# block 1

**Block 1: sizing map**

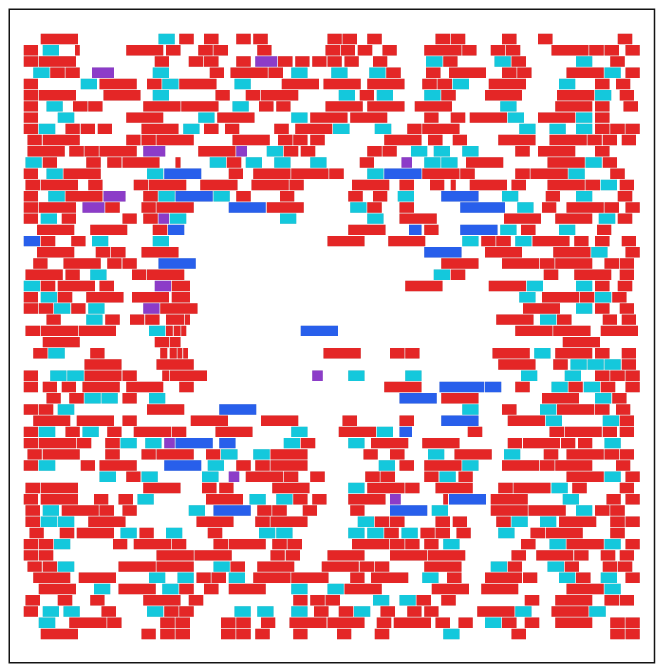

$ cat config.mk
export PLATFORM = sky130hd
export DESIGN_NAME = synthesijer_fmul64_issue
export DESIGN_NICKNAME = d
export VERILOG_FILES = /design/src/rtl/synthesijer_fmul64_issue.sv
export SDC_FILE = /design/constraint.sdc
export NUM_CORES = 1
export LEC_CHECK = 0
export CAP_MARGIN = 20
export CORE_AREA = 3 3 153 155
export CTS_CLUSTER_SIZE = 16
export DETAILED_ROUTE_END_ITERATION = 12
export DIE_AREA = 0 0 156 158
export PLACE_DENSITY_LB_ADDON = 0.15
export SLEW_MARGIN = 20
export SYNTH_ARGS = -nofsm -noshare
export SYNTH_HDL_FRONTEND = slang
export SYNTH_SLANG_ARGS = --single-unit
$ cat constraint.sdc
create_clock -name clk -period 9.7 [get_ports clk]
set_clock_uncertainty 0.05 [all_clocks]
set_input_delay 0.97 -clock clk [delete_from_list [all_inputs] [get_ports clk]]
set_output_delay 0.97 -clock clk [all_outputs]
set_load 0.02 [all_outputs]
$ cat src/rtl/synthesijer_fmul64_issue.sv
// Issue/capture sequencer for the synthesijer_fmul64 core: one multiply in flight at a time.
// Optional WAIT watchdog is compiled in with `define SYNTHESIJER_FMUL64_TIMEOUT_EN.
module synthesijer_fmul64_issue #(
    parameter int unsigned TIMEOUT = 64
) (
    input  logic        clk,
    input  logic        reset,
    input  logic        req,
    input  logic [63:0] a_in,
    input  logic [63:0] b_in,
    output logic        busy,
    output logic        done,
    output logic [63:0] result_out,
    output logic        err,
    output logic [63:0] core_a,
    output logic [63:0] core_b,
    output logic        core_nd,
    input  logic [63:0] core_result,
    input  logic        core_valid
);

    localparam int unsigned DW = 64;
    localparam int unsigned CW = 16;
    localparam logic [DW-1:0] QNAN = 64'h7FF8_0000_0000_0000;

    if (TIMEOUT < 1 || TIMEOUT > 65535) begin : g_bad_timeout
        $error("synthesijer_fmul64_issue: TIMEOUT out of range 1..65535");
    end

    typedef enum logic [1:0] {
        S_IDLE  = 2'd0,
        S_ISSUE = 2'd1,
        S_WAIT  = 2'd2,
        S_DONE  = 2'd3
    } state_t;

    state_t          state_q, state_d;
    logic            busy_q, busy_d;
    logic            done_q, done_d;
    logic            nd_q, nd_d;
    logic [DW-1:0]   a_q, a_d;
    logic [DW-1:0]   b_q, b_d;
    logic [DW-1:0]   res_q, res_d;

`ifdef SYNTHESIJER_FMUL64_TIMEOUT_EN
    logic            err_q, err_d;
    logic [CW-1:0]   cnt_q, cnt_d;
`endif

    // State register and registered outputs
    always_ff @(posedge clk or posedge reset) begin
        if (reset) begin
            state_q <= S_IDLE;
            busy_q  <= 1'b0;
            done_q  <= 1'b0;
            nd_q    <= 1'b0;
            a_q     <= '0;
            b_q     <= '0;
            res_q   <= '0;
`ifdef SYNTHESIJER_FMUL64_TIMEOUT_EN
            err_q   <= 1'b0;
            cnt_q   <= '0;
`endif
        end else begin
            state_q <= state_d;
            busy_q  <= busy_d;
            done_q  <= done_d;
            nd_q    <= nd_d;
            a_q     <= a_d;
            b_q     <= b_d;
            res_q   <= res_d;
`ifdef SYNTHESIJER_FMUL64_TIMEOUT_EN
            err_q   <= err_d;
            cnt_q   <= cnt_d;
`endif
        end
    end

    // Next-state and datapath capture
    always_comb begin
        state_d = state_q;
        a_d     = a_q;
        b_d     = b_q;
        res_d   = res_q;
`ifdef SYNTHESIJER_FMUL64_TIMEOUT_EN
        err_d   = err_q;
        cnt_d   = cnt_q;
`endif
        unique case (state_q)
            S_IDLE: begin
                if (req) begin
                    state_d = S_ISSUE;
                    a_d     = a_in;
                    b_d     = b_in;
`ifdef SYNTHESIJER_FMUL64_TIMEOUT_EN
                    err_d   = 1'b0;
`endif
                end
            end
            S_ISSUE: begin
                state_d = S_WAIT;
`ifdef SYNTHESIJER_FMUL64_TIMEOUT_EN
                cnt_d   = '0;
`endif
            end
            S_WAIT: begin
                // A real result always beats a coincident timeout
                if (core_valid) begin
                    state_d = S_DONE;
                    res_d   = core_result;
                end
`ifdef SYNTHESIJER_FMUL64_TIMEOUT_EN
                else if (cnt_q == CW'(TIMEOUT - 1)) begin
                    state_d = S_DONE;
                    res_d   = QNAN;
                    err_d   = 1'b1;
                end else begin
                    cnt_d   = cnt_q + CW'(1);
                end
`endif
            end
            S_DONE: begin
                state_d = S_IDLE;
            end
            default: begin
                state_d = S_IDLE;
            end
        endcase

        busy_d = (state_d != S_IDLE);
        done_d = (state_d == S_DONE);
        nd_d   = (state_d == S_ISSUE);
    end

    assign busy       = busy_q;
    assign done       = done_q;
    assign core_nd    = nd_q;
    assign core_a     = a_q;
    assign core_b     = b_q;
    assign result_out = res_q;

`ifdef SYNTHESIJER_FMUL64_TIMEOUT_EN
    assign err = err_q;
`else
    assign err = 1'b0;
`endif

endmodule

# block 2

===== src/rtl/coef_to_digits_if.sv =====
`default_nettype none
// ============================================================================
// Module   : coef_to_digits_if
// Brief    : Request/result bundle between coefficient source and BCD converter
// Revision : 1.0
// ============================================================================
interface coef_to_digits_if #(
  parameter int WIDTH  = 17,
  parameter int DIGITS = 5
);
  logic                  start;
  logic [WIDTH-1:0]      value;
  logic                  busy;
  logic                  done;
  logic [4*DIGITS-1:0]   digits;
  logic                  plus;
  logic                  overflow;

  modport master (
    output start, value,
    input  busy, done, digits, plus, overflow
  );

  modport slave (
    input  start, value,
    output busy, done, digits, plus, overflow
  );
endinterface
`default_nettype wire


===== src/rtl/coef_to_digits.sv =====
`default_nettype none
// ============================================================================
// Module   : coef_to_digits
// Brief    : Signed binary to sign + BCD, shift-and-add-3, one bit per clock
// Revision : 1.0
// ============================================================================
module coef_to_digits #(
  parameter int WIDTH  = 17,
  parameter int DIGITS = 5
) (
  input  wire logic         clk,
  input  wire logic         reset,
  coef_to_digits_if.slave   bus
);
  localparam int c_ACC_W = 4 * (DIGITS + 1);
  localparam int c_CNT_W = $clog2(WIDTH + 1);
  localparam logic [c_CNT_W-1:0]  c_LAST_STEP = c_CNT_W'(WIDTH - 1);
  localparam logic [4*DIGITS-1:0] c_ALL_NINES = {DIGITS{4'h9}};

  typedef enum logic [1:0] {
    S_IDLE = 2'd0,
    S_CONV = 2'd1,
    S_DONE = 2'd2
  } state_t;

  state_t                 r_state;
  state_t                 w_state_next;
  logic                   w_start_conv;
  logic                   w_last_step;

  logic                   r_sign;
  logic [WIDTH-1:0]       r_mag;
  logic [c_ACC_W-1:0]     r_acc;
  logic [c_CNT_W-1:0]     r_cnt;
  logic [4*DIGITS-1:0]    r_digits;
  logic                   r_plus;
  logic                   r_ovf;
  logic                   r_done;

  logic [WIDTH-1:0]       w_mag_in;
  logic [c_ACC_W-1:0]     w_adj;
  logic [c_ACC_W-1:0]     w_acc_next;
  logic                   w_ovf;

  always_ff @(posedge clk) begin
    if (reset) r_state <= S_IDLE;
    else       r_state <= w_state_next;
  end

  always_comb begin
    w_state_next = r_state;
    w_start_conv = 1'b0;
    w_last_step  = 1'b0;
    case (r_state)
      S_IDLE: begin
        if (bus.start) begin
          w_start_conv = 1'b1;
          w_state_next = S_CONV;
        end
      end
      S_CONV: begin
        if (r_cnt == c_LAST_STEP) begin
          w_last_step  = 1'b1;
          w_state_next = S_DONE;
        end
      end
      S_DONE:  w_state_next = S_IDLE;
      default: w_state_next = S_IDLE;
    endcase
  end

  // Most negative input negates to itself, which is the correct unsigned magnitude.
  assign w_mag_in = bus.value[WIDTH-1] ? (~bus.value + WIDTH'(1)) : bus.value;

  always_comb begin
    w_adj = r_acc;
    for (int i = 0; i < DIGITS + 1; i++) begin
      if (r_acc[4*i +: 4] >= 4'd5) w_adj[4*i +: 4] = r_acc[4*i +: 4] + 4'd3;
    end
  end

  assign w_acc_next = {w_adj[c_ACC_W-2:0], r_mag[WIDTH-1]};
  // A bit falling off the guard nibble is also a magnitude too large to show.
  assign w_ovf      = w_adj[c_ACC_W-1] | (|w_acc_next[c_ACC_W-1 -: 4]);

  always_ff @(posedge clk) begin
    if (reset) begin
      r_sign   <= 1'b0;
      r_mag    <= '0;
      r_acc    <= '0;
      r_cnt    <= '0;
      r_digits <= '0;
      r_plus   <= 1'b1;
      r_ovf    <= 1'b0;
      r_done   <= 1'b0;
    end else begin
      r_done <= w_last_step;
      if (w_start_conv) begin
        r_sign <= bus.value[WIDTH-1];
        r_mag  <= w_mag_in;
        r_acc  <= '0;
        r_cnt  <= '0;
      end else if (r_state == S_CONV) begin
        r_acc  <= w_acc_next;
        r_mag  <= {r_mag[WIDTH-2:0], 1'b0};
        r_cnt  <= r_cnt + c_CNT_W'(1);
      end
      if (w_last_step) begin
        r_plus   <= ~r_sign;
        r_ovf    <= w_ovf;
        r_digits <= w_ovf ? c_ALL_NINES : w_acc_next[4*DIGITS-1:0];
      end
    end
  end

  assign bus.busy     = (r_state != S_IDLE);
  assign bus.done     = r_done;
  assign bus.digits   = r_digits;
  assign bus.plus     = r_plus;
  assign bus.overflow = r_ovf;
endmodule
`default_nettype wire


===== src/flat_wrapper.sv =====
// flat-port wrapper written by rule: the top's interface ports become plain ports
module coef_to_digits_flat 
#(
  parameter int WIDTH  = 17,
  parameter int DIGITS = 5
)
  (clk, reset, bus_start, bus_value, bus_busy, bus_done, bus_digits, bus_plus, bus_overflow);
  coef_to_digits_if #(.WIDTH(WIDTH), .DIGITS(DIGITS)) bus_i ();
  input  wire logic clk;
  input  wire logic reset;
  input wire logic [$bits(bus_i.start)-1:0] bus_start;
  input wire logic [$bits(bus_i.value)-1:0] bus_value;
  output wire logic [$bits(bus_i.busy)-1:0] bus_busy;
  output wire logic [$bits(bus_i.done)-1:0] bus_done;
  output wire logic [$bits(bus_i.digits)-1:0] bus_digits;
  output wire logic [$bits(bus_i.plus)-1:0] bus_plus;
  output wire logic [$bits(bus_i.overflow)-1:0] bus_overflow;
  assign bus_i.start = bus_start;
  assign bus_i.value = bus_value;
  assign bus_busy = bus_i.busy;
  assign bus_done = bus_i.done;
  assign bus_digits = bus_i.digits;
  assign bus_plus = bus_i.plus;
  assign bus_overflow = bus_i.overflow;
  coef_to_digits #(.WIDTH(WIDTH), .DIGITS(DIGITS)) u_core (.clk(clk), .reset(reset), .bus(bus_i));
endmodule

===== config.mk =====
export PLATFORM = sky130hd
export DESIGN_NAME = coef_to_digits_flat
export DESIGN_NICKNAME = d
export VERILOG_FILES = /design/src/rtl/coef_to_digits_if.sv /design/src/rtl/coef_to_digits.sv /design/src/flat_wrapper.sv
export SDC_FILE = /design/constraint.sdc
export NUM_CORES = 1
export LEC_CHECK = 0
export ABC_AREA = 1
export CAP_MARGIN = 10
export CORE_MARGIN = 3
export CORE_UTILIZATION = 45
export DETAILED_ROUTE_END_ITERATION = 7
export PLACE_DENSITY = 0.66
export SETUP_SLACK_MARGIN = 0.02
export SLEW_MARGIN = 30
export SYNTH_ARGS = -nofsm -noshare
export SYNTH_HDL_FRONTEND = slang
export SYNTH_SLANG_ARGS = --single-unit
export TNS_END_PERCENT = 30

===== constraint.sdc =====
create_clock -name clk -period 2.4 [get_ports clk]
set_clock_uncertainty 0.15 [all_clocks]
set_input_delay 0.36 -clock clk [delete_from_list [all_inputs] [get_ports clk]]
set_output_delay 0.36 -clock clk [all_outputs]
set_load 0.02 [all_outputs]

# block 3

==> src/rtl/fifo_pkg.sv <==
// fifo_pkg: shared types and elaboration helpers for fifo_flex.
//   fifo_err_t     - sticky error flags {overflow, underflow}
//   fifo_depth()   - word count for a given address width (2**aw)
//   fifo_params_ok - parameter range check used at elaboration time
package fifo_pkg;

  typedef struct packed {
    logic overflow;
    logic underflow;
  } fifo_err_t;

  function automatic int unsigned fifo_depth(input int unsigned aw);
    return 32'd1 << aw;
  endfunction

  function automatic bit fifo_params_ok(input int unsigned dw, input int unsigned aw,
                                        input int unsigned af, input int unsigned ae);
    return (dw >= 1) && (af <= fifo_depth(aw)) && (ae <= fifo_depth(aw));
  endfunction

endpackage

==> src/rtl/fifo_ram.sv <==
// fifo_ram: simple dual-port memory, one write port and one read port.
//   clk_i            clock
//   srst_i           synchronous reset of the registered read data only
//   we_i/waddr_i/wdata_i  write port
//   re_i/raddr_i     read port (re_i used only when SYNC_READ != 0)
//   rdata_o          read data: registered when SYNC_READ != 0, else combinational
// Memory contents are never reset.
module fifo_ram
  import fifo_pkg::*;
#(
  parameter int unsigned DWIDTH    = 16,
  parameter int unsigned AWIDTH    = 5,
  parameter int unsigned SYNC_READ = 0
) (
  input  logic              clk_i,
  input  logic              srst_i,
  input  logic              we_i,
  input  logic [AWIDTH-1:0] waddr_i,
  input  logic [DWIDTH-1:0] wdata_i,
  input  logic              re_i,
  input  logic [AWIDTH-1:0] raddr_i,
  output logic [DWIDTH-1:0] rdata_o
);

  localparam int unsigned Depth = fifo_depth(AWIDTH);

  logic [DWIDTH-1:0] mem_q [Depth];
  logic [DWIDTH-1:0] rdata_q;

  always_ff @(posedge clk_i) begin
    if (we_i) begin
      mem_q[waddr_i] <= wdata_i;
    end
  end

  always_ff @(posedge clk_i) begin
    if (srst_i) begin
      rdata_q <= '0;
    end else if (re_i) begin
      rdata_q <= mem_q[raddr_i];
    end
  end

  // The unused path is a constant-selected mux leg and is pruned by synthesis.
  assign rdata_o = (SYNC_READ != 0) ? rdata_q : mem_q[raddr_i];

endmodule

==> src/rtl/fifo_flex.sv <==
// fifo_flex: single-clock synchronous FIFO with showahead/normal read mode,
// synchronous flush and sticky overflow/underflow flags.
//   clk_i, srst_i (sync, active-high), flush_i (sync, clears contents and errors)
//   data_i/wrreq_i write side; rdreq_i read request (ack in showahead mode); q_o read data
//   empty_o, full_o, usedw_o (0..2**AWIDTH), almost_full_o (usedw >= ALMOST_FULL_VALUE),
//   almost_empty_o (usedw < ALMOST_EMPTY_VALUE), overflow_o, underflow_o (sticky)
// Optional macro FIFO_PEAK_EN adds peak_usedw_o, a registered high-water mark of usedw_o.
module fifo_flex
  import fifo_pkg::*;
#(
  parameter int unsigned DWIDTH             = 16,
  parameter int unsigned AWIDTH             = 5,
  parameter int unsigned SHOWAHEAD          = 1,
  parameter int unsigned ALMOST_FULL_VALUE  = 29,
  parameter int unsigned ALMOST_EMPTY_VALUE = 3
) (
  input  logic              clk_i,
  input  logic              srst_i,
  input  logic              flush_i,
  input  logic [DWIDTH-1:0] data_i,
  input  logic              wrreq_i,
  input  logic              rdreq_i,
  output logic [DWIDTH-1:0] q_o,
  output logic              empty_o,
  output logic              full_o,
  output logic [AWIDTH:0]   usedw_o,
  output logic              almost_full_o,
  output logic              almost_empty_o,
  output logic              overflow_o,
  output logic              underflow_o
`ifdef FIFO_PEAK_EN
  ,
  output logic [AWIDTH:0]   peak_usedw_o
`endif
);

  localparam int unsigned Depth = fifo_depth(AWIDTH);
  localparam logic [AWIDTH:0] DepthCnt = (AWIDTH+1)'(Depth);
  localparam logic [AWIDTH:0] AfThresh = (AWIDTH+1)'(ALMOST_FULL_VALUE);
  localparam logic [AWIDTH:0] AeThresh = (AWIDTH+1)'(ALMOST_EMPTY_VALUE);

  if (!fifo_params_ok(DWIDTH, AWIDTH, ALMOST_FULL_VALUE, ALMOST_EMPTY_VALUE)) begin : g_bad_params
    $error("fifo_flex: DWIDTH must be >= 1 and thresholds must not exceed 2**AWIDTH");
  end

  logic [AWIDTH-1:0] wr_ptr_q, wr_ptr_d;
  logic [AWIDTH-1:0] rd_ptr_q, rd_ptr_d;
  logic [AWIDTH:0]   usedw_q, usedw_d;
  fifo_err_t         err_q, err_d;
  logic              wr_acc, rd_acc;
  logic              ram_we, ram_re;
  logic [DWIDTH-1:0] ram_rdata;

  assign empty_o        = (usedw_q == '0);
  assign full_o         = (usedw_q == DepthCnt);
  assign almost_full_o  = (usedw_q >= AfThresh);
  assign almost_empty_o = (usedw_q < AeThresh);
  assign usedw_o        = usedw_q;
  assign overflow_o     = err_q.overflow;
  assign underflow_o    = err_q.underflow;

  assign wr_acc = wrreq_i && !full_o;
  assign rd_acc = rdreq_i && !empty_o;

  // Flush and reset suppress memory and read-register updates in their cycle.
  assign ram_we = wr_acc && !srst_i && !flush_i;
  assign ram_re = rd_acc && !srst_i && !flush_i;

  always_comb begin
    wr_ptr_d = wr_ptr_q;
    rd_ptr_d = rd_ptr_q;
    usedw_d  = usedw_q;
    err_d    = err_q;
    if (srst_i || flush_i) begin
      wr_ptr_d = '0;
      rd_ptr_d = '0;
      usedw_d  = '0;
      err_d    = '0;
    end else begin
      if (wr_acc) wr_ptr_d = wr_ptr_q + 1'b1;
      if (rd_acc) rd_ptr_d = rd_ptr_q + 1'b1;
      if (wr_acc && !rd_acc) begin
        usedw_d = usedw_q + 1'b1;
      end else if (rd_acc && !wr_acc) begin
        usedw_d = usedw_q - 1'b1;
      end
      if (wrreq_i && full_o)  err_d.overflow  = 1'b1;
      if (rdreq_i && empty_o) err_d.underflow = 1'b1;
    end
  end

  always_ff @(posedge clk_i) begin
    wr_ptr_q <= wr_ptr_d;
    rd_ptr_q <= rd_ptr_d;
    usedw_q  <= usedw_d;
    err_q    <= err_d;
  end

  fifo_ram #(
    .DWIDTH    (DWIDTH),
    .AWIDTH    (AWIDTH),
    .SYNC_READ ((SHOWAHEAD != 0) ? 0 : 1)
  ) u_ram (
    .clk_i   (clk_i),
    .srst_i  (srst_i),
    .we_i    (ram_we),
    .waddr_i (wr_ptr_q),
    .wdata_i (data_i),
    .re_i    (ram_re),
    .raddr_i (rd_ptr_q),
    .rdata_o (ram_rdata)
  );

  // Showahead exposes the head word combinationally and forces zero while empty.
  assign q_o = (SHOWAHEAD != 0) ? (empty_o ? '0 : ram_rdata) : ram_rdata;

`ifdef FIFO_PEAK_EN
  logic [AWIDTH:0] peak_q, peak_d;

  always_comb begin
    peak_d = peak_q;
    if (srst_i || flush_i) begin
      peak_d = '0;
    end else if (usedw_q > peak_q) begin
      peak_d = usedw_q;
    end
  end

  always_ff @(posedge clk_i) begin
    peak_q <= peak_d;
  end

  assign peak_usedw_o = peak_q;
`endif

endmodule

==> config.mk <==
export PLATFORM = sky130hd
export DESIGN_NAME = fifo_flex
export DESIGN_NICKNAME = d
export VERILOG_FILES = /design/src/rtl/fifo_pkg.sv /design/src/rtl/fifo_ram.sv /design/src/rtl/fifo_flex.sv
export SDC_FILE = /design/constraint.sdc
export NUM_CORES = 1
export LEC_CHECK = 0
export ABC_AREA = 0
export CORE_UTILIZATION = 61
export CTS_CLUSTER_DIAMETER = 120
export DETAILED_ROUTE_END_ITERATION = 12
export PLACE_DENSITY_LB_ADDON = 0.08
export SETUP_SLACK_MARGIN = 0.1
export SKIP_LAST_GASP = 1
export SYNTH_ARGS = -nofsm -noshare
export SYNTH_HDL_FRONTEND = slang
export SYNTH_SLANG_ARGS = --single-unit
==> constraint.sdc <==
create_clock -name clk_i -period 3.42 [get_ports clk_i]
set_clock_uncertainty 0.05 [all_clocks]
set_input_delay 0.684 -clock clk_i [delete_from_list [all_inputs] [get_ports clk_i]]
set_output_delay 0.684 -clock clk_i [all_outputs]
set_load 0.01 [all_outputs]
**Block 1: placement by cell class**

The bar under the picture is 50 um long.
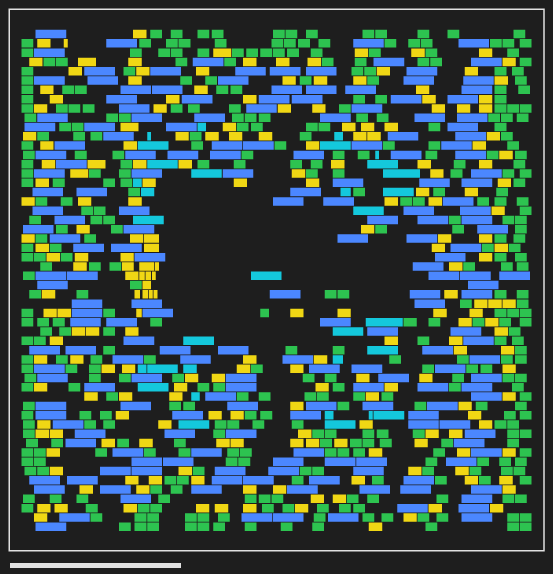
| class | colour | cells |
|---|---|---|
| clock drivers and dummy loads | cyan | 32 |
| all other logic | yellow | 210 |
| other buffers and delay cells | green | 392 |
| flip-flops | blue | 197 |
Finished Cell Area: 0.0121 sq mm
fin util: 55.1%
flop share of the area: 40.7%

## Picture notes: 'sizing map' of block 1
| size | colour | cells |
|---|---|---|
| drive 2 | cyan | 187 |
| drive 3 to 4 | purple | 14 |
| drive 6 and up | blue | 25 |
| drive 1 or less | red | 605 |
Final WS setup: 6620 ps
nonclk buf count: 392
area delta synth->final: 61.7%

==> impl_metrics.json, block 1 <==
{
  "outcome": "complete, no violations",
  "final_layout_size_suffix_gt1_share_pct": 27.2,
  "ctsHoldBuffers": 0,
  "hp-class": "reg2reg",
  "gr-max-usage-layer": "met2",
  "whs_ps": 453,
  "vias": 4989,
  "rows": 54,
  "top_layer": "met4",
  "routedWlPerCell_um": 19.0,
  "path_clk_slew_ps": 70,
  "crit_arrival_ps": 3330,
  "path_class": "in2reg",
  "grt_pass1_vias": 5528,
  "stdcell_count": 1111,
  "dieWidth_um": 156,
  "cts-root-buf": "clkbuf_16",
  "cp_max_fo": 65,
  "cts.path.max_buffers": 2,
  "syn_inst": 428,
  "viasPerCell": 4.49,
  "dpl_cell_area_sq_mm": 0.0115,
  "use_met1_pct": 18.2,
  "syn_nets": 627,
  "ys_area_sq_mm": 0.00748,
  "warning_count": 30,
  "inverters": 3,
  "nClkBuffers": 20
}
## block 1: power breakdown
part / switching, mW / internal (mW)
clock: 0.310 / 0.386
combinational: 1.01 / 1.18
sequential: 0.215 / 1.24
## block 1: Yosys cell counts
cell | number | area [sq um]
o21ai_0 | 1 | 5.00
a21oi_1 | 3 | 15.0
buf_4 | 1 | 7.51
nor2_1 | 2 | 7.51
a211oi_1 | 1 | 7.51
nand2_1 | 1 | 3.75
ha_1 | 3 | 37.5
mux2_4 | 5 | 75.1
nor3_1 | 1 | 5.00
buf_6 | 11 | 124
nand2_4 | 1 | 11.3
mux2_2 | 187 | 2110
dfrtp_1 | 197 | 4930
clkbuf_8 | 9 | 124
conb_1 | 1 | 3.75
mux2i_1 | 1 | 10.0
inv_1 | 3 | 11.3
## block 1: worst paths after layout
kind	start	to
max in group asynchronous	reset	result_out[39]
worst min register to register	result_out[31]	result_out[31]
worst min-delay path	result_out[31]	result_out[31]
worst max register to register	state_q[0]	core_a[25]
min in group asynchronous	reset	result_out[34]
worst max-delay path	req	core_a[25]
## block 1: critical path: stages
cell	delay [ps]
clkdlybuf4s50_1	470
nand2_4	650
buf_4	770
mux2_2	420
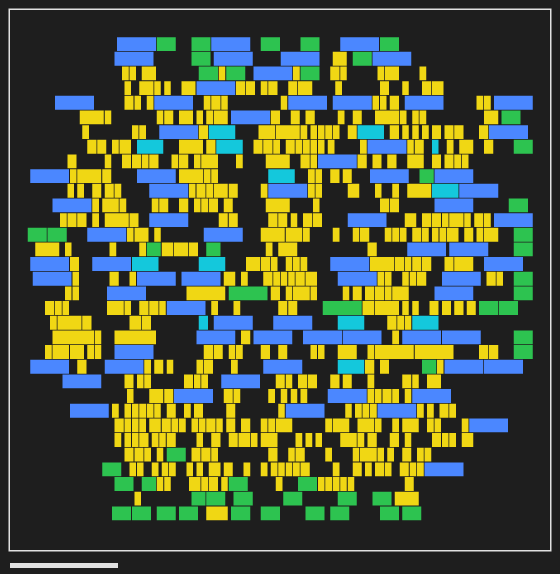
**Above:** block 2 (placement by cell class).
The bar under the picture is 20 um long.
| class | colour | cells |
|---|---|---|
| other buffers and delay cells | green | 51 |
| clock drivers and dummy loads | cyan | 13 |
| flip-flops | blue | 72 |
| all other logic | yellow | 477 |
Core Footprint: 0.00842 sq mm
fin util: 55.4%
Finished Cell Area: 0.00467 sq mm
Placement Rows: 33

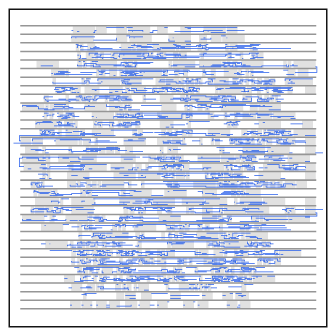
**Above:** block 2 (met1 routing).
Supply wires on this layer in grey. Cells faint in the background.
longest straight run: 40.0 um
share of all routed wire: 48%
routed wire length: 8.80 mm
via count: 3596
met1 Use GR: 23.7%

==> impl_metrics.json, block 2 <==
{
  "buffer_area_share_pct": 11.0,
  "routedWlPerCell_um": 12.3,
  "cts-root-buf": "clkbuf_8",
  "crit_chain": "inv_1 > ha_1 > inv_1 > nand2_1 > nand3_2 > xor2_1 > nor2_1 > nand2_2 > nand2_2 > inv_1 > nor2_1",
  "start_kind": "flop",
  "cts_resized": 0,
  "cts_setup_buffers": 0,
  "cts_tree": "yes",
  "cp.buffers_inverters": 3,
  "grt_pass1_vias": 3198,
  "largest_class": "logic gates",
  "htree_levels": 3,
  "rsz0062_at_grt": "false",
  "fin_crit_sh_pct": 88.6,
  "cp-startpoint": "u_core.r_acc[20]",
  "outcome": "complete, no violations",
  "crit_arrival_ps": 2200,
  "drt_iter0_drc": 148,
  "warning_count": 33,
  "syn_inst": 571,
  "yosysCellCount": 571,
  "fin_tns_setup_ps": 0,
  "cts_sinks": 72,
  "power_switching_uw": 740,
  "dpl_worst_slack_ps": 172,
  "mostFrequentLayoutCells": "110 x nand2_1, 79 x inv_1, 72 x dfxtp_1",
  "hold_end": "u_core.bus.overflow"
}
==> block 2: stage by stage <==
step / hold WS (ps) / power [mW]
finish: 314 / 2.56
global placement: 289 / 1.76
floorplan: 273 / 1.63
CTS: 314 / 2.59
global route: 330 / 2.70
detailed placement: 299 / 1.76
==> block 2: state kept, by name, indices dropped and copies added (netlist names) <==
| register | flops |
|---|---|
| u_core.r_sign | 1 |
| u_core.bus.done | 1 |
| u_core.r_state | 2 |
| u_core.bus.overflow | 1 |
| u_core.r_mag | 17 |
| u_core.r_acc | 24 |
| u_core.r_cnt | 5 |
| u_core.bus.digits | 20 |
| u_core.bus.plus | 1 |
==> block 2: cells in the mapped netlist, drive strengths merged <==
cell and n:
a211oi 1, a21oi 52, a22oi 1, a31oi 1
and2 1, buf 15, clkbuf 7, clkinv 1
dfxtp 72, ha 15, inv 85, mux2i 1
nand2 113, nand3 28, nand4 4, nor2 62
nor3 3, nor3b 1, nor4 1, o211a 1
o211ai 1, o21a 9, o21ai 69, o21bai 5
o221ai 1, o31ai 2, or2 4, xnor2 1
xor2 14
==> block 2: tightest hold or removal path, cell delays in order, from the launching register on <==
cell and delay, ps:
dfxtp_1 310, nand2_1 60, a21oi_1 50
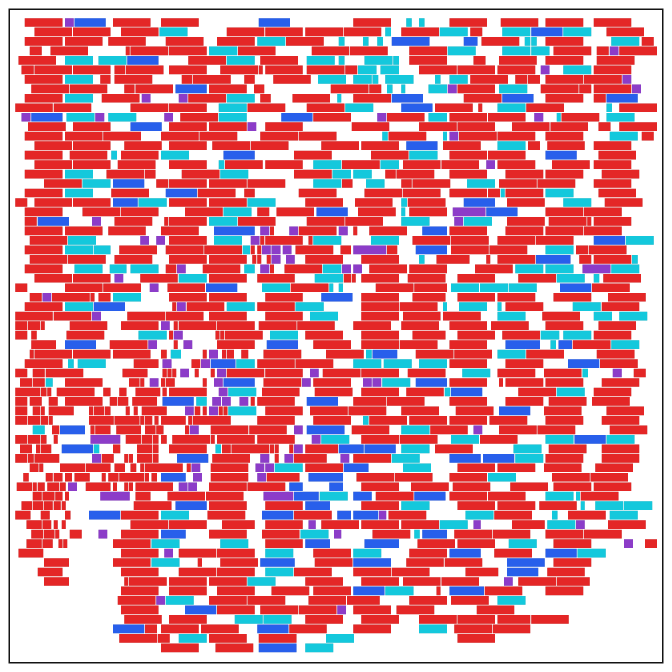
**Above:** block 3 (sizing map).
| size | colour | cells |
|---|---|---|
| drive 2 | cyan | 196 |
| drive 6 and up | blue | 85 |
| drive 3 to 4 | purple | 94 |
| drive 1 or less | red | 758 |
Finished Cell Area: 0.0244 sq mm
nonclk buf count: 156

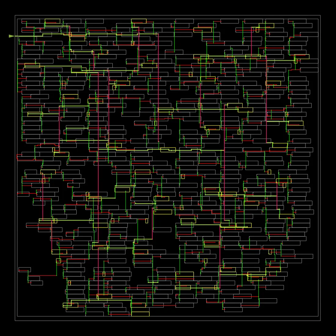
**Above:** block 3 (the clock network).
P_clk: 5.48 mW
clock buf count: 60

==> impl_metrics.json, block 3 <==
{
  "outcome": "finished with violations",
  "violations": "setup timing",
  "grt_pass1_wl_mm": 70.8,
  "antenna_cells": 0,
  "met3_usage_pct": 4.13,
  "fp.dieH_um": 187,
  "finalWirelength_mm": 47.8,
  "syn_nets": 967,
  "cts_setup_buffers": 16,
  "groute.usage.overall_pct": 28.4,
  "cts_tree": "yes",
  "worst_slack_ps": -92.3,
  "core_util_floorplan_pct": 62.2,
  "worstHoldStart": "underflow_o",
  "cp-end-kind": "output pin",
  "syn_area_sq_mm": 0.0209,
  "grt_max_degree": 38,
  "crit_end": "q_o[9]",
  "drv_slew": 0,
  "grt_pass1_vias": 10700,
  "routedWlPerCell_um": 30.3,
  "drc_errors": 0,
  "gr-total-overflow": 0,
  "ys_area_sq_mm": 0.0209,
  "die_area_sq_mm": 0.0350,
  "setup_violations": 13
}
[block 3: through the flow]
stage                     TNS, ps  std cells  util [%]  cell area, sq um
final                        -899       1581      72.6             24400
after global routing        -1810       1581      72.6             24400
after CTS                    -939       1579      72.5             24400
after detailed placement        0       1468      66.8             22400
after global placement          0       1468      66.8             22400
after floorplan                 0        935         -             20900
[block 3: cells by family after synthesis]
kind of cell | after synthesis | synth area share [%]
xor+xnor | 11 | 0.461
mux | 163 | 17.0
fa+ha+maj | 11 | 0.694
flops | 535 | 75.7
compound gates | 49 | 2.22
simple gates | 97 | 2.17
buf+inv | 69 | 1.73
[block 3: sequential cells by signal, indices dropped and copies added (netlist names), named ones only]
signal,cells
u_ram.mem_q,512
wr_ptr_q,5
usedw_o,6
rd_ptr_q,5
overflow_o,1
underflow_o,1
[block 3: power by group]
part / internal [mW] / total (mW) / switching [mW]
logic: 1.39 / 2.91 / 1.53
registers: 7.22 / 7.30 / 0.0789
clock network: 3.18 / 5.48 / 2.30
total: 11.8 / 15.7 / 3.91
[block 3: tightest hold or removal path: stages (launching register included)]
cell and delay (ps):
dfxtp_1 330, a21oi_1 40, nor2_1 70

# block 4

[src/rtl/demux1_2.sv]
// ============================================================================
// demux1_2 : registered 1-to-2 valid/ready demultiplexer, per-port counters
// Revision : 1.0
// ============================================================================
`default_nettype none

module demux1_2 #(
  parameter int BITS     = 13,
  parameter int CNT_BITS = 8
) (
  input  logic                clk,
  input  logic                rst_n,
  input  logic                in_valid,
  output logic                in_ready,
  input  logic                sel,
  input  logic [BITS-1:0]     in_data,
  output logic                out0_valid,
  input  logic                out0_ready,
  output logic [BITS-1:0]     out0_data,
  output logic                out1_valid,
  input  logic                out1_ready,
  output logic [BITS-1:0]     out1_data,
  output logic [CNT_BITS-1:0] cnt0,
  output logic [CNT_BITS-1:0] cnt1
);

  logic [1:0]          w_out_ready;
  logic [1:0]          w_valid;
  logic [1:0]          w_free;
  logic [1:0]          w_port_sel;
  logic [BITS-1:0]     w_data [2];
  logic [CNT_BITS-1:0] w_cnt  [2];

  assign w_out_ready = {out1_ready, out0_ready};
  assign w_free      = ~w_valid | w_out_ready;
  assign w_port_sel  = {sel, ~sel};

  // Reset gating keeps upstream from seeing a handshake the slots will ignore.
  assign in_ready = rst_n & (sel ? w_free[1] : w_free[0]);

  generate
    for (genvar n = 0; n < 2; n++) begin : g_port
      logic                valid_q, valid_d;
      logic [BITS-1:0]     data_q,  data_d;
      logic [CNT_BITS-1:0] cnt_q,   cnt_d;
      logic                w_load;
      logic                w_take;

      assign w_load = in_valid & in_ready & w_port_sel[n];
      assign w_take = valid_q & w_out_ready[n];

      always_comb begin
        valid_d = valid_q;
        data_d  = data_q;
        cnt_d   = cnt_q;
        if (w_load) begin
          valid_d = 1'b1;
          data_d  = in_data;
        end else if (w_take) begin
          valid_d = 1'b0;
        end
        if (w_take) begin
          cnt_d = cnt_q + 1'b1;
        end
      end

      always_ff @(posedge clk) begin
        if (!rst_n) begin
          valid_q <= 1'b0;
          data_q  <= '0;
          cnt_q   <= '0;
        end else begin
          valid_q <= valid_d;
          data_q  <= data_d;
          cnt_q   <= cnt_d;
        end
      end

      assign w_valid[n] = valid_q;
      assign w_data[n]  = data_q;
      assign w_cnt[n]   = cnt_q;
    end
  endgenerate

  assign out0_valid = w_valid[0];
  assign out1_valid = w_valid[1];
  assign out0_data  = w_data[0];
  assign out1_data  = w_data[1];
  assign cnt0       = w_cnt[0];
  assign cnt1       = w_cnt[1];

endmodule

`default_nettype wire

[config.mk]
export PLATFORM = sky130hd
export DESIGN_NAME = demux1_2
export DESIGN_NICKNAME = d
export VERILOG_FILES = /design/src/rtl/demux1_2.sv
export SDC_FILE = /design/constraint.sdc
export NUM_CORES = 1
export LEC_CHECK = 0
export CAP_MARGIN = 10
export CORE_ASPECT_RATIO = 0.8
export CORE_MARGIN = 1.5
export CORE_UTILIZATION = 44
export DETAILED_ROUTE_END_ITERATION = 12
export HOLD_SLACK_MARGIN = 0.08
export PLACE_DENSITY_LB_ADDON = 0.15
export SYNTH_ARGS = -nofsm -noshare
export SYNTH_HDL_FRONTEND = slang
export SYNTH_SLANG_ARGS = --single-unit
[constraint.sdc]
create_clock -name clk -period 1.46 [get_ports clk]
set_input_delay 0.292 -clock clk [delete_from_list [all_inputs] [get_ports clk]]
set_output_delay 0.292 -clock clk [all_outputs]
set_load 0.05 [all_outputs]
# block 5

`config.mk`:
```
export PLATFORM = sky130hd
export DESIGN_NAME = axi_stream_strip_header_flat
export DESIGN_NICKNAME = d
export VERILOG_FILES = /design/src/rtl/axi_stream_strip_header_if.sv /design/src/rtl/axi_stream_strip_header.sv /design/src/flat_wrapper.sv
export SDC_FILE = /design/constraint.sdc
export NUM_CORES = 1
export LEC_CHECK = 0
export ABC_CLOCK_PERIOD_IN_PS = 8260
export CAP_MARGIN = 0
export CELL_PAD_IN_SITES_DETAIL_PLACEMENT = 1
export CELL_PAD_IN_SITES_GLOBAL_PLACEMENT = 1
export CORE_UTILIZATION = 41
export CTS_BUF_LIST = sky130_fd_sc_hd__clkbuf_4 sky130_fd_sc_hd__clkbuf_8
export CTS_CLUSTER_SIZE = 40
export DETAILED_ROUTE_END_ITERATION = 12
export MAX_ROUTING_LAYER = met4
export PLACE_DENSITY_LB_ADDON = 0.1
export SLEW_MARGIN = 20
export SYNTH_ARGS = -nofsm -noshare
export SYNTH_HDL_FRONTEND = slang
export SYNTH_SLANG_ARGS = --single-unit
```
`constraint.sdc`:
```
create_clock -name clk -period 8.26 [get_ports clk]
set_input_delay 2.478 -clock clk [delete_from_list [all_inputs] [get_ports clk]]
set_output_delay 2.478 -clock clk [all_outputs]
set_load 0.005 [all_outputs]
```
`src/rtl/axi_stream_strip_header_if.sv`:
```
// Stream-side signals of the header stripper: payload in, strip count, payload out, stripped header.
// slave is the stripper's view; master is the view of whoever drives and consumes it.
interface axi_stream_strip_header_if #(
    parameter int DATA_WD      = 32,
    parameter int DATA_BYTE_WD = DATA_WD / 8,
    parameter int BYTE_CNT_WD  = $clog2(DATA_BYTE_WD)
);
    logic                    valid_in;
    logic [DATA_WD-1:0]      data_in;
    logic [DATA_BYTE_WD-1:0] keep_in;
    logic                    last_in;
    logic                    ready_in;
    logic                    valid_strip;
    logic [BYTE_CNT_WD-1:0]  strip_cnt;
    logic                    ready_strip;
    logic                    valid_out;
    logic [DATA_WD-1:0]      data_out;
    logic [DATA_BYTE_WD-1:0] keep_out;
    logic                    last_out;
    logic                    ready_out;
    logic                    valid_hdr;
    logic [DATA_WD-1:0]      data_hdr;
    logic [DATA_BYTE_WD-1:0] keep_hdr;
    logic                    ready_hdr;

    modport slave (
        input  valid_in, data_in, keep_in, last_in, valid_strip, strip_cnt, ready_out, ready_hdr,
        output ready_in, ready_strip, valid_out, data_out, keep_out, last_out,
               valid_hdr, data_hdr, keep_hdr
    );

    modport master (
        output valid_in, data_in, keep_in, last_in, valid_strip, strip_cnt, ready_out, ready_hdr,
        input  ready_in, ready_strip, valid_out, data_out, keep_out, last_out,
               valid_hdr, data_hdr, keep_hdr
    );
endinterface

```
`src/rtl/axi_stream_strip_header.sv`:
```
// Strips strip_cnt+1 leading bytes per packet, re-packs the payload MSB-first, emits removed bytes on the header port.
// 1-cycle latency through registered outputs; input stalls on a busy output register, and a packet start also stalls on a full header register.
module axi_stream_strip_header #(
    parameter int DATA_WD      = 32,
    parameter int DATA_BYTE_WD = DATA_WD / 8,
    parameter int BYTE_CNT_WD  = $clog2(DATA_BYTE_WD)
) (
    input  logic clk,
    input  logic rst_n,
    axi_stream_strip_header_if.slave bus
);
    localparam int LEN_WD = BYTE_CNT_WD + 2;
    localparam int SH_WD  = LEN_WD + 3;
    localparam logic [LEN_WD-1:0]       NB   = LEN_WD'(DATA_BYTE_WD);
    localparam logic [DATA_BYTE_WD-1:0] ONES = '1;

    localparam logic [1:0] IDLE  = 2'd0;
    localparam logic [1:0] BODY  = 2'd1;
    localparam logic [1:0] FLUSH = 2'd2;

    function automatic logic [DATA_BYTE_WD-1:0] top_mask(input logic [LEN_WD-1:0] n);
        return ~(ONES >> n);
    endfunction

    function automatic logic [DATA_BYTE_WD-1:0] low_mask(input logic [LEN_WD-1:0] n);
        return ~(ONES << n);
    endfunction

    logic [1:0]              state;
    logic                    cnt_held;
    logic [BYTE_CNT_WD-1:0]  cnt_q;
    logic [LEN_WD-1:0]       s_q;
    logic [DATA_WD-1:0]      res_q;
    logic [DATA_BYTE_WD-1:0] flush_keep;
    logic                    out_vld, out_last, hdr_vld;
    logic [DATA_WD-1:0]      out_dat, hdr_dat;
    logic [DATA_BYTE_WD-1:0] out_keep, hdr_keep;

    logic                    out_free, hdr_free, in_rdy, acc;
    logic [DATA_WD-1:0]      data_m, res_next, body_dat, hdr_next;
    logic [LEN_WD-1:0]       vcnt, s_cur, rem, hlen, first_len, body_len;
    logic [SH_WD-1:0]        s_sh, rem_sh, hdr_sh;

    assign out_free = !out_vld || bus.ready_out;
    assign hdr_free = !hdr_vld || bus.ready_hdr;

    always_comb begin
        in_rdy = 1'b0;
        case (state)
            IDLE:    in_rdy = cnt_held && hdr_free && out_free;
            BODY:    in_rdy = out_free;
            default: in_rdy = 1'b0;
        endcase
    end

    assign bus.ready_in    = rst_n && in_rdy;
    assign bus.ready_strip = rst_n && !cnt_held;
    assign acc             = bus.valid_in && bus.ready_in;

    // Bytes outside keep are zeroed so they can never leak into the padding of a short beat.
    always_comb begin
        data_m = '0;
        vcnt   = '0;
        for (int i = 0; i < DATA_BYTE_WD; i++) begin
            data_m[8*i +: 8] = bus.keep_in[i] ? bus.data_in[8*i +: 8] : 8'h00;
            if (bus.keep_in[i]) vcnt = vcnt + LEN_WD'(1);
        end
    end

    assign s_cur     = (state == IDLE) ? LEN_WD'(cnt_q) + LEN_WD'(1) : s_q;
    assign rem       = NB - s_cur;
    assign hlen      = (vcnt < s_cur) ? vcnt : s_cur;
    assign first_len = (vcnt > s_cur) ? vcnt - s_cur : '0;
    assign body_len  = rem + vcnt;
    assign s_sh      = {s_cur, 3'b000};
    assign rem_sh    = {rem, 3'b000};
    assign hdr_sh    = {NB - hlen, 3'b000};
    assign hdr_next  = data_m >> hdr_sh;
    assign res_next  = data_m << s_sh;
    assign body_dat  = res_q | (data_m >> rem_sh);

    always_ff @(posedge clk) begin
        if (!rst_n) begin
            state      <= IDLE;
            cnt_held   <= 1'b0;
            cnt_q      <= '0;
            s_q        <= '0;
            res_q      <= '0;
            flush_keep <= '0;
            out_vld    <= 1'b0;
            out_dat    <= '0;
            out_keep   <= '0;
            out_last   <= 1'b0;
            hdr_vld    <= 1'b0;
            hdr_dat    <= '0;
            hdr_keep   <= '0;
        end else begin
            if (bus.ready_out) out_vld <= 1'b0;
            if (bus.ready_hdr) hdr_vld <= 1'b0;
            if (bus.valid_strip && !cnt_held) begin
                cnt_held <= 1'b1;
                cnt_q    <= bus.strip_cnt;
            end
            case (state)
                IDLE: if (acc) begin
                    cnt_held <= 1'b0;
                    s_q      <= s_cur;
                    res_q    <= res_next;
                    hdr_vld  <= 1'b1;
                    hdr_dat  <= hdr_next;
                    hdr_keep <= low_mask(hlen);
                    if (bus.last_in) begin
                        // Short packets still emit one (possibly empty) beat to mark the boundary.
                        out_vld  <= 1'b1;
                        out_dat  <= res_next;
                        out_keep <= top_mask(first_len);
                        out_last <= 1'b1;
                    end else begin
                        state <= BODY;
                    end
                end
                BODY: if (acc) begin
                    res_q   <= res_next;
                    out_vld <= 1'b1;
                    out_dat <= body_dat;
                    if (!bus.last_in) begin
                        out_keep <= ONES;
                        out_last <= 1'b0;
                    end else if (body_len <= NB) begin
                        out_keep <= top_mask(body_len);
                        out_last <= 1'b1;
                        state    <= IDLE;
                    end else begin
                        out_keep   <= ONES;
                        out_last   <= 1'b0;
                        flush_keep <= top_mask(body_len - NB);
                        state      <= FLUSH;
                    end
                end
                FLUSH: if (out_free) begin
                    out_vld  <= 1'b1;
                    out_dat  <= res_q;
                    out_keep <= flush_keep;
                    out_last <= 1'b1;
                    state    <= IDLE;
                end
                default: state <= IDLE;
            endcase
        end
    end

    assign bus.valid_out = out_vld;
    assign bus.data_out  = out_dat;
    assign bus.keep_out  = out_keep;
    assign bus.last_out  = out_last;
    assign bus.valid_hdr = hdr_vld;
    assign bus.data_hdr  = hdr_dat;
    assign bus.keep_hdr  = hdr_keep;
endmodule

```
`src/flat_wrapper.sv`:
```
// flat-port wrapper written by rule: the top's interface ports become plain ports
module axi_stream_strip_header_flat 
#(
    parameter int DATA_WD      = 32,
    parameter int DATA_BYTE_WD = DATA_WD / 8,
    parameter int BYTE_CNT_WD  = $clog2(DATA_BYTE_WD)
)
  (clk, rst_n, bus_valid_in, bus_data_in, bus_keep_in, bus_last_in, bus_valid_strip, bus_strip_cnt, bus_ready_out, bus_ready_hdr, bus_ready_in, bus_ready_strip, bus_valid_out, bus_data_out, bus_keep_out, bus_last_out, bus_valid_hdr, bus_data_hdr, bus_keep_hdr);
  axi_stream_strip_header_if #(.DATA_WD(DATA_WD), .DATA_BYTE_WD(DATA_BYTE_WD), .BYTE_CNT_WD(BYTE_CNT_WD)) bus_i ();
  input  logic clk;
  input  logic rst_n;
  input wire logic [$bits(bus_i.valid_in)-1:0] bus_valid_in;
  input wire logic [$bits(bus_i.data_in)-1:0] bus_data_in;
  input wire logic [$bits(bus_i.keep_in)-1:0] bus_keep_in;
  input wire logic [$bits(bus_i.last_in)-1:0] bus_last_in;
  input wire logic [$bits(bus_i.valid_strip)-1:0] bus_valid_strip;
  input wire logic [$bits(bus_i.strip_cnt)-1:0] bus_strip_cnt;
  input wire logic [$bits(bus_i.ready_out)-1:0] bus_ready_out;
  input wire logic [$bits(bus_i.ready_hdr)-1:0] bus_ready_hdr;
  output wire logic [$bits(bus_i.ready_in)-1:0] bus_ready_in;
  output wire logic [$bits(bus_i.ready_strip)-1:0] bus_ready_strip;
  output wire logic [$bits(bus_i.valid_out)-1:0] bus_valid_out;
  output wire logic [$bits(bus_i.data_out)-1:0] bus_data_out;
  output wire logic [$bits(bus_i.keep_out)-1:0] bus_keep_out;
  output wire logic [$bits(bus_i.last_out)-1:0] bus_last_out;
  output wire logic [$bits(bus_i.valid_hdr)-1:0] bus_valid_hdr;
  output wire logic [$bits(bus_i.data_hdr)-1:0] bus_data_hdr;
  output wire logic [$bits(bus_i.keep_hdr)-1:0] bus_keep_hdr;
  assign bus_i.valid_in = bus_valid_in;
  assign bus_i.data_in = bus_data_in;
  assign bus_i.keep_in = bus_keep_in;
  assign bus_i.last_in = bus_last_in;
  assign bus_i.valid_strip = bus_valid_strip;
  assign bus_i.strip_cnt = bus_strip_cnt;
  assign bus_i.ready_out = bus_ready_out;
  assign bus_i.ready_hdr = bus_ready_hdr;
  assign bus_ready_in = bus_i.ready_in;
  assign bus_ready_strip = bus_i.ready_strip;
  assign bus_valid_out = bus_i.valid_out;
  assign bus_data_out = bus_i.data_out;
  assign bus_keep_out = bus_i.keep_out;
  assign bus_last_out = bus_i.last_out;
  assign bus_valid_hdr = bus_i.valid_hdr;
  assign bus_data_hdr = bus_i.data_hdr;
  assign bus_keep_hdr = bus_i.keep_hdr;
  axi_stream_strip_header #(.DATA_WD(DATA_WD), .DATA_BYTE_WD(DATA_BYTE_WD), .BYTE_CNT_WD(BYTE_CNT_WD)) u_core (.clk(clk), .rst_n(rst_n), .bus(bus_i));
endmodule
```

==> gallery <==
Placement by cell class.
picture 1
The bar under the picture is 20 um long.
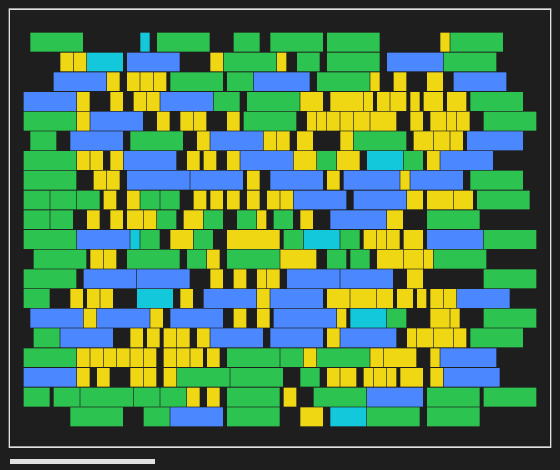
picture 2
The bar under the picture is 50 um long.
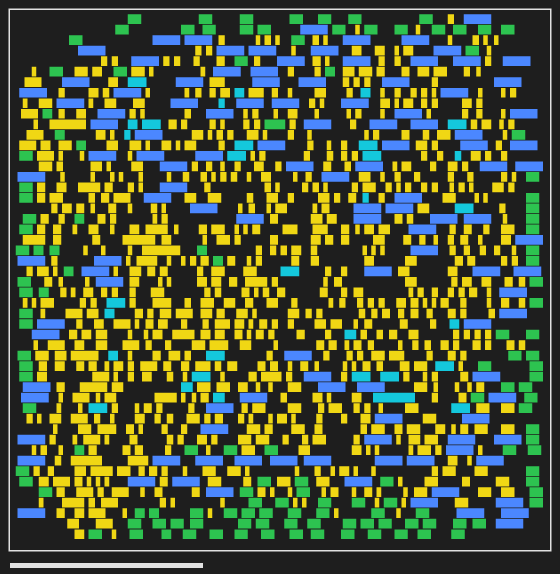
Of these, most sequential cells: picture 2
Of these, largest die: picture 2
block 5: picture 2
block 4: picture 1

**Block 5: the clock network**

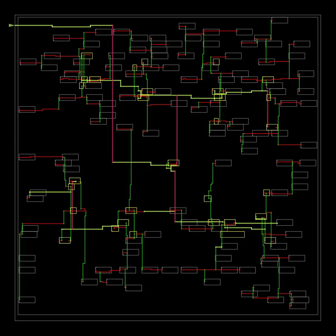
P_clk: 504 uW
Post-Route Skew: 10.8 ps

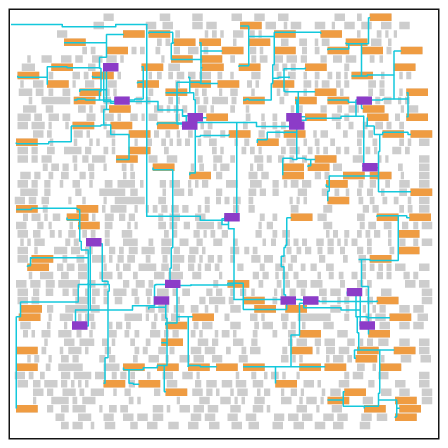
**Above:** block 5 (clock distribution).
[cells driving clock nets] purple | count: 17
[clock wires] cyan | length: 1920 um
[flip-flops] orange | count: 120
routed clock nets: 18
flops lie: spread over the die
clock power share: 27.4%
Insertion Delay late pin: 460 ps

==> impl_metrics.json, block 5 <==
{
  "outcome": "complete, no violations",
  "dpl_worst_slack_ps": 305,
  "drc_errors": 0,
  "fmax_ghz": 0.132,
  "vias": 8327,
  "top_cell_area_share_pct": 30.9,
  "crit_end": "u_core.bus.data_hdr[11]",
  "first_pass_iters": 5,
  "final_layout_size_suffix_gt1_share_pct": 8.03,
  "ys_seq_share_pct": 30.9,
  "r2r-start": "u_core.state[0]",
  "p_total_mw": 1.84,
  "reg2reg_to": "u_core.bus.data_hdr[11]",
  "cts_buffers": 17,
  "rows": 50,
  "postSynthAreaPerCell_sq_um": 7.79,
  "grt_pass1_wl_mm": 47.2,
  "netSwitchingFraction_pct": 40.6,
  "groute.usage.overall_pct": 32.7,
  "path_clk_slew_ps": 80
}
==> block 5: routing by layer <==
layer  routed length, um  global-route usage [%]
met2               15000                    54.0
met1               12800                    38.3
met4                1340                    16.5
met3                1540                    5.47
met5                   0                       -
==> block 5: layout by cell type, fill, tap and decap left out, drive strengths merged, types with 6 or more instances in the layout <==
master         synthesis  layout
clkdlybuf4s50          0     121
dfxtp                120     120
nand2                110     110
a21oi                102     102
nor2                  67      67
o21ai                 58      58
nor3                  56      56
a31oi                 38      38
mux2i                 38      38
nand3                 37      37
inv                   26      26
ha                    21      21
a32o                  19      19
o211ai                19      19
clkbuf                48      19
o22ai                 17      17
o31ai                 16      16
buf                   35      16
nand4                 14      14
and2                  13      13
a311oi                11      11
nor2b                  9       9
clkinv                 2       9
or3                    8       8
nand2b                 7       7
o2111ai                7       7
o21a                   6       6
a21o                   6       6
a22oi                  6       6
==> block 5: final cells by class <==
class / count / area [sq um] / area share (%)
well taps: 234 / 293 / 3.12
clock inverters: 12 / 106 / 1.13
flip-flops and latches: 120 / 2400 / 25.6
clock buffers: 19 / 249 / 2.65
multi-input cells: 767 / 4900 / 52.2
inverters: 28 / 105 / 1.12
repair buffers: 137 / 1340 / 14.3
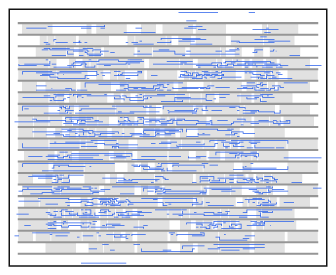
**Above:** block 4 (met1 routing).
Supply wires on this layer in grey. Cells faint in the background.
longest straight run: 23.0 um
nets with wire on the layer: 265
share of all routed wire: 44%
wire length on this layer: 2240 um
main direction: horizontal
routed wire length: 5.10 mm
met1 Use GR: 32.7%
via count: 1878

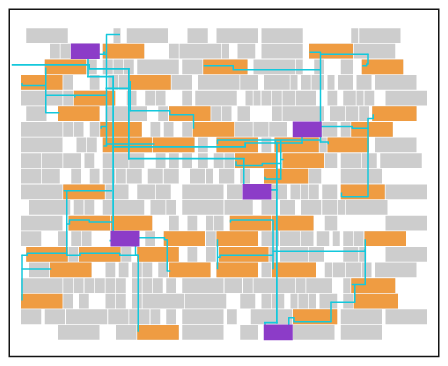
**Above:** block 4 (clock distribution).
[clock wires] cyan | length: 550 um
[cells driving clock nets] purple | count: 5
[flip-flops] orange | count: 44
flops lie: spread over the die
Insertion Delay late pin: 310 ps
Post-Route Skew: 8.08 ps
clock power share: 32.3%

==> impl_metrics.json, block 4 <==
{
  "outcome": "finished with violations",
  "violations": "setup timing",
  "routedWlPerCell_um": 14.8,
  "signal_buffers": 81,
  "power_switching_uw": 655,
  "sh_comb_area_pct": 27.4,
  "warning_count": 29,
  "reg2reg_to": "out0_data[11]",
  "hp-class": "reg2reg",
  "r2r-start": "out0_valid",
  "rsz0062_at_grt": "true",
  "fp.dieH_um": 60.2,
  "worst_slack_ps": -115,
  "syn2layout_area_growth_pct": 76.0,
  "postLayoutCellArea_sq_mm": 0.00317,
  "setup_violations": 1,
  "crit_required_ps": 1170,
  "cts_buffers": 5,
  "comb_power_share_pct": 16.7
}
## block 4: stage by stage
step / std cells / util, % / TNS [ps]
floorplan: 214 / - / -120
global placement: 336 / 79.5 / -7610
detailed placement: 336 / 79.5 / -9600
CTS: 345 / 82.2 / -161
global route: 345 / 82.2 / -156
finish: 345 / 82.2 / -115
## block 4: sequential cells by signal, summed over array words and instances, names as in the netlist
signal	cells
out0_valid	1
out1_data	13
cnt0	8
cnt1	8
out1_valid	1
out0_data	13
## block 4: cells by family after synthesis
family	Yosys count	share of synthesized area, %
AOI/OAI and AO/OA	73	21.3
and+or+nand+nor	71	21.1
DFF	44	48.9
buffers and inverters	18	4.24
xor gates and xnor gates	4	1.95
muxes	2	1.11
adders and majority gates	2	1.39
## block 4: what timing repair did
action,CTS,global route
hold buffers,0,0
resized,7,1
endpoints found under the setup margin,14,7
setup buffers,1,0
pin swaps,1,1
## block 4: layer usage
metal | vias up | wire length [um]
met5 | - | 0
met1 | 873 | 2240
met3 | 12 | 318
met2 | 76 | 2430
li1 | 917 | -
met4 | 0 | 108
## block 4: critical path: stages, from the launching register on
cell,delay [ps]
dfxtp_4,350
and2b_2,220
a211oi_4,240
buf_12,170

# block 6

**Block 6: sizing map**

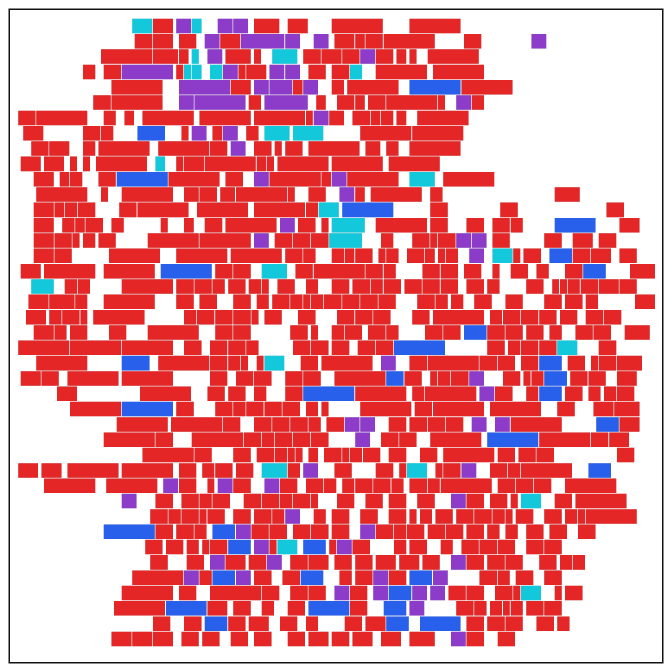

## config.mk

```make
export PLATFORM = sky130hd
export DESIGN_NAME = odd_issue_sched_flat
export DESIGN_NICKNAME = d
export VERILOG_FILES = /design/src/rtl/odd_issue_sched_if.sv /design/src/rtl/odd_issue_sched.sv /design/src/flat_wrapper.sv
export SDC_FILE = /design/constraint.sdc
export NUM_CORES = 1
export LEC_CHECK = 0
export CORE_MARGIN = 1
export CORE_UTILIZATION = 50
export DETAILED_ROUTE_END_ITERATION = 8
export PLACE_DENSITY = 0.79
export REMOVE_ABC_BUFFERS = 1
export SETUP_SLACK_MARGIN = 0.3
export SLEW_MARGIN = 20
export SYNTH_ARGS = -nofsm -noshare
export SYNTH_HDL_FRONTEND = slang
export SYNTH_SLANG_ARGS = --single-unit
```

## constraint.sdc

```tcl
create_clock -name clk -period 4.65 [get_ports clk]
set_input_delay 0.93 -clock clk [delete_from_list [all_inputs] [get_ports clk]]
set_output_delay 0.93 -clock clk [all_outputs]
set_load 0.005 [all_outputs]
```

## src/rtl/odd_issue_sched_if.sv

```systemverilog
// Request/status bundle between the odd-pipe issue stage (master) and the scheduler (slave).
interface odd_issue_sched_if;
    logic        in_valid;
    logic        in_ready;
    logic [1:0]  unit;
    logic [6:0]  rt_addr;
    logic        reg_write;
    logic [6:0]  ra_odd_addr, rb_odd_addr, rc_odd_addr;
    logic        is_ra_odd_valid, is_rb_odd_valid, is_rc_odd_valid;
    logic [6:0]  ra_even_addr, rb_even_addr, rc_even_addr;
    logic        is_ra_even_valid, is_rb_even_valid, is_rc_even_valid;
    logic        even_valid;
    logic        flush;
    logic        issue;
    logic [1:0]  issue_unit;
    logic        stall_odd_raw, stall_even_raw, stall_struct;
    logic [15:0] stall_cnt;

    modport master (
        output in_valid, unit, rt_addr, reg_write,
               ra_odd_addr, rb_odd_addr, rc_odd_addr,
               is_ra_odd_valid, is_rb_odd_valid, is_rc_odd_valid,
               ra_even_addr, rb_even_addr, rc_even_addr,
               is_ra_even_valid, is_rb_even_valid, is_rc_even_valid,
               even_valid, flush,
        input  in_ready, issue, issue_unit,
               stall_odd_raw, stall_even_raw, stall_struct, stall_cnt
    );

    modport slave (
        input  in_valid, unit, rt_addr, reg_write,
               ra_odd_addr, rb_odd_addr, rc_odd_addr,
               is_ra_odd_valid, is_rb_odd_valid, is_rc_odd_valid,
               ra_even_addr, rb_even_addr, rc_even_addr,
               is_ra_even_valid, is_rb_even_valid, is_rc_even_valid,
               even_valid, flush,
        output in_ready, issue, issue_unit,
               stall_odd_raw, stall_even_raw, stall_struct, stall_cnt
    );
endinterface

```

## src/rtl/odd_issue_sched.sv

```systemverilog
// Odd-pipe issue scheduler: tracks in-flight producers by age, detects RAW and
// writeback-port conflicts combinationally, and counts stall cycles.
module odd_issue_sched #(
    parameter int unsigned P_LAT_PERM = 4,
    parameter int unsigned P_LAT_LS   = 6,
    parameter int unsigned P_LAT_BR   = 1,
    parameter int unsigned P_DEPTH    = 7
) (
    input logic              clk,
    input logic              reset,
    odd_issue_sched_if.slave bus
);
    localparam int unsigned LAT_W = 8;

    typedef struct packed {
        logic             valid;
        logic [6:0]       rt;
        logic             wr;
        logic [LAT_W-1:0] lat;
    } stage_t;

    stage_t           stage_q [1:P_DEPTH];
    stage_t           stage_d [1:P_DEPTH];
    logic [P_DEPTH:1] pend;
    logic [15:0]      cnt_q, cnt_d;
    logic [LAT_W-1:0] req_lat;
    logic             odd_raw, even_raw, struct_hit, ready, issue_w;

    always_comb begin
        case (bus.unit)
            2'd1:    req_lat = LAT_W'(P_LAT_LS);
            2'd2:    req_lat = LAT_W'(P_LAT_BR);
            default: req_lat = LAT_W'(P_LAT_PERM);
        endcase
    end

    // A stage-k producer is still outside forwarding reach while k < its latency.
    always_comb begin
        pend = '0;
        for (int unsigned k = 1; k <= P_DEPTH; k++)
            pend[k] = stage_q[k].valid && stage_q[k].wr && (k < 32'(stage_q[k].lat));
    end

    always_comb begin
        odd_raw    = 1'b0;
        even_raw   = 1'b0;
        struct_hit = 1'b0;
        for (int unsigned k = 1; k <= P_DEPTH; k++) begin
            if (pend[k]) begin
                if ((bus.is_ra_odd_valid && bus.ra_odd_addr == stage_q[k].rt) ||
                    (bus.is_rb_odd_valid && bus.rb_odd_addr == stage_q[k].rt) ||
                    (bus.is_rc_odd_valid && bus.rc_odd_addr == stage_q[k].rt))
                    odd_raw = 1'b1;
                if ((bus.is_ra_even_valid && bus.ra_even_addr == stage_q[k].rt) ||
                    (bus.is_rb_even_valid && bus.rb_even_addr == stage_q[k].rt) ||
                    (bus.is_rc_even_valid && bus.rc_even_addr == stage_q[k].rt))
                    even_raw = 1'b1;
            end
            // Same writeback cycle: lat_k - k == req_lat, rearranged to stay unsigned.
            if (stage_q[k].valid && stage_q[k].wr &&
                32'(stage_q[k].lat) == 32'(req_lat) + k)
                struct_hit = 1'b1;
        end
        odd_raw    = odd_raw && bus.in_valid && reset;
        even_raw   = even_raw && bus.even_valid && reset;
        struct_hit = struct_hit && bus.in_valid && bus.reg_write && reset;
        ready      = reset && !(odd_raw || even_raw || struct_hit || bus.flush);
        issue_w    = bus.in_valid && ready;
    end

    always_comb begin
        stage_d[1] = '{valid: issue_w, rt: bus.rt_addr, wr: bus.reg_write, lat: req_lat};
        for (int unsigned k = 2; k <= P_DEPTH; k++)
            stage_d[k] = stage_q[k-1];
        cnt_d = cnt_q;
        if (bus.in_valid && !bus.flush && !ready && cnt_q != '1)
            cnt_d = cnt_q + 16'd1;
    end

    always_ff @(posedge clk or negedge reset) begin
        if (!reset) begin
            for (int unsigned k = 1; k <= P_DEPTH; k++)
                stage_q[k] <= '0;
            cnt_q <= '0;
        end else begin
            for (int unsigned k = 1; k <= P_DEPTH; k++)
                stage_q[k] <= stage_d[k];
            cnt_q <= cnt_d;
        end
    end

    assign bus.in_ready       = ready;
    assign bus.issue          = issue_w;
    assign bus.issue_unit     = (issue_w && bus.unit != 2'd3) ? bus.unit : 2'd0;
    assign bus.stall_odd_raw  = odd_raw;
    assign bus.stall_even_raw = even_raw;
    assign bus.stall_struct   = struct_hit;
    assign bus.stall_cnt      = cnt_q;
endmodule

```

## src/flat_wrapper.sv

```systemverilog
// flat-port wrapper written by rule: the top's interface ports become plain ports
module odd_issue_sched_flat 
#(
    parameter int unsigned P_LAT_PERM = 4,
    parameter int unsigned P_LAT_LS   = 6,
    parameter int unsigned P_LAT_BR   = 1,
    parameter int unsigned P_DEPTH    = 7
)
  (clk, reset, bus_in_valid, bus_unit, bus_rt_addr, bus_reg_write, bus_ra_odd_addr, bus_rb_odd_addr, bus_rc_odd_addr, bus_is_ra_odd_valid, bus_is_rb_odd_valid, bus_is_rc_odd_valid, bus_ra_even_addr, bus_rb_even_addr, bus_rc_even_addr, bus_is_ra_even_valid, bus_is_rb_even_valid, bus_is_rc_even_valid, bus_even_valid, bus_flush, bus_in_ready, bus_issue, bus_issue_unit, bus_stall_odd_raw, bus_stall_even_raw, bus_stall_struct, bus_stall_cnt);
  odd_issue_sched_if bus_i ();
  input logic clk;
  input logic reset;
  input wire logic [$bits(bus_i.in_valid)-1:0] bus_in_valid;
  input wire logic [$bits(bus_i.unit)-1:0] bus_unit;
  input wire logic [$bits(bus_i.rt_addr)-1:0] bus_rt_addr;
  input wire logic [$bits(bus_i.reg_write)-1:0] bus_reg_write;
  input wire logic [$bits(bus_i.ra_odd_addr)-1:0] bus_ra_odd_addr;
  input wire logic [$bits(bus_i.rb_odd_addr)-1:0] bus_rb_odd_addr;
  input wire logic [$bits(bus_i.rc_odd_addr)-1:0] bus_rc_odd_addr;
  input wire logic [$bits(bus_i.is_ra_odd_valid)-1:0] bus_is_ra_odd_valid;
  input wire logic [$bits(bus_i.is_rb_odd_valid)-1:0] bus_is_rb_odd_valid;
  input wire logic [$bits(bus_i.is_rc_odd_valid)-1:0] bus_is_rc_odd_valid;
  input wire logic [$bits(bus_i.ra_even_addr)-1:0] bus_ra_even_addr;
  input wire logic [$bits(bus_i.rb_even_addr)-1:0] bus_rb_even_addr;
  input wire logic [$bits(bus_i.rc_even_addr)-1:0] bus_rc_even_addr;
  input wire logic [$bits(bus_i.is_ra_even_valid)-1:0] bus_is_ra_even_valid;
  input wire logic [$bits(bus_i.is_rb_even_valid)-1:0] bus_is_rb_even_valid;
  input wire logic [$bits(bus_i.is_rc_even_valid)-1:0] bus_is_rc_even_valid;
  input wire logic [$bits(bus_i.even_valid)-1:0] bus_even_valid;
  input wire logic [$bits(bus_i.flush)-1:0] bus_flush;
  output wire logic [$bits(bus_i.in_ready)-1:0] bus_in_ready;
  output wire logic [$bits(bus_i.issue)-1:0] bus_issue;
  output wire logic [$bits(bus_i.issue_unit)-1:0] bus_issue_unit;
  output wire logic [$bits(bus_i.stall_odd_raw)-1:0] bus_stall_odd_raw;
  output wire logic [$bits(bus_i.stall_even_raw)-1:0] bus_stall_even_raw;
  output wire logic [$bits(bus_i.stall_struct)-1:0] bus_stall_struct;
  output wire logic [$bits(bus_i.stall_cnt)-1:0] bus_stall_cnt;
  assign bus_i.in_valid = bus_in_valid;
  assign bus_i.unit = bus_unit;
  assign bus_i.rt_addr = bus_rt_addr;
  assign bus_i.reg_write = bus_reg_write;
  assign bus_i.ra_odd_addr = bus_ra_odd_addr;
  assign bus_i.rb_odd_addr = bus_rb_odd_addr;
  assign bus_i.rc_odd_addr = bus_rc_odd_addr;
  assign bus_i.is_ra_odd_valid = bus_is_ra_odd_valid;
  assign bus_i.is_rb_odd_valid = bus_is_rb_odd_valid;
  assign bus_i.is_rc_odd_valid = bus_is_rc_odd_valid;
  assign bus_i.ra_even_addr = bus_ra_even_addr;
  assign bus_i.rb_even_addr = bus_rb_even_addr;
  assign bus_i.rc_even_addr = bus_rc_even_addr;
  assign bus_i.is_ra_even_valid = bus_is_ra_even_valid;
  assign bus_i.is_rb_even_valid = bus_is_rb_even_valid;
  assign bus_i.is_rc_even_valid = bus_is_rc_even_valid;
  assign bus_i.even_valid = bus_even_valid;
  assign bus_i.flush = bus_flush;
  assign bus_in_ready = bus_i.in_ready;
  assign bus_issue = bus_i.issue;
  assign bus_issue_unit = bus_i.issue_unit;
  assign bus_stall_odd_raw = bus_i.stall_odd_raw;
  assign bus_stall_even_raw = bus_i.stall_even_raw;
  assign bus_stall_struct = bus_i.stall_struct;
  assign bus_stall_cnt = bus_i.stall_cnt;
  odd_issue_sched #(.P_LAT_PERM(P_LAT_PERM), .P_LAT_LS(P_LAT_LS), .P_LAT_BR(P_LAT_BR), .P_DEPTH(P_DEPTH)) u_core (.clk(clk), .reset(reset), .bus(bus_i));
endmodule
```

# block 7

--- config.mk ---
export PLATFORM = sky130hd
export DESIGN_NAME = i2c_slave_rx
export DESIGN_NICKNAME = d
export VERILOG_FILES = /design/src/rtl/i2c_slave_rx.sv
export SDC_FILE = /design/constraint.sdc
export NUM_CORES = 1
export LEC_CHECK = 0
export ABC_AREA = 1
export CORE_MARGIN = 2
export CORE_UTILIZATION = 45
export DETAILED_ROUTE_END_ITERATION = 10
export GPL_TIMING_DRIVEN = 0
export PLACE_DENSITY = 0.72
export SLEW_MARGIN = 25
export SYNTH_ARGS = -nofsm -noshare
export SYNTH_HDL_FRONTEND = slang
export SYNTH_SLANG_ARGS = --single-unit
--- constraint.sdc ---
create_clock -name clk -period 2.35 [get_ports clk]
set_clock_uncertainty 0.05 [all_clocks]
set_input_delay 0.3525 -clock clk [delete_from_list [all_inputs] [get_ports clk]]
set_output_delay 0.3525 -clock clk [all_outputs]
set_load 0.005 [all_outputs]
--- src/rtl/i2c_slave_rx.sv ---
// Write-only I2C target receiver: START/STOP detection, address match, per-byte ACK/NACK.
// Optional SCL/SDA glitch filter enabled by defining I2C_SLAVE_RX_GLITCH_FILTER_EN.
module i2c_slave_rx #(
    parameter logic [6:0]  SLAVE_ADDR = 7'h50,
    parameter logic        RW_WRITE   = 1'b1,
    parameter int unsigned FILT_LEN   = 3
) (
    input  logic       clk,
    input  logic       reset_n,
    input  logic       scl_in,
    input  logic       sda_in,
    output logic       sda_oe,
    input  logic       rx_ready,
    output logic [7:0] rx_data,
    output logic       rx_valid,
    output logic       busy,
    output logic       stop_seen,
    output logic       nack_out
);
    localparam int unsigned CNT_W = 3;

    typedef enum logic [2:0] {
        IDLE   = 3'd0,
        ADDR   = 3'd1,
        ACK_A  = 3'd2,
        DATA   = 3'd3,
        ACK_D  = 3'd4,
        IGNORE = 3'd5
    } state_t;

    if ((FILT_LEN < 2) || (FILT_LEN > 15)) begin : g_filt_len_check
        $error("i2c_slave_rx: FILT_LEN must be in 2..15");
    end

    // Bit 0 carries SCL, bit 1 carries SDA through the conditioning chain.
    logic [1:0] sync1, sync2, cond, hist;

    always_ff @(posedge clk or negedge reset_n) begin
        if (!reset_n) begin
            sync1 <= 2'b11;
            sync2 <= 2'b11;
        end else begin
            sync1 <= {sda_in, scl_in};
            sync2 <= sync1;
        end
    end

`ifdef I2C_SLAVE_RX_GLITCH_FILTER_EN
    localparam int unsigned FCNT_W = 4;
    logic [FCNT_W-1:0] fcnt [2];

    // Output follows the input only after FILT_LEN consecutive differing samples.
    always_ff @(posedge clk or negedge reset_n) begin
        if (!reset_n) begin
            cond <= 2'b11;
            for (int i = 0; i < 2; i++) fcnt[i] <= '0;
        end else begin
            for (int i = 0; i < 2; i++) begin
                if (sync2[i] == cond[i]) begin
                    fcnt[i] <= '0;
                end else if (fcnt[i] == FCNT_W'(FILT_LEN - 1)) begin
                    cond[i] <= sync2[i];
                    fcnt[i] <= '0;
                end else begin
                    fcnt[i] <= fcnt[i] + FCNT_W'(1);
                end
            end
        end
    end
`else
    assign cond = sync2;
`endif

    always_ff @(posedge clk or negedge reset_n) begin
        if (!reset_n) hist <= 2'b11;
        else          hist <= cond;
    end

    logic scl_rise_c, scl_fall_c, sda_rise_c, sda_fall_c, start_c, stop_c;
    assign scl_rise_c = cond[0] & ~hist[0];
    assign scl_fall_c = ~cond[0] & hist[0];
    assign sda_rise_c = cond[1] & ~hist[1];
    assign sda_fall_c = ~cond[1] & hist[1];
    assign start_c    = sda_fall_c & cond[0];
    assign stop_c     = sda_rise_c & cond[0];

    state_t           state, state_d;
    logic [CNT_W-1:0] cnt, cnt_d;
    logic [7:0]       shreg, shreg_d, rx_data_d, byte_c;
    logic             acc, acc_d, ack_ph, ack_ph_d, valid_pend, valid_pend_d;
    logic             sda_oe_d, busy_d, stop_seen_d, nack_d;

    assign byte_c = {shreg[6:0], cond[1]};

    // Next-state and next-output logic; STOP beats START beats SCL edges.
    always_comb begin
        state_d      = state;
        cnt_d        = cnt;
        shreg_d      = shreg;
        acc_d        = acc;
        ack_ph_d     = ack_ph;
        valid_pend_d = 1'b0;
        sda_oe_d     = sda_oe;
        rx_data_d    = rx_data;
        busy_d       = busy;
        stop_seen_d  = 1'b0;
        nack_d       = 1'b0;
        if (stop_c) begin
            state_d     = IDLE;
            busy_d      = 1'b0;
            sda_oe_d    = 1'b0;
            ack_ph_d    = 1'b0;
            stop_seen_d = busy;
        end else if (start_c) begin
            state_d  = ADDR;
            cnt_d    = '0;
            shreg_d  = '0;
            busy_d   = 1'b0;
            sda_oe_d = 1'b0;
            ack_ph_d = 1'b0;
        end else begin
            case (state)
                ADDR: if (scl_rise_c) begin
                    shreg_d = byte_c;
                    if (cnt == CNT_W'(7)) begin
                        ack_ph_d = 1'b0;
                        if ((byte_c[7:1] == SLAVE_ADDR) && (byte_c[0] == RW_WRITE)) begin
                            busy_d  = 1'b1;
                            state_d = ACK_A;
                        end else begin
                            state_d = IGNORE;
                        end
                    end else begin
                        cnt_d = cnt + CNT_W'(1);
                    end
                end
                DATA: if (scl_rise_c) begin
                    shreg_d = byte_c;
                    if (cnt == CNT_W'(7)) begin
                        rx_data_d    = byte_c;
                        acc_d        = rx_ready;
                        valid_pend_d = rx_ready;
                        ack_ph_d     = 1'b0;
                        state_d      = ACK_D;
                    end else begin
                        cnt_d = cnt + CNT_W'(1);
                    end
                end
                ACK_A, ACK_D: if (scl_fall_c) begin
                    if (!ack_ph) begin
                        ack_ph_d = 1'b1;
                        sda_oe_d = (state == ACK_A) ? 1'b1 : acc;
                        nack_d   = (state == ACK_D) & ~acc;
                    end else begin
                        ack_ph_d = 1'b0;
                        sda_oe_d = 1'b0;
                        cnt_d    = '0;
                        state_d  = DATA;
                    end
                end
                default: ;
            endcase
        end
    end

    always_ff @(posedge clk or negedge reset_n) begin
        if (!reset_n) begin
            state      <= IDLE;
            cnt        <= '0;
            shreg      <= '0;
            acc        <= 1'b0;
            ack_ph     <= 1'b0;
            valid_pend <= 1'b0;
            sda_oe     <= 1'b0;
            rx_data    <= '0;
            rx_valid   <= 1'b0;
            busy       <= 1'b0;
            stop_seen  <= 1'b0;
            nack_out   <= 1'b0;
        end else begin
            state      <= state_d;
            cnt        <= cnt_d;
            shreg      <= shreg_d;
            acc        <= acc_d;
            ack_ph     <= ack_ph_d;
            valid_pend <= valid_pend_d;
            sda_oe     <= sda_oe_d;
            rx_data    <= rx_data_d;
            rx_valid   <= valid_pend;
            busy       <= busy_d;
            stop_seen  <= stop_seen_d;
            nack_out   <= nack_d;
        end
    end
endmodule
# block 8

**config.mk**
```make
export PLATFORM = sky130hd
export DESIGN_NAME = priority_request_scheduler
export DESIGN_NICKNAME = d
export VERILOG_FILES = /design/src/rtl/priority_request_scheduler.sv
export SDC_FILE = /design/constraint.sdc
export NUM_CORES = 1
export LEC_CHECK = 0
export ABC_AREA = 1
export CORE_ASPECT_RATIO = 0.6
export CORE_MARGIN = 3
export CORE_UTILIZATION = 58
export DETAILED_ROUTE_END_ITERATION = 6
export PLACE_DENSITY = 0.86
export SYNTH_ARGS = -nofsm -noshare
export SYNTH_HDL_FRONTEND = slang
export SYNTH_SLANG_ARGS = --single-unit
```
**constraint.sdc**
```tcl
create_clock -name clk -period 5.2 [get_ports clk]
set_clock_uncertainty 0.1 [all_clocks]
set_input_delay 1.04 -clock clk [delete_from_list [all_inputs] [get_ports clk]]
set_output_delay 1.04 -clock clk [all_outputs]
set_load 0.01 [all_outputs]
```
**src/rtl/priority_request_scheduler.sv**
```systemverilog
// priority_request_scheduler
//
// Captures a 16-bit request vector and hands out the index of each set bit, one per accepted
// transfer, in priority order (highest index first, or lowest first when LSB_FIRST=1).
//
// Ports:
//   clk            rising-edge clock
//   rst_n          asynchronous active-low reset
//   req_in[15:0]   request vector, captured on load while load_ready=1
//   load           capture request (ignored unless load_ready=1 and req_in is non-zero)
//   load_ready     high in IDLE
//   flush          synchronous abort, overrides load and transfer
//   idx_out[3:0]   index currently offered (0 when idx_valid=0)
//   idx_valid      idx_out is valid (high in SERVE)
//   idx_ready      consumer accepts idx_out
//   pending_count  set bits remaining in the pending register, 0..16

module priority_request_scheduler #(
  parameter bit LSB_FIRST = 1'b0
) (
  input  logic        clk,
  input  logic        rst_n,
  input  logic [15:0] req_in,
  input  logic        load,
  output logic        load_ready,
  input  logic        flush,
  output logic [3:0]  idx_out,
  output logic        idx_valid,
  input  logic        idx_ready,
  output logic [4:0]  pending_count
);

  typedef enum logic [0:0] {StIdle, StServe} state_e;

  state_e      state_q, state_d;
  logic [15:0] pending_q, pending_d;
  logic [4:0]  count_q, count_d;

  logic [3:0]  idx_sel;
  logic [15:0] pending_cleared;

  function automatic logic [4:0] popcount16(input logic [15:0] v);
    logic [4:0] c;
    c = '0;
    for (int i = 0; i < 16; i++) begin
      c = c + 5'(v[i]);
    end
    return c;
  endfunction

  // Priority encoder: the last match in loop order wins, so the loop direction picks the
  // end of the vector that is served first.
  always_comb begin
    idx_sel = '0;
    if (LSB_FIRST) begin
      for (int i = 15; i >= 0; i--) begin
        if (pending_q[i]) idx_sel = 4'(i);
      end
    end else begin
      for (int i = 0; i < 16; i++) begin
        if (pending_q[i]) idx_sel = 4'(i);
      end
    end
  end

  assign pending_cleared = pending_q & ~(16'b1 << idx_sel);

  always_comb begin
    state_d   = state_q;
    pending_d = pending_q;
    count_d   = count_q;
    if (flush) begin
      // A transfer on this edge is still seen by the consumer; only our copy is dropped.
      state_d   = StIdle;
      pending_d = '0;
      count_d   = '0;
    end else begin
      unique case (state_q)
        StIdle: begin
          if (load && (req_in != 16'h0000)) begin
            state_d   = StServe;
            pending_d = req_in;
            count_d   = popcount16(req_in);
          end
        end
        StServe: begin
          if (idx_ready) begin
            pending_d = pending_cleared;
            count_d   = count_q - 5'd1;
            if (pending_cleared == 16'h0000) state_d = StIdle;
          end
        end
        default: begin
          state_d   = StIdle;
          pending_d = '0;
          count_d   = '0;
        end
      endcase
    end
  end

  always_ff @(posedge clk or negedge rst_n) begin
    if (!rst_n) begin
      state_q   <= StIdle;
      pending_q <= '0;
      count_q   <= '0;
    end else begin
      state_q   <= state_d;
      pending_q <= pending_d;
      count_q   <= count_d;
    end
  end

  assign load_ready    = (state_q == StIdle);
  assign idx_valid     = (state_q == StServe);
  assign idx_out       = idx_valid ? idx_sel : 4'd0;
  assign pending_count = count_q;

endmodule

```
**Block 7: sizing map**

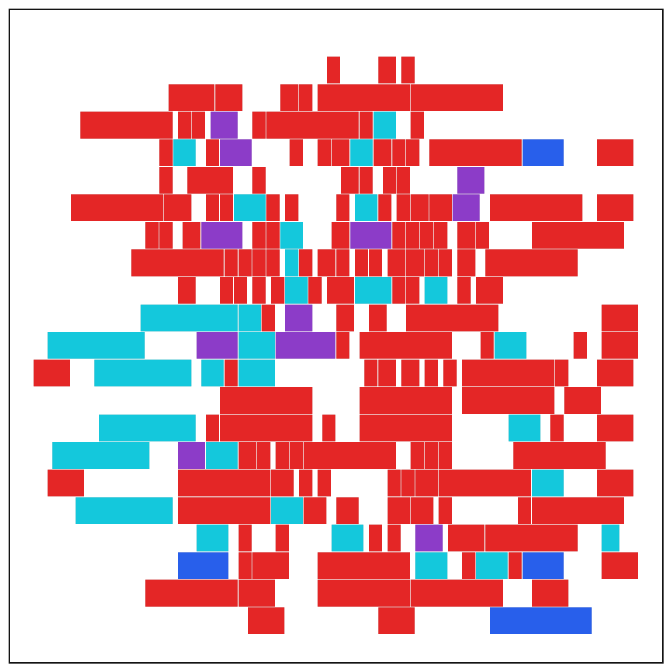
| size | colour | cells |
|---|---|---|
| drive 2 | cyan | 30 |
| drive 3 to 4 | purple | 11 |
| drive 6 and up | blue | 4 |
| drive 1 or less | red | 162 |
Finished Cell Area: 0.00197 sq mm
area delta synth->final: 20.0%
nonclk buf count: 21
Final WS setup: 714 ps

==> impl_metrics.json, block 7 <==
{
  "clk_share_pct": 3.43,
  "p_seq_share_pct": 43.5,
  "core_sq_mm": 0.00342,
  "fin_crit_sh_pct": 69.6,
  "outcome": "complete, no violations",
  "crit_chain": "clkdlybuf4s50_1",
  "fin_nets": 213,
  "met3_usage_pct": 4.17,
  "gr-total-overflow": 0,
  "ir_worst_vdd_v": 0.000396,
  "crit_arrival_ps": 1230,
  "yosys.area.top_type": "dfrtp_1",
  "mostFrequentLayoutCells": "50 x nand2_1, 29 x dfrtp_1, 21 x inv_1",
  "hpwl_mm": 2.32,
  "seq_area_share_pct": 44.8,
  "p_int_mw": 1.07,
  "top_cell_area_share_pct": 44.2
}
[block 7: power groups by stage]
stage | Sequential (mW) | Clock [mW] | Combinational [mW]
6_report | 0.761 | 0.360 | 0.630
5_1_grt | 0.771 | 0.398 | 0.715
4_1_cts | 0.759 | 0.368 | 0.632
3_5_place_dp | 0.771 | 0 | 0.628
3_3_place_gp | 0.766 | 0 | 0.586
2_1_floorplan | 0.753 | 0 | 0.490
[block 7: worst max-delay path by stage]
stage | startpoint | endpoint | slack, ps | cells past startpoint
3_5_place_dp | cnt[0] | rx_data[1] | 730 | 7
5_1_grt | hist[1] | shreg[6] | 600 | 6
3_3_place_gp | reset_n | cnt[0] | 210 | 1
4_1_cts | sda_oe | sda_oe | 700 | 1
6_report | sda_oe | sda_oe | 710 | 1
2_1_floorplan | cnt[0] | state[0] | 900 | 8
[block 7: repair_timing]
item                       CTS  global route
gates resized                0             0
hold buffers                 1             0
hold endpoints to repair    10             0
setup endpoints to repair    0             0
setup buffers                0             0
[block 7: stage by stage]
| stage | area [sq um] | cells |
|---|---|---|
| floorplan | 1640 | 180 |
| global placement | 1870 | 243 |
| detailed placement | 1890 | 244 |
| CTS | 1970 | 253 |
| global route | 1970 | 253 |
| finish | 1970 | 253 |
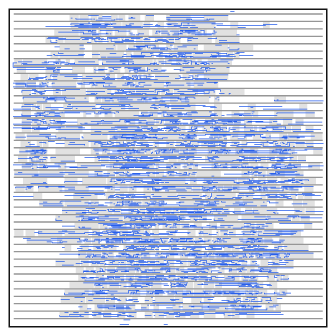
**Above:** block 6 (met1 routing).
Supply wires on this layer in grey. Cells faint in the background.
share of all routed wire: 42%
nets with wire on the layer: 739
longest straight run: 50.6 um
routed wire length: 18.9 mm
met1 Use GR: 39.2%
via count: 5320

## Picture notes: 'sizing map' of block 6
| size | colour | cells |
|---|---|---|
| drive 6 and up | blue | 34 |
| drive 2 | cyan | 25 |
| drive 1 or less | red | 632 |
| drive 3 to 4 | purple | 67 |
nonclk buf count: 164
Finished Cell Area: 0.00815 sq mm
area delta synth->final: 26.1%
Final WS setup: 392 ps

==> impl_metrics.json, block 6 <==
{
  "gr-total-overflow": 0,
  "syn_inst": 667,
  "fillers": 1005,
  "sh_comb_area_pct": 46.2,
  "worstMarginPinSlew_ps": 678,
  "path_class": "in2out",
  "dpl_worst_slack_ps": -173,
  "hp-class": "reg2reg",
  "worstSkewPairLatency_ps": 340,
  "nClkBuffers": 12,
  "period_needed_ps": 4260,
  "drv_slew": 0,
  "hold_end": "u_core.stage_d[67]",
  "top_layer": "met4",
  "ys_seq_share_pct": 36.0,
  "drc_errors": 0,
  "outcome": "complete, no violations",
  "synth.comb.largest_family": "XOR/XNOR gates",
  "met2_length_mm": 8.79,
  "clk_share_pct": 3.53,
  "p_int_mw": 1.56,
  "worstHoldStart": "u_core.stage_d[84]",
  "seq_area_share_pct": 28.5,
  "mostFrequentLayoutCell": "xnor2_1",
  "clk-power_uw": 696,
  "rows": 41,
  "first_pass_iters": 5,
  "syn_area_sq_mm": 0.00646
}
-- block 6: synthesized netlist by cell type, types with 2 or more instances --
| master | instances |
|---|---|
| ha_1 | 5 |
| o311ai_1 | 2 |
| o31ai_1 | 2 |
| nor2_1 | 40 |
| xnor2_1 | 270 |
| dfrtp_1 | 93 |
| a21oi_1 | 2 |
| inv_1 | 7 |
| xor2_1 | 9 |
| o22ai_1 | 4 |
| buf_6 | 2 |
| nand4_1 | 83 |
| and3_1 | 7 |
| nand3_1 | 8 |
| a31oi_4 | 2 |
| buf_4 | 7 |
| nand2_1 | 8 |
| buf_2 | 79 |
| o21ai_0 | 3 |
| nor3_1 | 15 |
-- block 6: state kept, by name, indices dropped and copies added (netlist names) --
name	cells
u_core.stage_d	72
u_core.bus.stall_cnt	16
u_core.stage_q	5
-- block 6: worst max-delay path, delay by kind of cell --
family	cells	cell delay (ps)
and+or+nand+nor	5	590
buffers and inverters	5	1070
AOI/OAI and AO/OA	3	610
xor gates and xnor gates	1	130
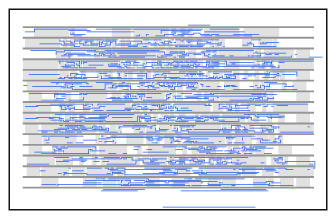
**Above:** block 8 (met1 routing).
Supply wires on this layer in grey. Cells faint in the background.
wire length on this layer: 2640 um
share of all routed wire: 47%
longest straight run: 36.8 um
main direction: horizontal
nets with wire on the layer: 297
met1 Use GR: 46.5%
via count: 1990
routed wire length: 5.60 mm

==> impl_metrics.json, block 8 <==
{
  "outcome": "finished with violations",
  "path_class": "in2reg",
  "dieWidth_um": 80.3,
  "htree_levels": 1,
  "cp_max_fo": 3,
  "r2r-start": "pending_q[3]",
  "grt_pass1_vias": 1841,
  "clk_share_pct": 3.05,
  "rsz0062_at_grt": "false",
  "dpl_cell_area_sq_mm": 0.00227,
  "met3_usage_pct": 5.73,
  "path_depth": 15,
  "io_pins": 32,
  "dp.cells": 327,
  "warning_count": 27,
  "violations": "DRC",
  "drc_errors": 1,
  "start_kind": "input port",
  "netlist_top_cells_count": "49 x nand2_1, 43 x inv_1, 22 x dfrtp_1",
  "slowest_delay_ps": 570,
  "cp_top_family": "adder cells",
  "antenna_found_initial": 0,
  "buffer_area_share_pct": 13.9,
  "ant_nets": 0,
  "whs_ps": 439,
  "hpwl_mm": 4.31,
  "seq_area_share_pct": 23.6,
  "signal_buffers": 33,
  "worstSkewPairLatency_ps": 280,
  "cts.path.max_buffers": 2
}
[block 8: worst min-delay path by stage]
stage | endpoint | cells past startpoint | startpoint
2_1_floorplan | pending_q[0] | 1 | pending_q[0]
3_3_place_gp | pending_q[0] | 1 | pending_q[0]
3_5_place_dp | pending_q[0] | 1 | pending_q[0]
4_1_cts | pending_q[0] | 1 | pending_q[0]
5_1_grt | pending_q[0] | 1 | pending_q[0]
6_report | pending_q[0] | 1 | pending_q[0]
[block 8: state kept, by name, summed over array words and instances, names as in the netlist]
name / cells
pending_count: 5
pending_q: 16
idx_valid: 1
[block 8: logic make-up (layout without fill, tap and decap cells)]
family          after synthesis  in the layout  share of synthesized area [%]
compound gates               61             61                           20.0
xor+xnor                      2              2                          0.912
fa+ha+maj                    17             17                           15.0
buf+inv                      53             84                           11.1
flops                        22             22                           28.6
simple gates                103            103                           24.4
[block 8: where the power goes]
part / leakage (nW) / switching [mW] / internal (mW)
sequential: 0.279 / 0.0320 / 0.205
clock: 0.0357 / 0.0614 / 0.103
combinational: 0.795 / 0.270 / 0.189

# block 9

**Block 9: clock distribution**

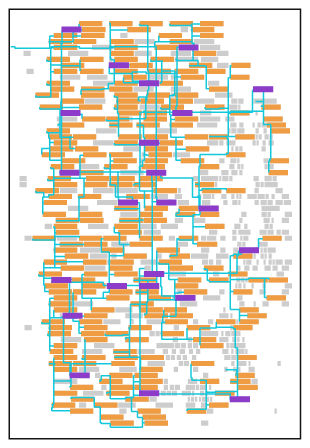

`src/rtl/loader_pkg.sv`:
```
// Shared constants and state encoding for the serial program loader.
package loader_pkg;

    localparam int unsigned INSTR_W_DEF   = 13;
    localparam int unsigned MAX_WORDS_DEF = 1000;
    localparam int unsigned BIT_CNT_W     = $clog2(INSTR_W_DEF);

    typedef enum logic [1:0] {
        IDLE   = 2'd0,
        PRE    = 2'd1,
        SHIFT  = 2'd2,
        FINISH = 2'd3
    } state_t;

endpackage

```
`src/rtl/loader_fifo.sv`:
```
// Synchronous word buffer between the host and the shifter.
// empty and not_full are registered so they can feed outputs directly.
module loader_fifo #(
    parameter int unsigned WIDTH = 13,
    parameter int unsigned DEPTH = 16
) (
    input  logic             clk,
    input  logic             reset_n,
    input  logic             wr_en,
    input  logic [WIDTH-1:0] wr_data,
    input  logic             rd_en,
    output logic [WIDTH-1:0] rd_data,
    output logic             empty,
    output logic             not_full
);

    localparam int unsigned PTR_W = $clog2(DEPTH);
    localparam int unsigned CNT_W = PTR_W + 1;

    logic [WIDTH-1:0] mem [DEPTH];
    logic [PTR_W-1:0] wr_ptr;
    logic [PTR_W-1:0] rd_ptr;
    logic [CNT_W-1:0] count;
    logic [CNT_W-1:0] count_nxt;
    logic             push;
    logic             pop;

    assign push      = wr_en && not_full;
    assign pop       = rd_en && !empty;
    assign count_nxt = count + CNT_W'(push) - CNT_W'(pop);
    assign rd_data   = mem[rd_ptr];

    // Word storage; contents are don't-care until written.
    always_ff @(posedge clk) begin
        if (push) begin
            mem[wr_ptr] <= wr_data;
        end
    end

    // Pointers, occupancy and registered flags.
    always_ff @(posedge clk or negedge reset_n) begin
        if (!reset_n) begin
            wr_ptr   <= '0;
            rd_ptr   <= '0;
            count    <= '0;
            empty    <= 1'b1;
            not_full <= 1'b1;
        end else begin
            if (push) begin
                wr_ptr <= wr_ptr + PTR_W'(1);
            end
            if (pop) begin
                rd_ptr <= rd_ptr + PTR_W'(1);
            end
            count    <= count_nxt;
            empty    <= (count_nxt == '0);
            not_full <= (count_nxt != CNT_W'(DEPTH));
        end
    end

endmodule

```
`src/rtl/program_loader.sv`:
```
// Serial program transmitter for the one-bit processor's instruction-load port.
// Buffers host words and streams each one LSB first while proc_en is high.
// Optional macro PROGRAM_LOADER_PROC_RESET_EN adds a one-cycle proc_reset
// pulse (PRE state) ahead of the stream.
module program_loader
    import loader_pkg::*;
#(
    parameter int unsigned INSTR_W    = INSTR_W_DEF,
    parameter int unsigned FIFO_DEPTH = 16,
    parameter int unsigned MAX_WORDS  = MAX_WORDS_DEF,
    parameter int unsigned CNT_W      = 10
) (
    input  logic               clk,
    input  logic               reset_n,
    input  logic               in_valid,
    output logic               in_ready,
    input  logic [INSTR_W-1:0] in_data,
    input  logic               start,
    output logic               busy,
    output logic               done,
    output logic [CNT_W-1:0]   words_sent,
    output logic               proc_en,
    output logic               proc_ser,
    output logic               proc_reset
);

    state_t                 state;
    logic [INSTR_W-1:0]     shreg;
    logic [BIT_CNT_W-1:0]   bit_cnt;
    logic [BIT_CNT_W-1:0]   bit_nxt;
    logic [INSTR_W-1:0]     fifo_head;
    logic                   fifo_empty;
    logic                   word_last;
    logic                   more_ok;
    logic                   pop;

    assign bit_nxt   = bit_cnt + BIT_CNT_W'(1);
    assign word_last = (bit_cnt == BIT_CNT_W'(INSTR_W - 1));
    // A follow-on word must already be buffered and fit under the word limit.
    assign more_ok   = !fifo_empty && ((32'(words_sent) + 32'd1) < MAX_WORDS);
    assign pop       = ((state == IDLE) && start && !fifo_empty) ||
                       ((state == SHIFT) && word_last && more_ok);

    loader_fifo #(
        .WIDTH (INSTR_W),
        .DEPTH (FIFO_DEPTH)
    ) u_fifo (
        .clk      (clk),
        .reset_n  (reset_n),
        .wr_en    (in_valid),
        .wr_data  (in_data),
        .rd_en    (pop),
        .rd_data  (fifo_head),
        .empty    (fifo_empty),
        .not_full (in_ready)
    );

`ifdef PROGRAM_LOADER_PROC_RESET_EN
    logic proc_reset_q;
    assign proc_reset = proc_reset_q;
`else
    assign proc_reset = 1'b0;
`endif

    // Load sequencer, shift register and registered processor-side outputs.
    always_ff @(posedge clk or negedge reset_n) begin
        if (!reset_n) begin
            state      <= IDLE;
            shreg      <= '0;
            bit_cnt    <= '0;
            words_sent <= '0;
            busy       <= 1'b0;
            done       <= 1'b0;
            proc_en    <= 1'b0;
            proc_ser   <= 1'b0;
`ifdef PROGRAM_LOADER_PROC_RESET_EN
            proc_reset_q <= 1'b0;
`endif
        end else begin
            done <= 1'b0;
            case (state)
                IDLE: begin
                    if (start) begin
                        busy       <= 1'b1;
                        words_sent <= '0;
                        if (fifo_empty) begin
                            state <= FINISH;
                            done  <= 1'b1;
                        end else begin
                            shreg   <= fifo_head;
                            bit_cnt <= '0;
`ifdef PROGRAM_LOADER_PROC_RESET_EN
                            state        <= PRE;
                            proc_reset_q <= 1'b1;
`else
                            state    <= SHIFT;
                            proc_en  <= 1'b1;
                            proc_ser <= fifo_head[0];
`endif
                        end
                    end
                end
`ifdef PROGRAM_LOADER_PROC_RESET_EN
                PRE: begin
                    proc_reset_q <= 1'b0;
                    proc_en      <= 1'b1;
                    proc_ser     <= shreg[0];
                    state        <= SHIFT;
                end
`endif
                SHIFT: begin
                    if (!word_last) begin
                        bit_cnt  <= bit_nxt;
                        proc_ser <= shreg[bit_nxt];
                    end else begin
                        words_sent <= words_sent + CNT_W'(1);
                        if (more_ok) begin
                            shreg    <= fifo_head;
                            bit_cnt  <= '0;
                            proc_ser <= fifo_head[0];
                        end else begin
                            state    <= FINISH;
                            proc_en  <= 1'b0;
                            proc_ser <= 1'b0;
                            done     <= 1'b1;
                        end
                    end
                end
                FINISH: begin
                    state <= IDLE;
                    busy  <= 1'b0;
                end
                default: begin
                    state <= IDLE;
                end
            endcase
        end
    end

endmodule
```
`config.mk`:
```
export PLATFORM = sky130hd
export DESIGN_NAME = program_loader
export DESIGN_NICKNAME = d
export VERILOG_FILES = /design/src/rtl/loader_pkg.sv /design/src/rtl/loader_fifo.sv /design/src/rtl/program_loader.sv
export SDC_FILE = /design/constraint.sdc
export NUM_CORES = 1
export LEC_CHECK = 0
export CELL_PAD_IN_SITES_DETAIL_PLACEMENT = 0
export CELL_PAD_IN_SITES_GLOBAL_PLACEMENT = 1
export CORE_ASPECT_RATIO = 1.5
export CORE_MARGIN = 3
export CORE_UTILIZATION = 45
export CTS_CLUSTER_DIAMETER = 80
export DETAILED_ROUTE_END_ITERATION = 7
export PLACE_DENSITY = 0.7
export SLEW_MARGIN = 15
export SYNTH_ARGS = -nofsm -noshare
export SYNTH_HDL_FRONTEND = slang
export SYNTH_SLANG_ARGS = --single-unit
export TNS_END_PERCENT = 30
```
`constraint.sdc`:
```
create_clock -name clk -period 3.8 [get_ports clk]
set_input_delay 0.57 -clock clk [delete_from_list [all_inputs] [get_ports clk]]
set_output_delay 0.57 -clock clk [all_outputs]
set_load 0.02 [all_outputs]
```
# block 10

==> src/rtl/alu_result_stage.sv <==
// ALU result stage: small FIFO between ALU and memory stage that commits flags into the CCR.
// Optional macro CCR_SHADOW_EN adds a save/restore shadow copy of the CCR.
module alu_result_stage #(
  parameter int W     = 16,
  parameter int DEPTH = 2
) (
  input  logic         clk,
  input  logic         rst_n,
  input  logic         in_valid,
  output logic         in_ready,
  input  logic [W-1:0] in_result,
  input  logic         in_carry,
  input  logic         in_zero,
  input  logic         in_neg,
  input  logic [3:0]   in_op,
  input  logic [2:0]   in_fmask,
  output logic         out_valid,
  input  logic         out_ready,
  output logic [W-1:0] out_result,
  output logic [3:0]   out_op,
  output logic [2:0]   out_flags,
  input  logic         flush,
  output logic [2:0]   ccr,
  input  logic         ccr_save,
  input  logic         ccr_restore,
  output logic [15:0]  retired
);
  localparam int PW = (DEPTH > 1) ? $clog2(DEPTH) : 1;
  localparam int CW = $clog2(DEPTH + 1);

  typedef logic [PW-1:0] ptr_t;

  logic [W-1:0] res_mem [DEPTH];
  logic [3:0]   op_mem  [DEPTH];
  logic [2:0]   flg_mem [DEPTH];
  logic [2:0]   msk_mem [DEPTH];

  ptr_t          wp_q, wp_d, rp_q, rp_d;
  logic [CW-1:0] cnt_q, cnt_d;
  logic [2:0]    ccr_q, ccr_d;
  logic [15:0]   ret_q, ret_d;
  logic          acc, cmt;

`ifdef CCR_SHADOW_EN
  logic [2:0] shd_q, shd_d;
`else
  logic unused_shadow_ctl;
  assign unused_shadow_ctl = ccr_save ^ ccr_restore;
`endif

  function automatic ptr_t ptr_inc(input ptr_t p);
    return (p == ptr_t'(DEPTH - 1)) ? '0 : p + ptr_t'(1);
  endfunction

  // Readiness comes only from registered occupancy, never from out_ready.
  assign in_ready   = (cnt_q < CW'(DEPTH));
  assign out_valid  = (cnt_q != '0);
  assign acc        = in_valid && in_ready;
  assign cmt        = out_valid && out_ready;

  assign out_result = res_mem[rp_q];
  assign out_op     = op_mem[rp_q];
  assign out_flags  = flg_mem[rp_q];
  assign ccr        = ccr_q;
  assign retired    = ret_q;

  always_comb begin
    wp_d  = wp_q;
    rp_d  = rp_q;
    cnt_d = cnt_q;
    ccr_d = ccr_q;
    ret_d = ret_q;
`ifdef CCR_SHADOW_EN
    shd_d = shd_q;
`endif
    if (flush) begin
      wp_d  = '0;
      rp_d  = '0;
      cnt_d = '0;
    end else begin
      if (acc) wp_d = ptr_inc(wp_q);
      if (cmt) begin
        rp_d  = ptr_inc(rp_q);
        ret_d = ret_q + 16'd1;
        ccr_d = (ccr_q & ~msk_mem[rp_q]) | (flg_mem[rp_q] & msk_mem[rp_q]);
      end
      case ({acc, cmt})
        2'b10:   cnt_d = cnt_q + CW'(1);
        2'b01:   cnt_d = cnt_q - CW'(1);
        default: cnt_d = cnt_q;
      endcase
    end
`ifdef CCR_SHADOW_EN
    // Restore beats any commit update; save is suppressed when both are asserted.
    if (ccr_restore)   ccr_d = shd_q;
    else if (ccr_save) shd_d = ccr_q;
`endif
  end

  always_ff @(posedge clk or negedge rst_n) begin
    if (!rst_n) begin
      wp_q  <= '0;
      rp_q  <= '0;
      cnt_q <= '0;
      ccr_q <= '0;
      ret_q <= '0;
`ifdef CCR_SHADOW_EN
      shd_q <= '0;
`endif
    end else begin
      wp_q  <= wp_d;
      rp_q  <= rp_d;
      cnt_q <= cnt_d;
      ccr_q <= ccr_d;
      ret_q <= ret_d;
`ifdef CCR_SHADOW_EN
      shd_q <= shd_d;
`endif
    end
  end

  always_ff @(posedge clk) begin
    if (acc && !flush) begin
      res_mem[wp_q] <= in_result;
      op_mem[wp_q]  <= in_op;
      flg_mem[wp_q] <= {in_carry, in_zero, in_neg};
      msk_mem[wp_q] <= in_fmask;
    end
  end
endmodule

==> config.mk <==
export PLATFORM = sky130hd
export DESIGN_NAME = alu_result_stage
export DESIGN_NICKNAME = d
export VERILOG_FILES = /design/src/rtl/alu_result_stage.sv
export SDC_FILE = /design/constraint.sdc
export NUM_CORES = 1
export LEC_CHECK = 0
export ABC_AREA = 1
export CORE_ASPECT_RATIO = 0.8
export CORE_UTILIZATION = 44
export DETAILED_ROUTE_END_ITERATION = 7
export PLACE_DENSITY_LB_ADDON = 0.08
export SETUP_SLACK_MARGIN = 0.15
export SYNTH_ARGS = -nofsm -noshare
export SYNTH_HDL_FRONTEND = slang
export SYNTH_SLANG_ARGS = --single-unit
==> constraint.sdc <==
create_clock -name clk -period 2.2 [get_ports clk]
set_clock_uncertainty 0.2 [all_clocks]
set_input_delay 0.44 -clock clk [delete_from_list [all_inputs] [get_ports clk]]
set_output_delay 0.44 -clock clk [all_outputs]
set_load 0.005 [all_outputs]
# block 11

**src/rtl/q_twos_to_signmag.sv**
```systemverilog
// q_twos_to_signmag
// Bit-serial two's-complement to sign-magnitude converter.
// The magnitude is produced one bit per clock, LSB first, with the classic
// "copy up to and including the first 1, then invert" negation rule.
//
// Handshake contract (both sides): a word moves across an interface on a
// rising edge where valid and ready are both high. Valid, once raised, holds
// with its data until that edge.
//
// The most negative input has no representable magnitude. It saturates to
// {1, all ones} and raises o_ovf for that result only.
module q_twos_to_signmag #(
   parameter int N = 16,
   parameter int Q = 8
) (
   input  logic         i_clk,
   input  logic         i_rst_n,
   input  logic [N-1:0] i_data,
   input  logic         i_valid,
   output logic         o_ready,
   output logic [N-1:0] o_data,
   output logic         o_valid,
   input  logic         i_ready,
   output logic         o_ovf,
   output logic         o_busy,
   output logic [1:0]   o_state
);

   // Q only labels the fixed-point format; the conversion does not depend on it.
   // An illegal parameter set elaborates this empty marker scope.
   if ((N < 3) || (Q > N - 2)) begin : g_bad_params
   end

   localparam int CW = $clog2(N - 1);

   typedef enum logic [1:0] {
      S_IDLE = 2'd0,
      S_CONV = 2'd1,
      S_DONE = 2'd2
   } state_t;

   state_t        state;
   state_t        state_d;
   logic [CW-1:0] cnt;
   logic [N-2:0]  sreg;
   logic [N-2:0]  mag;
   logic          sign;
   logic          seen_one;

   logic          accept;
   logic          last_bit;
   logic          out_bit;
   logic          seen_one_d;

   assign accept     = (state == S_IDLE) && i_valid;
   assign last_bit   = (cnt == CW'(N - 2));
   // Negating: bits after the first 1 are inverted; positive words pass through.
   assign out_bit    = sreg[0] ^ (sign & seen_one);
   assign seen_one_d = seen_one | sreg[0];
   assign o_state    = state;

   // State register.
   always_ff @(posedge i_clk or negedge i_rst_n) begin
      if (!i_rst_n) state <= S_IDLE;
      else          state <= state_d;
   end

   // Next-state logic.
   always_comb begin
      state_d = state;
      case (state)
         S_IDLE: if (i_valid) state_d = S_CONV;
         S_CONV: if (last_bit) state_d = S_DONE;
         S_DONE: if (i_ready) state_d = S_IDLE;
         default: state_d = S_IDLE;
      endcase
   end

   // Status flags are registered copies of the upcoming state, so ready never
   // depends combinationally on the downstream ready.
   always_ff @(posedge i_clk or negedge i_rst_n) begin
      if (!i_rst_n) begin
         o_ready <= 1'b1;
         o_valid <= 1'b0;
         o_busy  <= 1'b0;
      end else begin
         o_ready <= (state_d == S_IDLE);
         o_valid <= (state_d == S_DONE);
         o_busy  <= (state_d == S_CONV);
      end
   end

   // Serial datapath: capture on accept, one magnitude bit per CONV cycle,
   // result loaded on the last bit and held through DONE.
   always_ff @(posedge i_clk or negedge i_rst_n) begin
      if (!i_rst_n) begin
         cnt      <= '0;
         sreg     <= '0;
         mag      <= '0;
         sign     <= 1'b0;
         seen_one <= 1'b0;
         o_data   <= '0;
         o_ovf    <= 1'b0;
      end else begin
         case (state)
            S_IDLE: begin
               if (accept) begin
                  sreg     <= i_data[N-2:0];
                  sign     <= i_data[N-1];
                  cnt      <= '0;
                  seen_one <= 1'b0;
                  mag      <= '0;
               end
            end
            S_CONV: begin
               sreg     <= sreg >> 1;
               mag      <= {out_bit, mag[N-2:1]};
               seen_one <= seen_one_d;
               cnt      <= cnt + 1'b1;
               if (last_bit) begin
                  if (sign && !seen_one_d) begin
                     o_data <= {1'b1, {(N-1){1'b1}}};
                     o_ovf  <= 1'b1;
                  end else begin
                     o_data <= {sign, out_bit, mag[N-2:1]};
                     o_ovf  <= 1'b0;
                  end
               end
            end
            S_DONE: begin
               if (i_ready) o_ovf <= 1'b0;
            end
            default: ;
         endcase
      end
   end

endmodule

```
**config.mk**
```make
export PLATFORM = sky130hd
export DESIGN_NAME = q_twos_to_signmag
export DESIGN_NICKNAME = d
export VERILOG_FILES = /design/src/rtl/q_twos_to_signmag.sv
export SDC_FILE = /design/constraint.sdc
export NUM_CORES = 1
export LEC_CHECK = 0
export ABC_AREA = 1
export CAP_MARGIN = 10
export CORE_MARGIN = 2
export CORE_UTILIZATION = 37
export DETAILED_ROUTE_END_ITERATION = 8
export PLACE_DENSITY = 0.58
export SYNTH_ARGS = -nofsm -noshare
export SYNTH_HDL_FRONTEND = slang
export SYNTH_SLANG_ARGS = --single-unit
```
**constraint.sdc**
```tcl
create_clock -name i_clk -period 1.2 [get_ports i_clk]
set_input_delay 0.36 -clock i_clk [delete_from_list [all_inputs] [get_ports i_clk]]
set_output_delay 0.36 -clock i_clk [all_outputs]
set_load 0.01 [all_outputs]
```
**Block 9: placement by cell class**

The bar under the picture is 50 um long.
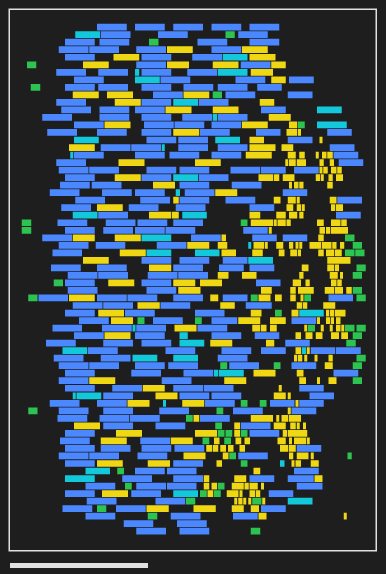
| class | colour | cells |
|---|---|---|
| all other logic | yellow | 273 |
| clock drivers and dummy loads | cyan | 40 |
| flip-flops | blue | 256 |
| other buffers and delay cells | green | 58 |
Core Footprint: 0.0232 sq mm
Placement Rows: 68

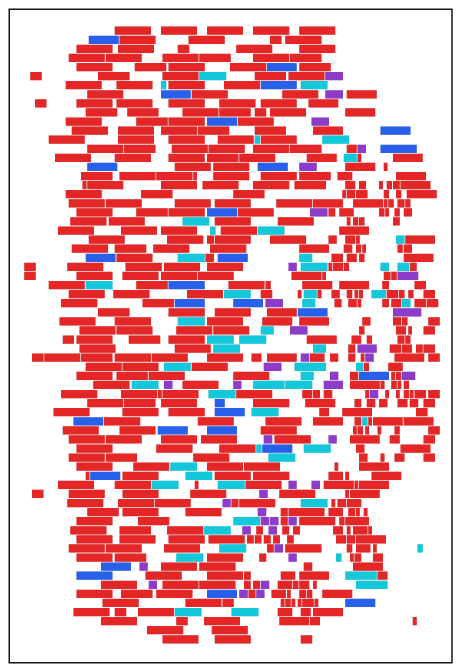
**Above:** block 9 (sizing map).
| size | colour | cells |
|---|---|---|
| drive 2 | cyan | 55 |
| drive 1 or less | red | 504 |
| drive 6 and up | blue | 28 |
| drive 3 to 4 | purple | 40 |
Final WS setup: 335 ps
nonclk buf count: 58
Finished Cell Area: 0.0122 sq mm
area delta synth->final: 13.8%

Notes on 'clock distribution' of block 9 above:
[flip-flops] orange | count: 256
[clock wires] cyan | length: 2810 um
[cells driving clock nets] purple | count: 23
routed clock nets: 24
clock power share: 26.3%
Post-Route Skew: 16.1 ps
P_clk: 2.35 mW

==> impl_metrics.json, block 9 <==
{
  "synthAoiAreaFrac_pct": 3.23,
  "whs_ps": 153,
  "final_layout_size_suffix_gt1_share_pct": 19.6,
  "reg2reg_to": "u_fifo.empty",
  "largest_reg_flops": 208,
  "start_kind": "flop",
  "use_met2_pct": 33.5,
  "cts_tree": "yes",
  "fin_crit_sh_pct": 91.2,
  "routedWlPerCell_um": 23.3,
  "gr-total-overflow": 0,
  "r2r-start": "words_sent[0]",
  "ys_area_sq_mm": 0.0107,
  "seqCellArea_sq_mm": 0.00745,
  "outcome": "complete, no violations",
  "top_regs": "u_fifo.mem x208, shreg x13, words_sent x10"
}
[block 9: stage by stage]
stage,instance area [sq um],cells
floorplan,10700,553
global placement,11500,902
detailed placement,11500,902
CTS,12200,942
global route,12200,942
finish,12200,942
[block 9: cell usage after synthesis (all sizes together) (2+ instances only)]
cell type	n
dfstp	2
mux2i	2
nand4	2
o21ai	17
nand3	9
xor2	3
and3	9
edfxtp	208
ha	13
xnor2	12
buf	11
a31oi	2
mux4	66
nor3b	3
nor2	14
nor2b	8
dfrtp	46
o31ai	6
a21o	6
nand4b	2
nand2	16
a221o	2
nor3	4
mux2	15
inv	17
nand2b	3
a21oi	7
clkbuf	13
and2	17
a211oi	3
[block 9: power breakdown]
part | total (mW) | internal [mW] | switching, mW | leakage [nW]
registers | 3.95 | 3.51 | 0.443 | 2.46
clock network | 2.35 | 1.38 | 0.972 | 0.373
logic | 2.64 | 1.42 | 1.22 | 1.50
total | 8.95 | 6.31 | 2.64 | 4.33
[block 9: worst max path at each step]
stage,start,to
after floorplan,words_sent[0],u_fifo.empty
after global placement,start,u_fifo.empty
after detailed placement,start,u_fifo.empty
after CTS,words_sent[0],u_fifo.empty
after global routing,words_sent[0],u_fifo.empty
final,words_sent[0],u_fifo.empty
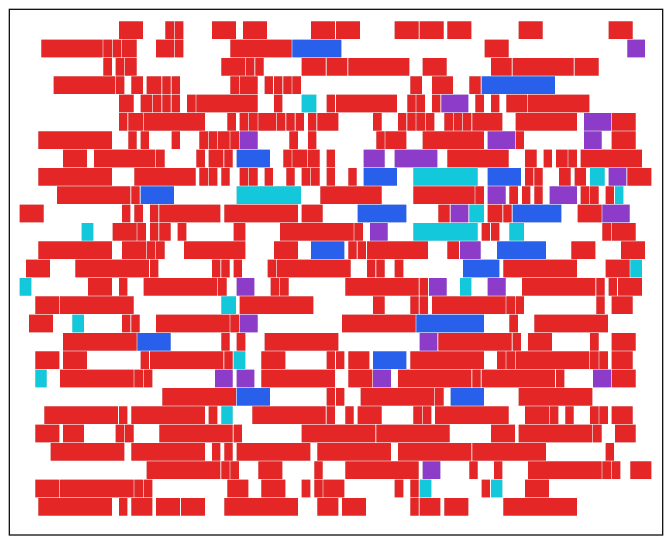
**Above:** block 10 (sizing map).
| size | colour | cells |
|---|---|---|
| drive 3 to 4 | purple | 25 |
| drive 1 or less | red | 343 |
| drive 2 | cyan | 19 |
| drive 6 and up | blue | 16 |
area delta synth->final: 36.9%
nonclk buf count: 93
Finished Cell Area: 0.00433 sq mm
Final WS setup: 168 ps

==> impl_metrics.json, block 10 <==
{
  "outcome": "complete, no violations",
  "synthAoiAreaFrac_pct": 1.15,
  "routedWlPerCell_um": 13.0,
  "path_depth": 6,
  "slew_headroom_pct": 79.4,
  "topCellsByArea": "edfxtp_1 49%, dfrtp_1 18%, nand2_1 17%",
  "cts-root-buf": "clkbuf_8",
  "gr-max-usage-layer": "met2",
  "synthArstFlopShare_pct": 30.7,
  "syn_nets": 334,
  "p_seq_share_pct": 48.4,
  "ys_sh_xor_pct": 1.94,
  "dieWidth_um": 96.8,
  "use_met1_pct": 24.9,
  "slowest_stage": "dfrtp_2"
}
==> block 10: worst register-to-register path: cells and delay by family, from the launching register on <==
family | cells | cell delay [ps]
buffers and inverters | 3 | 400
AND/OR/NAND/NOR | 3 | 320
flip-flops | 1 | 390
==> block 10: through the flow <==
stage          instance area [sq um]  util, %  power, mW
3_3_place_gp                    4080     58.9       2.59
6_report                        4330     62.5       3.60
4_1_cts                         4330     62.5       3.64
3_5_place_dp                    4080     58.9       2.60
5_1_grt                         4330     62.5       3.81
2_1_floorplan                   3170        -       2.11
==> block 10: layout by cell type (no fill, tap or decap), drive strengths merged <==
cell type,count
o21ai,4
edfxtp,52
nand4,5
clkinv,5
a21oi,2
xor2,2
nand3,11
dlygate4sd2,12
inv,15
and2,1
ha,1
nand2,147
nand3b,3
xnor2,5
clkdlybuf4s15,1
clkbuf,11
clkdlybuf4s50,51
bufinv,1
dfrtp,23
o22ai,1
clkinvlp,3
nor2,20
buf,27
==> block 10: sequential cells by signal, indices dropped and copies added, names as in the netlist, named ones only <==
register and count:
wp_q 1, msk_mem 6, cnt_q 2, rp_q 1, res_mem 32, retired 16, op_mem 8, flg_mem 6
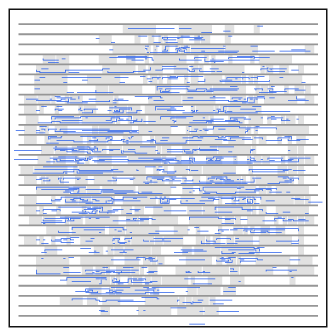
**Above:** block 11 (met1 routing).
Supply wires on this layer in grey. Cells faint in the background.
wire length on this layer: 2680 um
main direction: horizontal
nets with wire on the layer: 349
via count: 2193
routed wire length: 6.22 mm
met1 Use GR: 21.3%

==> impl_metrics.json, block 11 <==
{
  "setup_violations": 48,
  "hpwl_mm": 3.30,
  "final_layout_size_suffix_gt1_share_pct": 47.9,
  "r2r_slack_ps": -60,
  "hp-class": "in2async",
  "violations": "setup timing",
  "ys_seq_share_pct": 58.2,
  "slowest_stage": "dfstp_2",
  "dieWidth_um": 85.4,
  "ir_worst_vdd_v": 0.00115,
  "core_util_floorplan_pct": 38.4,
  "synth-main-ff-cell": "dfrtp_1",
  "top_cell": "nand2_1",
  "syn_inst": 273,
  "cts.path.max_buffers": 2,
  "path_clk_slew_ps": 60,
  "ctsHoldBuffers": 0,
  "grt_pass1_vias": 2060,
  "grt_max_degree": 58,
  "drv_cap": 0,
  "dpl_cell_area_sq_mm": 0.00315,
  "outcome": "finished with violations",
  "worst_slack_ps": -98.7,
  "worstMarginPinSlew_ps": 304,
  "cts_tree": "yes",
  "drv_slew": 0,
  "io_pins": 42,
  "crit_required_ps": 840,
  "ff2ff_path_depth": 8,
  "io_buffer_count": 41
}
[block 11: layout make-up]
class	instances	area [sq um]	area share, %
clock buffer	12	165	4.13
clock inverter	3	15.0	0.375
sequential	57	1430	35.7
tap	77	96.3	2.41
inverter	25	106	2.66
multi-input combinational	179	1260	31.4
timing repair buffer	98	932	23.3
[block 11: report_power, final]
| group | switching, mW | internal, mW |
|---|---|---|
| registers | 0.430 | 2.68 |
| clock network | 0.743 | 0.895 |
| logic | 2.21 | 2.19 |
[block 11: placed cells by master, fill, tap and decap left out, types with 2 or more instances in the layout]
cell type        instances
o21ai_1                  6
nand3_2                 29
buf_4                   37
nand2_8                  3
clkinv_2                 3
clkdlybuf4s50_1         17
o21ai_2                  4
buf_2                   22
buf_12                   6
nand2_2                 18
clkbuf_16                5
nand2_1                 86
nor2_4                   2
nand3_4                  5
inv_4                    2
nand2_4                  2
clkbuf_8                12
nand3_1                  4
o22ai_2                 10
inv_2                    2
buf_6                    9
dfrtp_1                 56
o22ai_4                  3
inv_1                   20
[block 11: registers in the layout, summed over array words and instances, names as in the netlist]
register  count
o_state       2
cnt           4
o_valid       1
o_data       16
sreg         15
mag          14
sign          1
o_ovf         1
seen_one      1
o_ready       1
o_busy        1


==> gallery <==
Placement by cell class.
image #1
The bar under the picture is 50 um long.
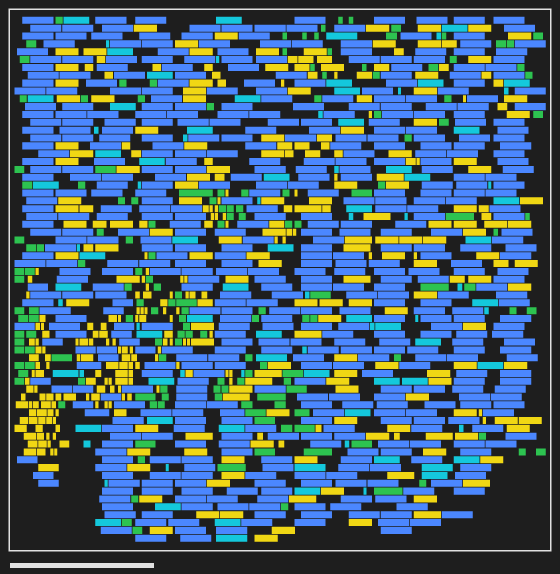
image #2
The bar under the picture is 20 um long.
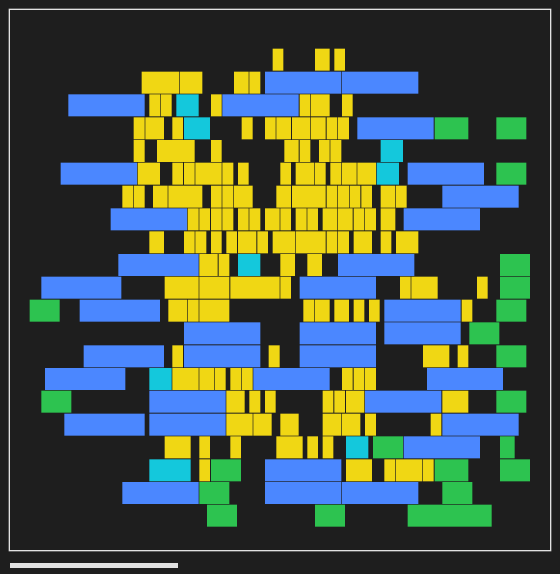
image #3
The bar under the picture is 20 um long.
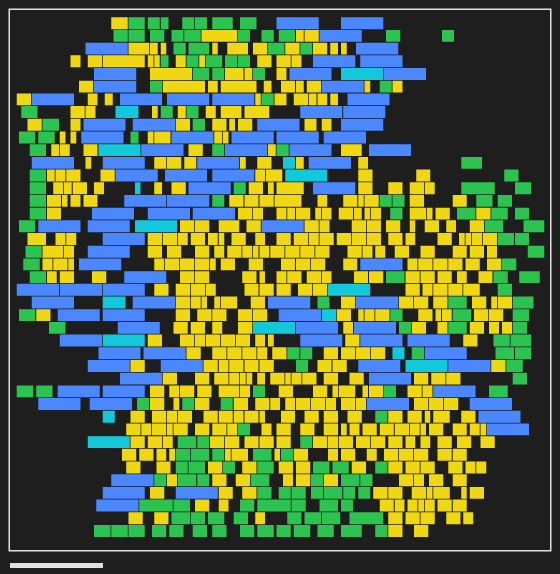
image #4
The bar under the picture is 20 um long.
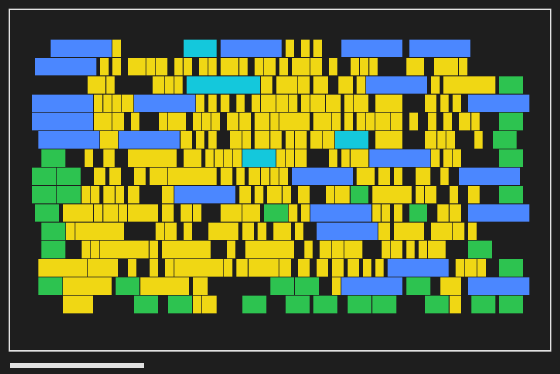
image #5
The bar under the picture is 20 um long.
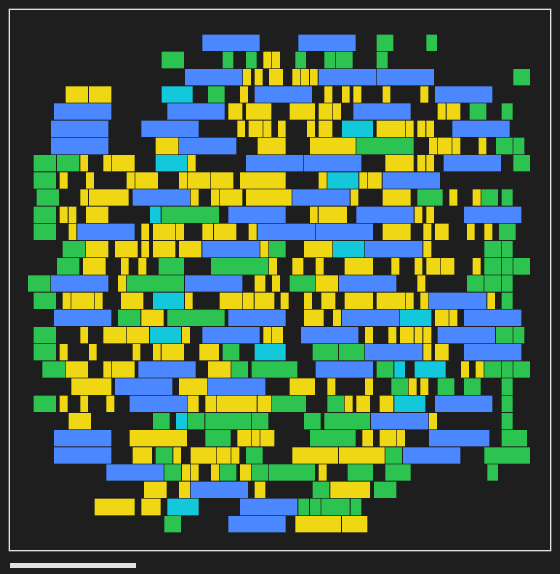
image #6
The bar under the picture is 20 um long.
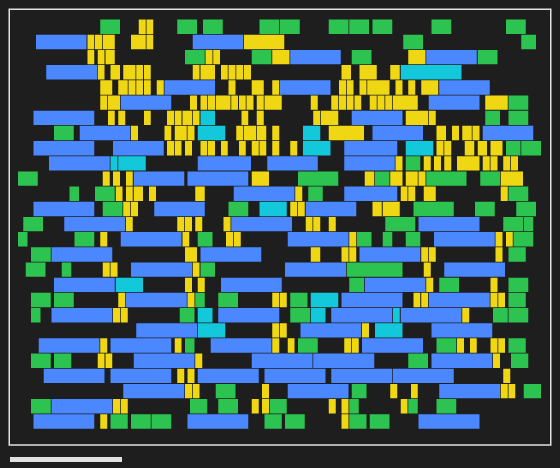
| picture | from |
|---|---|
| image #2 | block 7 |
| image #4 | block 8 |
| image #3 | block 6 |
| image #6 | block 10 |
| image #5 | block 11 |
| image #1 | block 3 |


## Gallery

Met1 routing.
Supply wires on this layer in grey. Cells faint in the background.
(a)
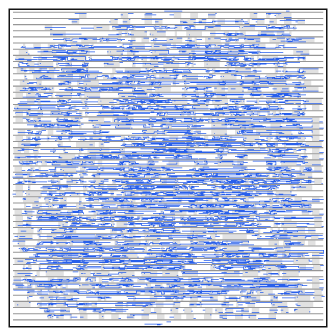
(b)
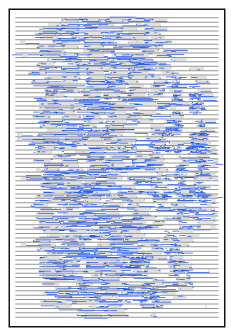
(c)
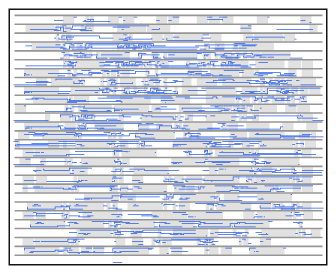
(d)
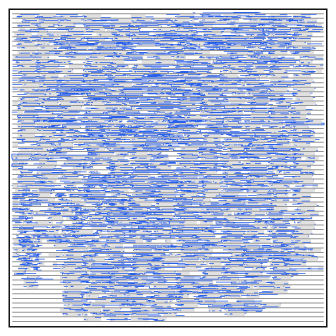
(e)
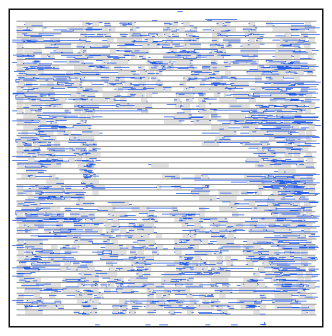
(f)
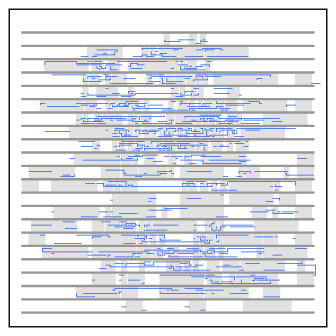
(b) comes from block 9.
(e) comes from block 1.
(a) comes from block 5.
(f) comes from block 7.
(c) comes from block 10.
(d) comes from block 3.

No activity file was given, so power comes from the tool's default toggle rates.
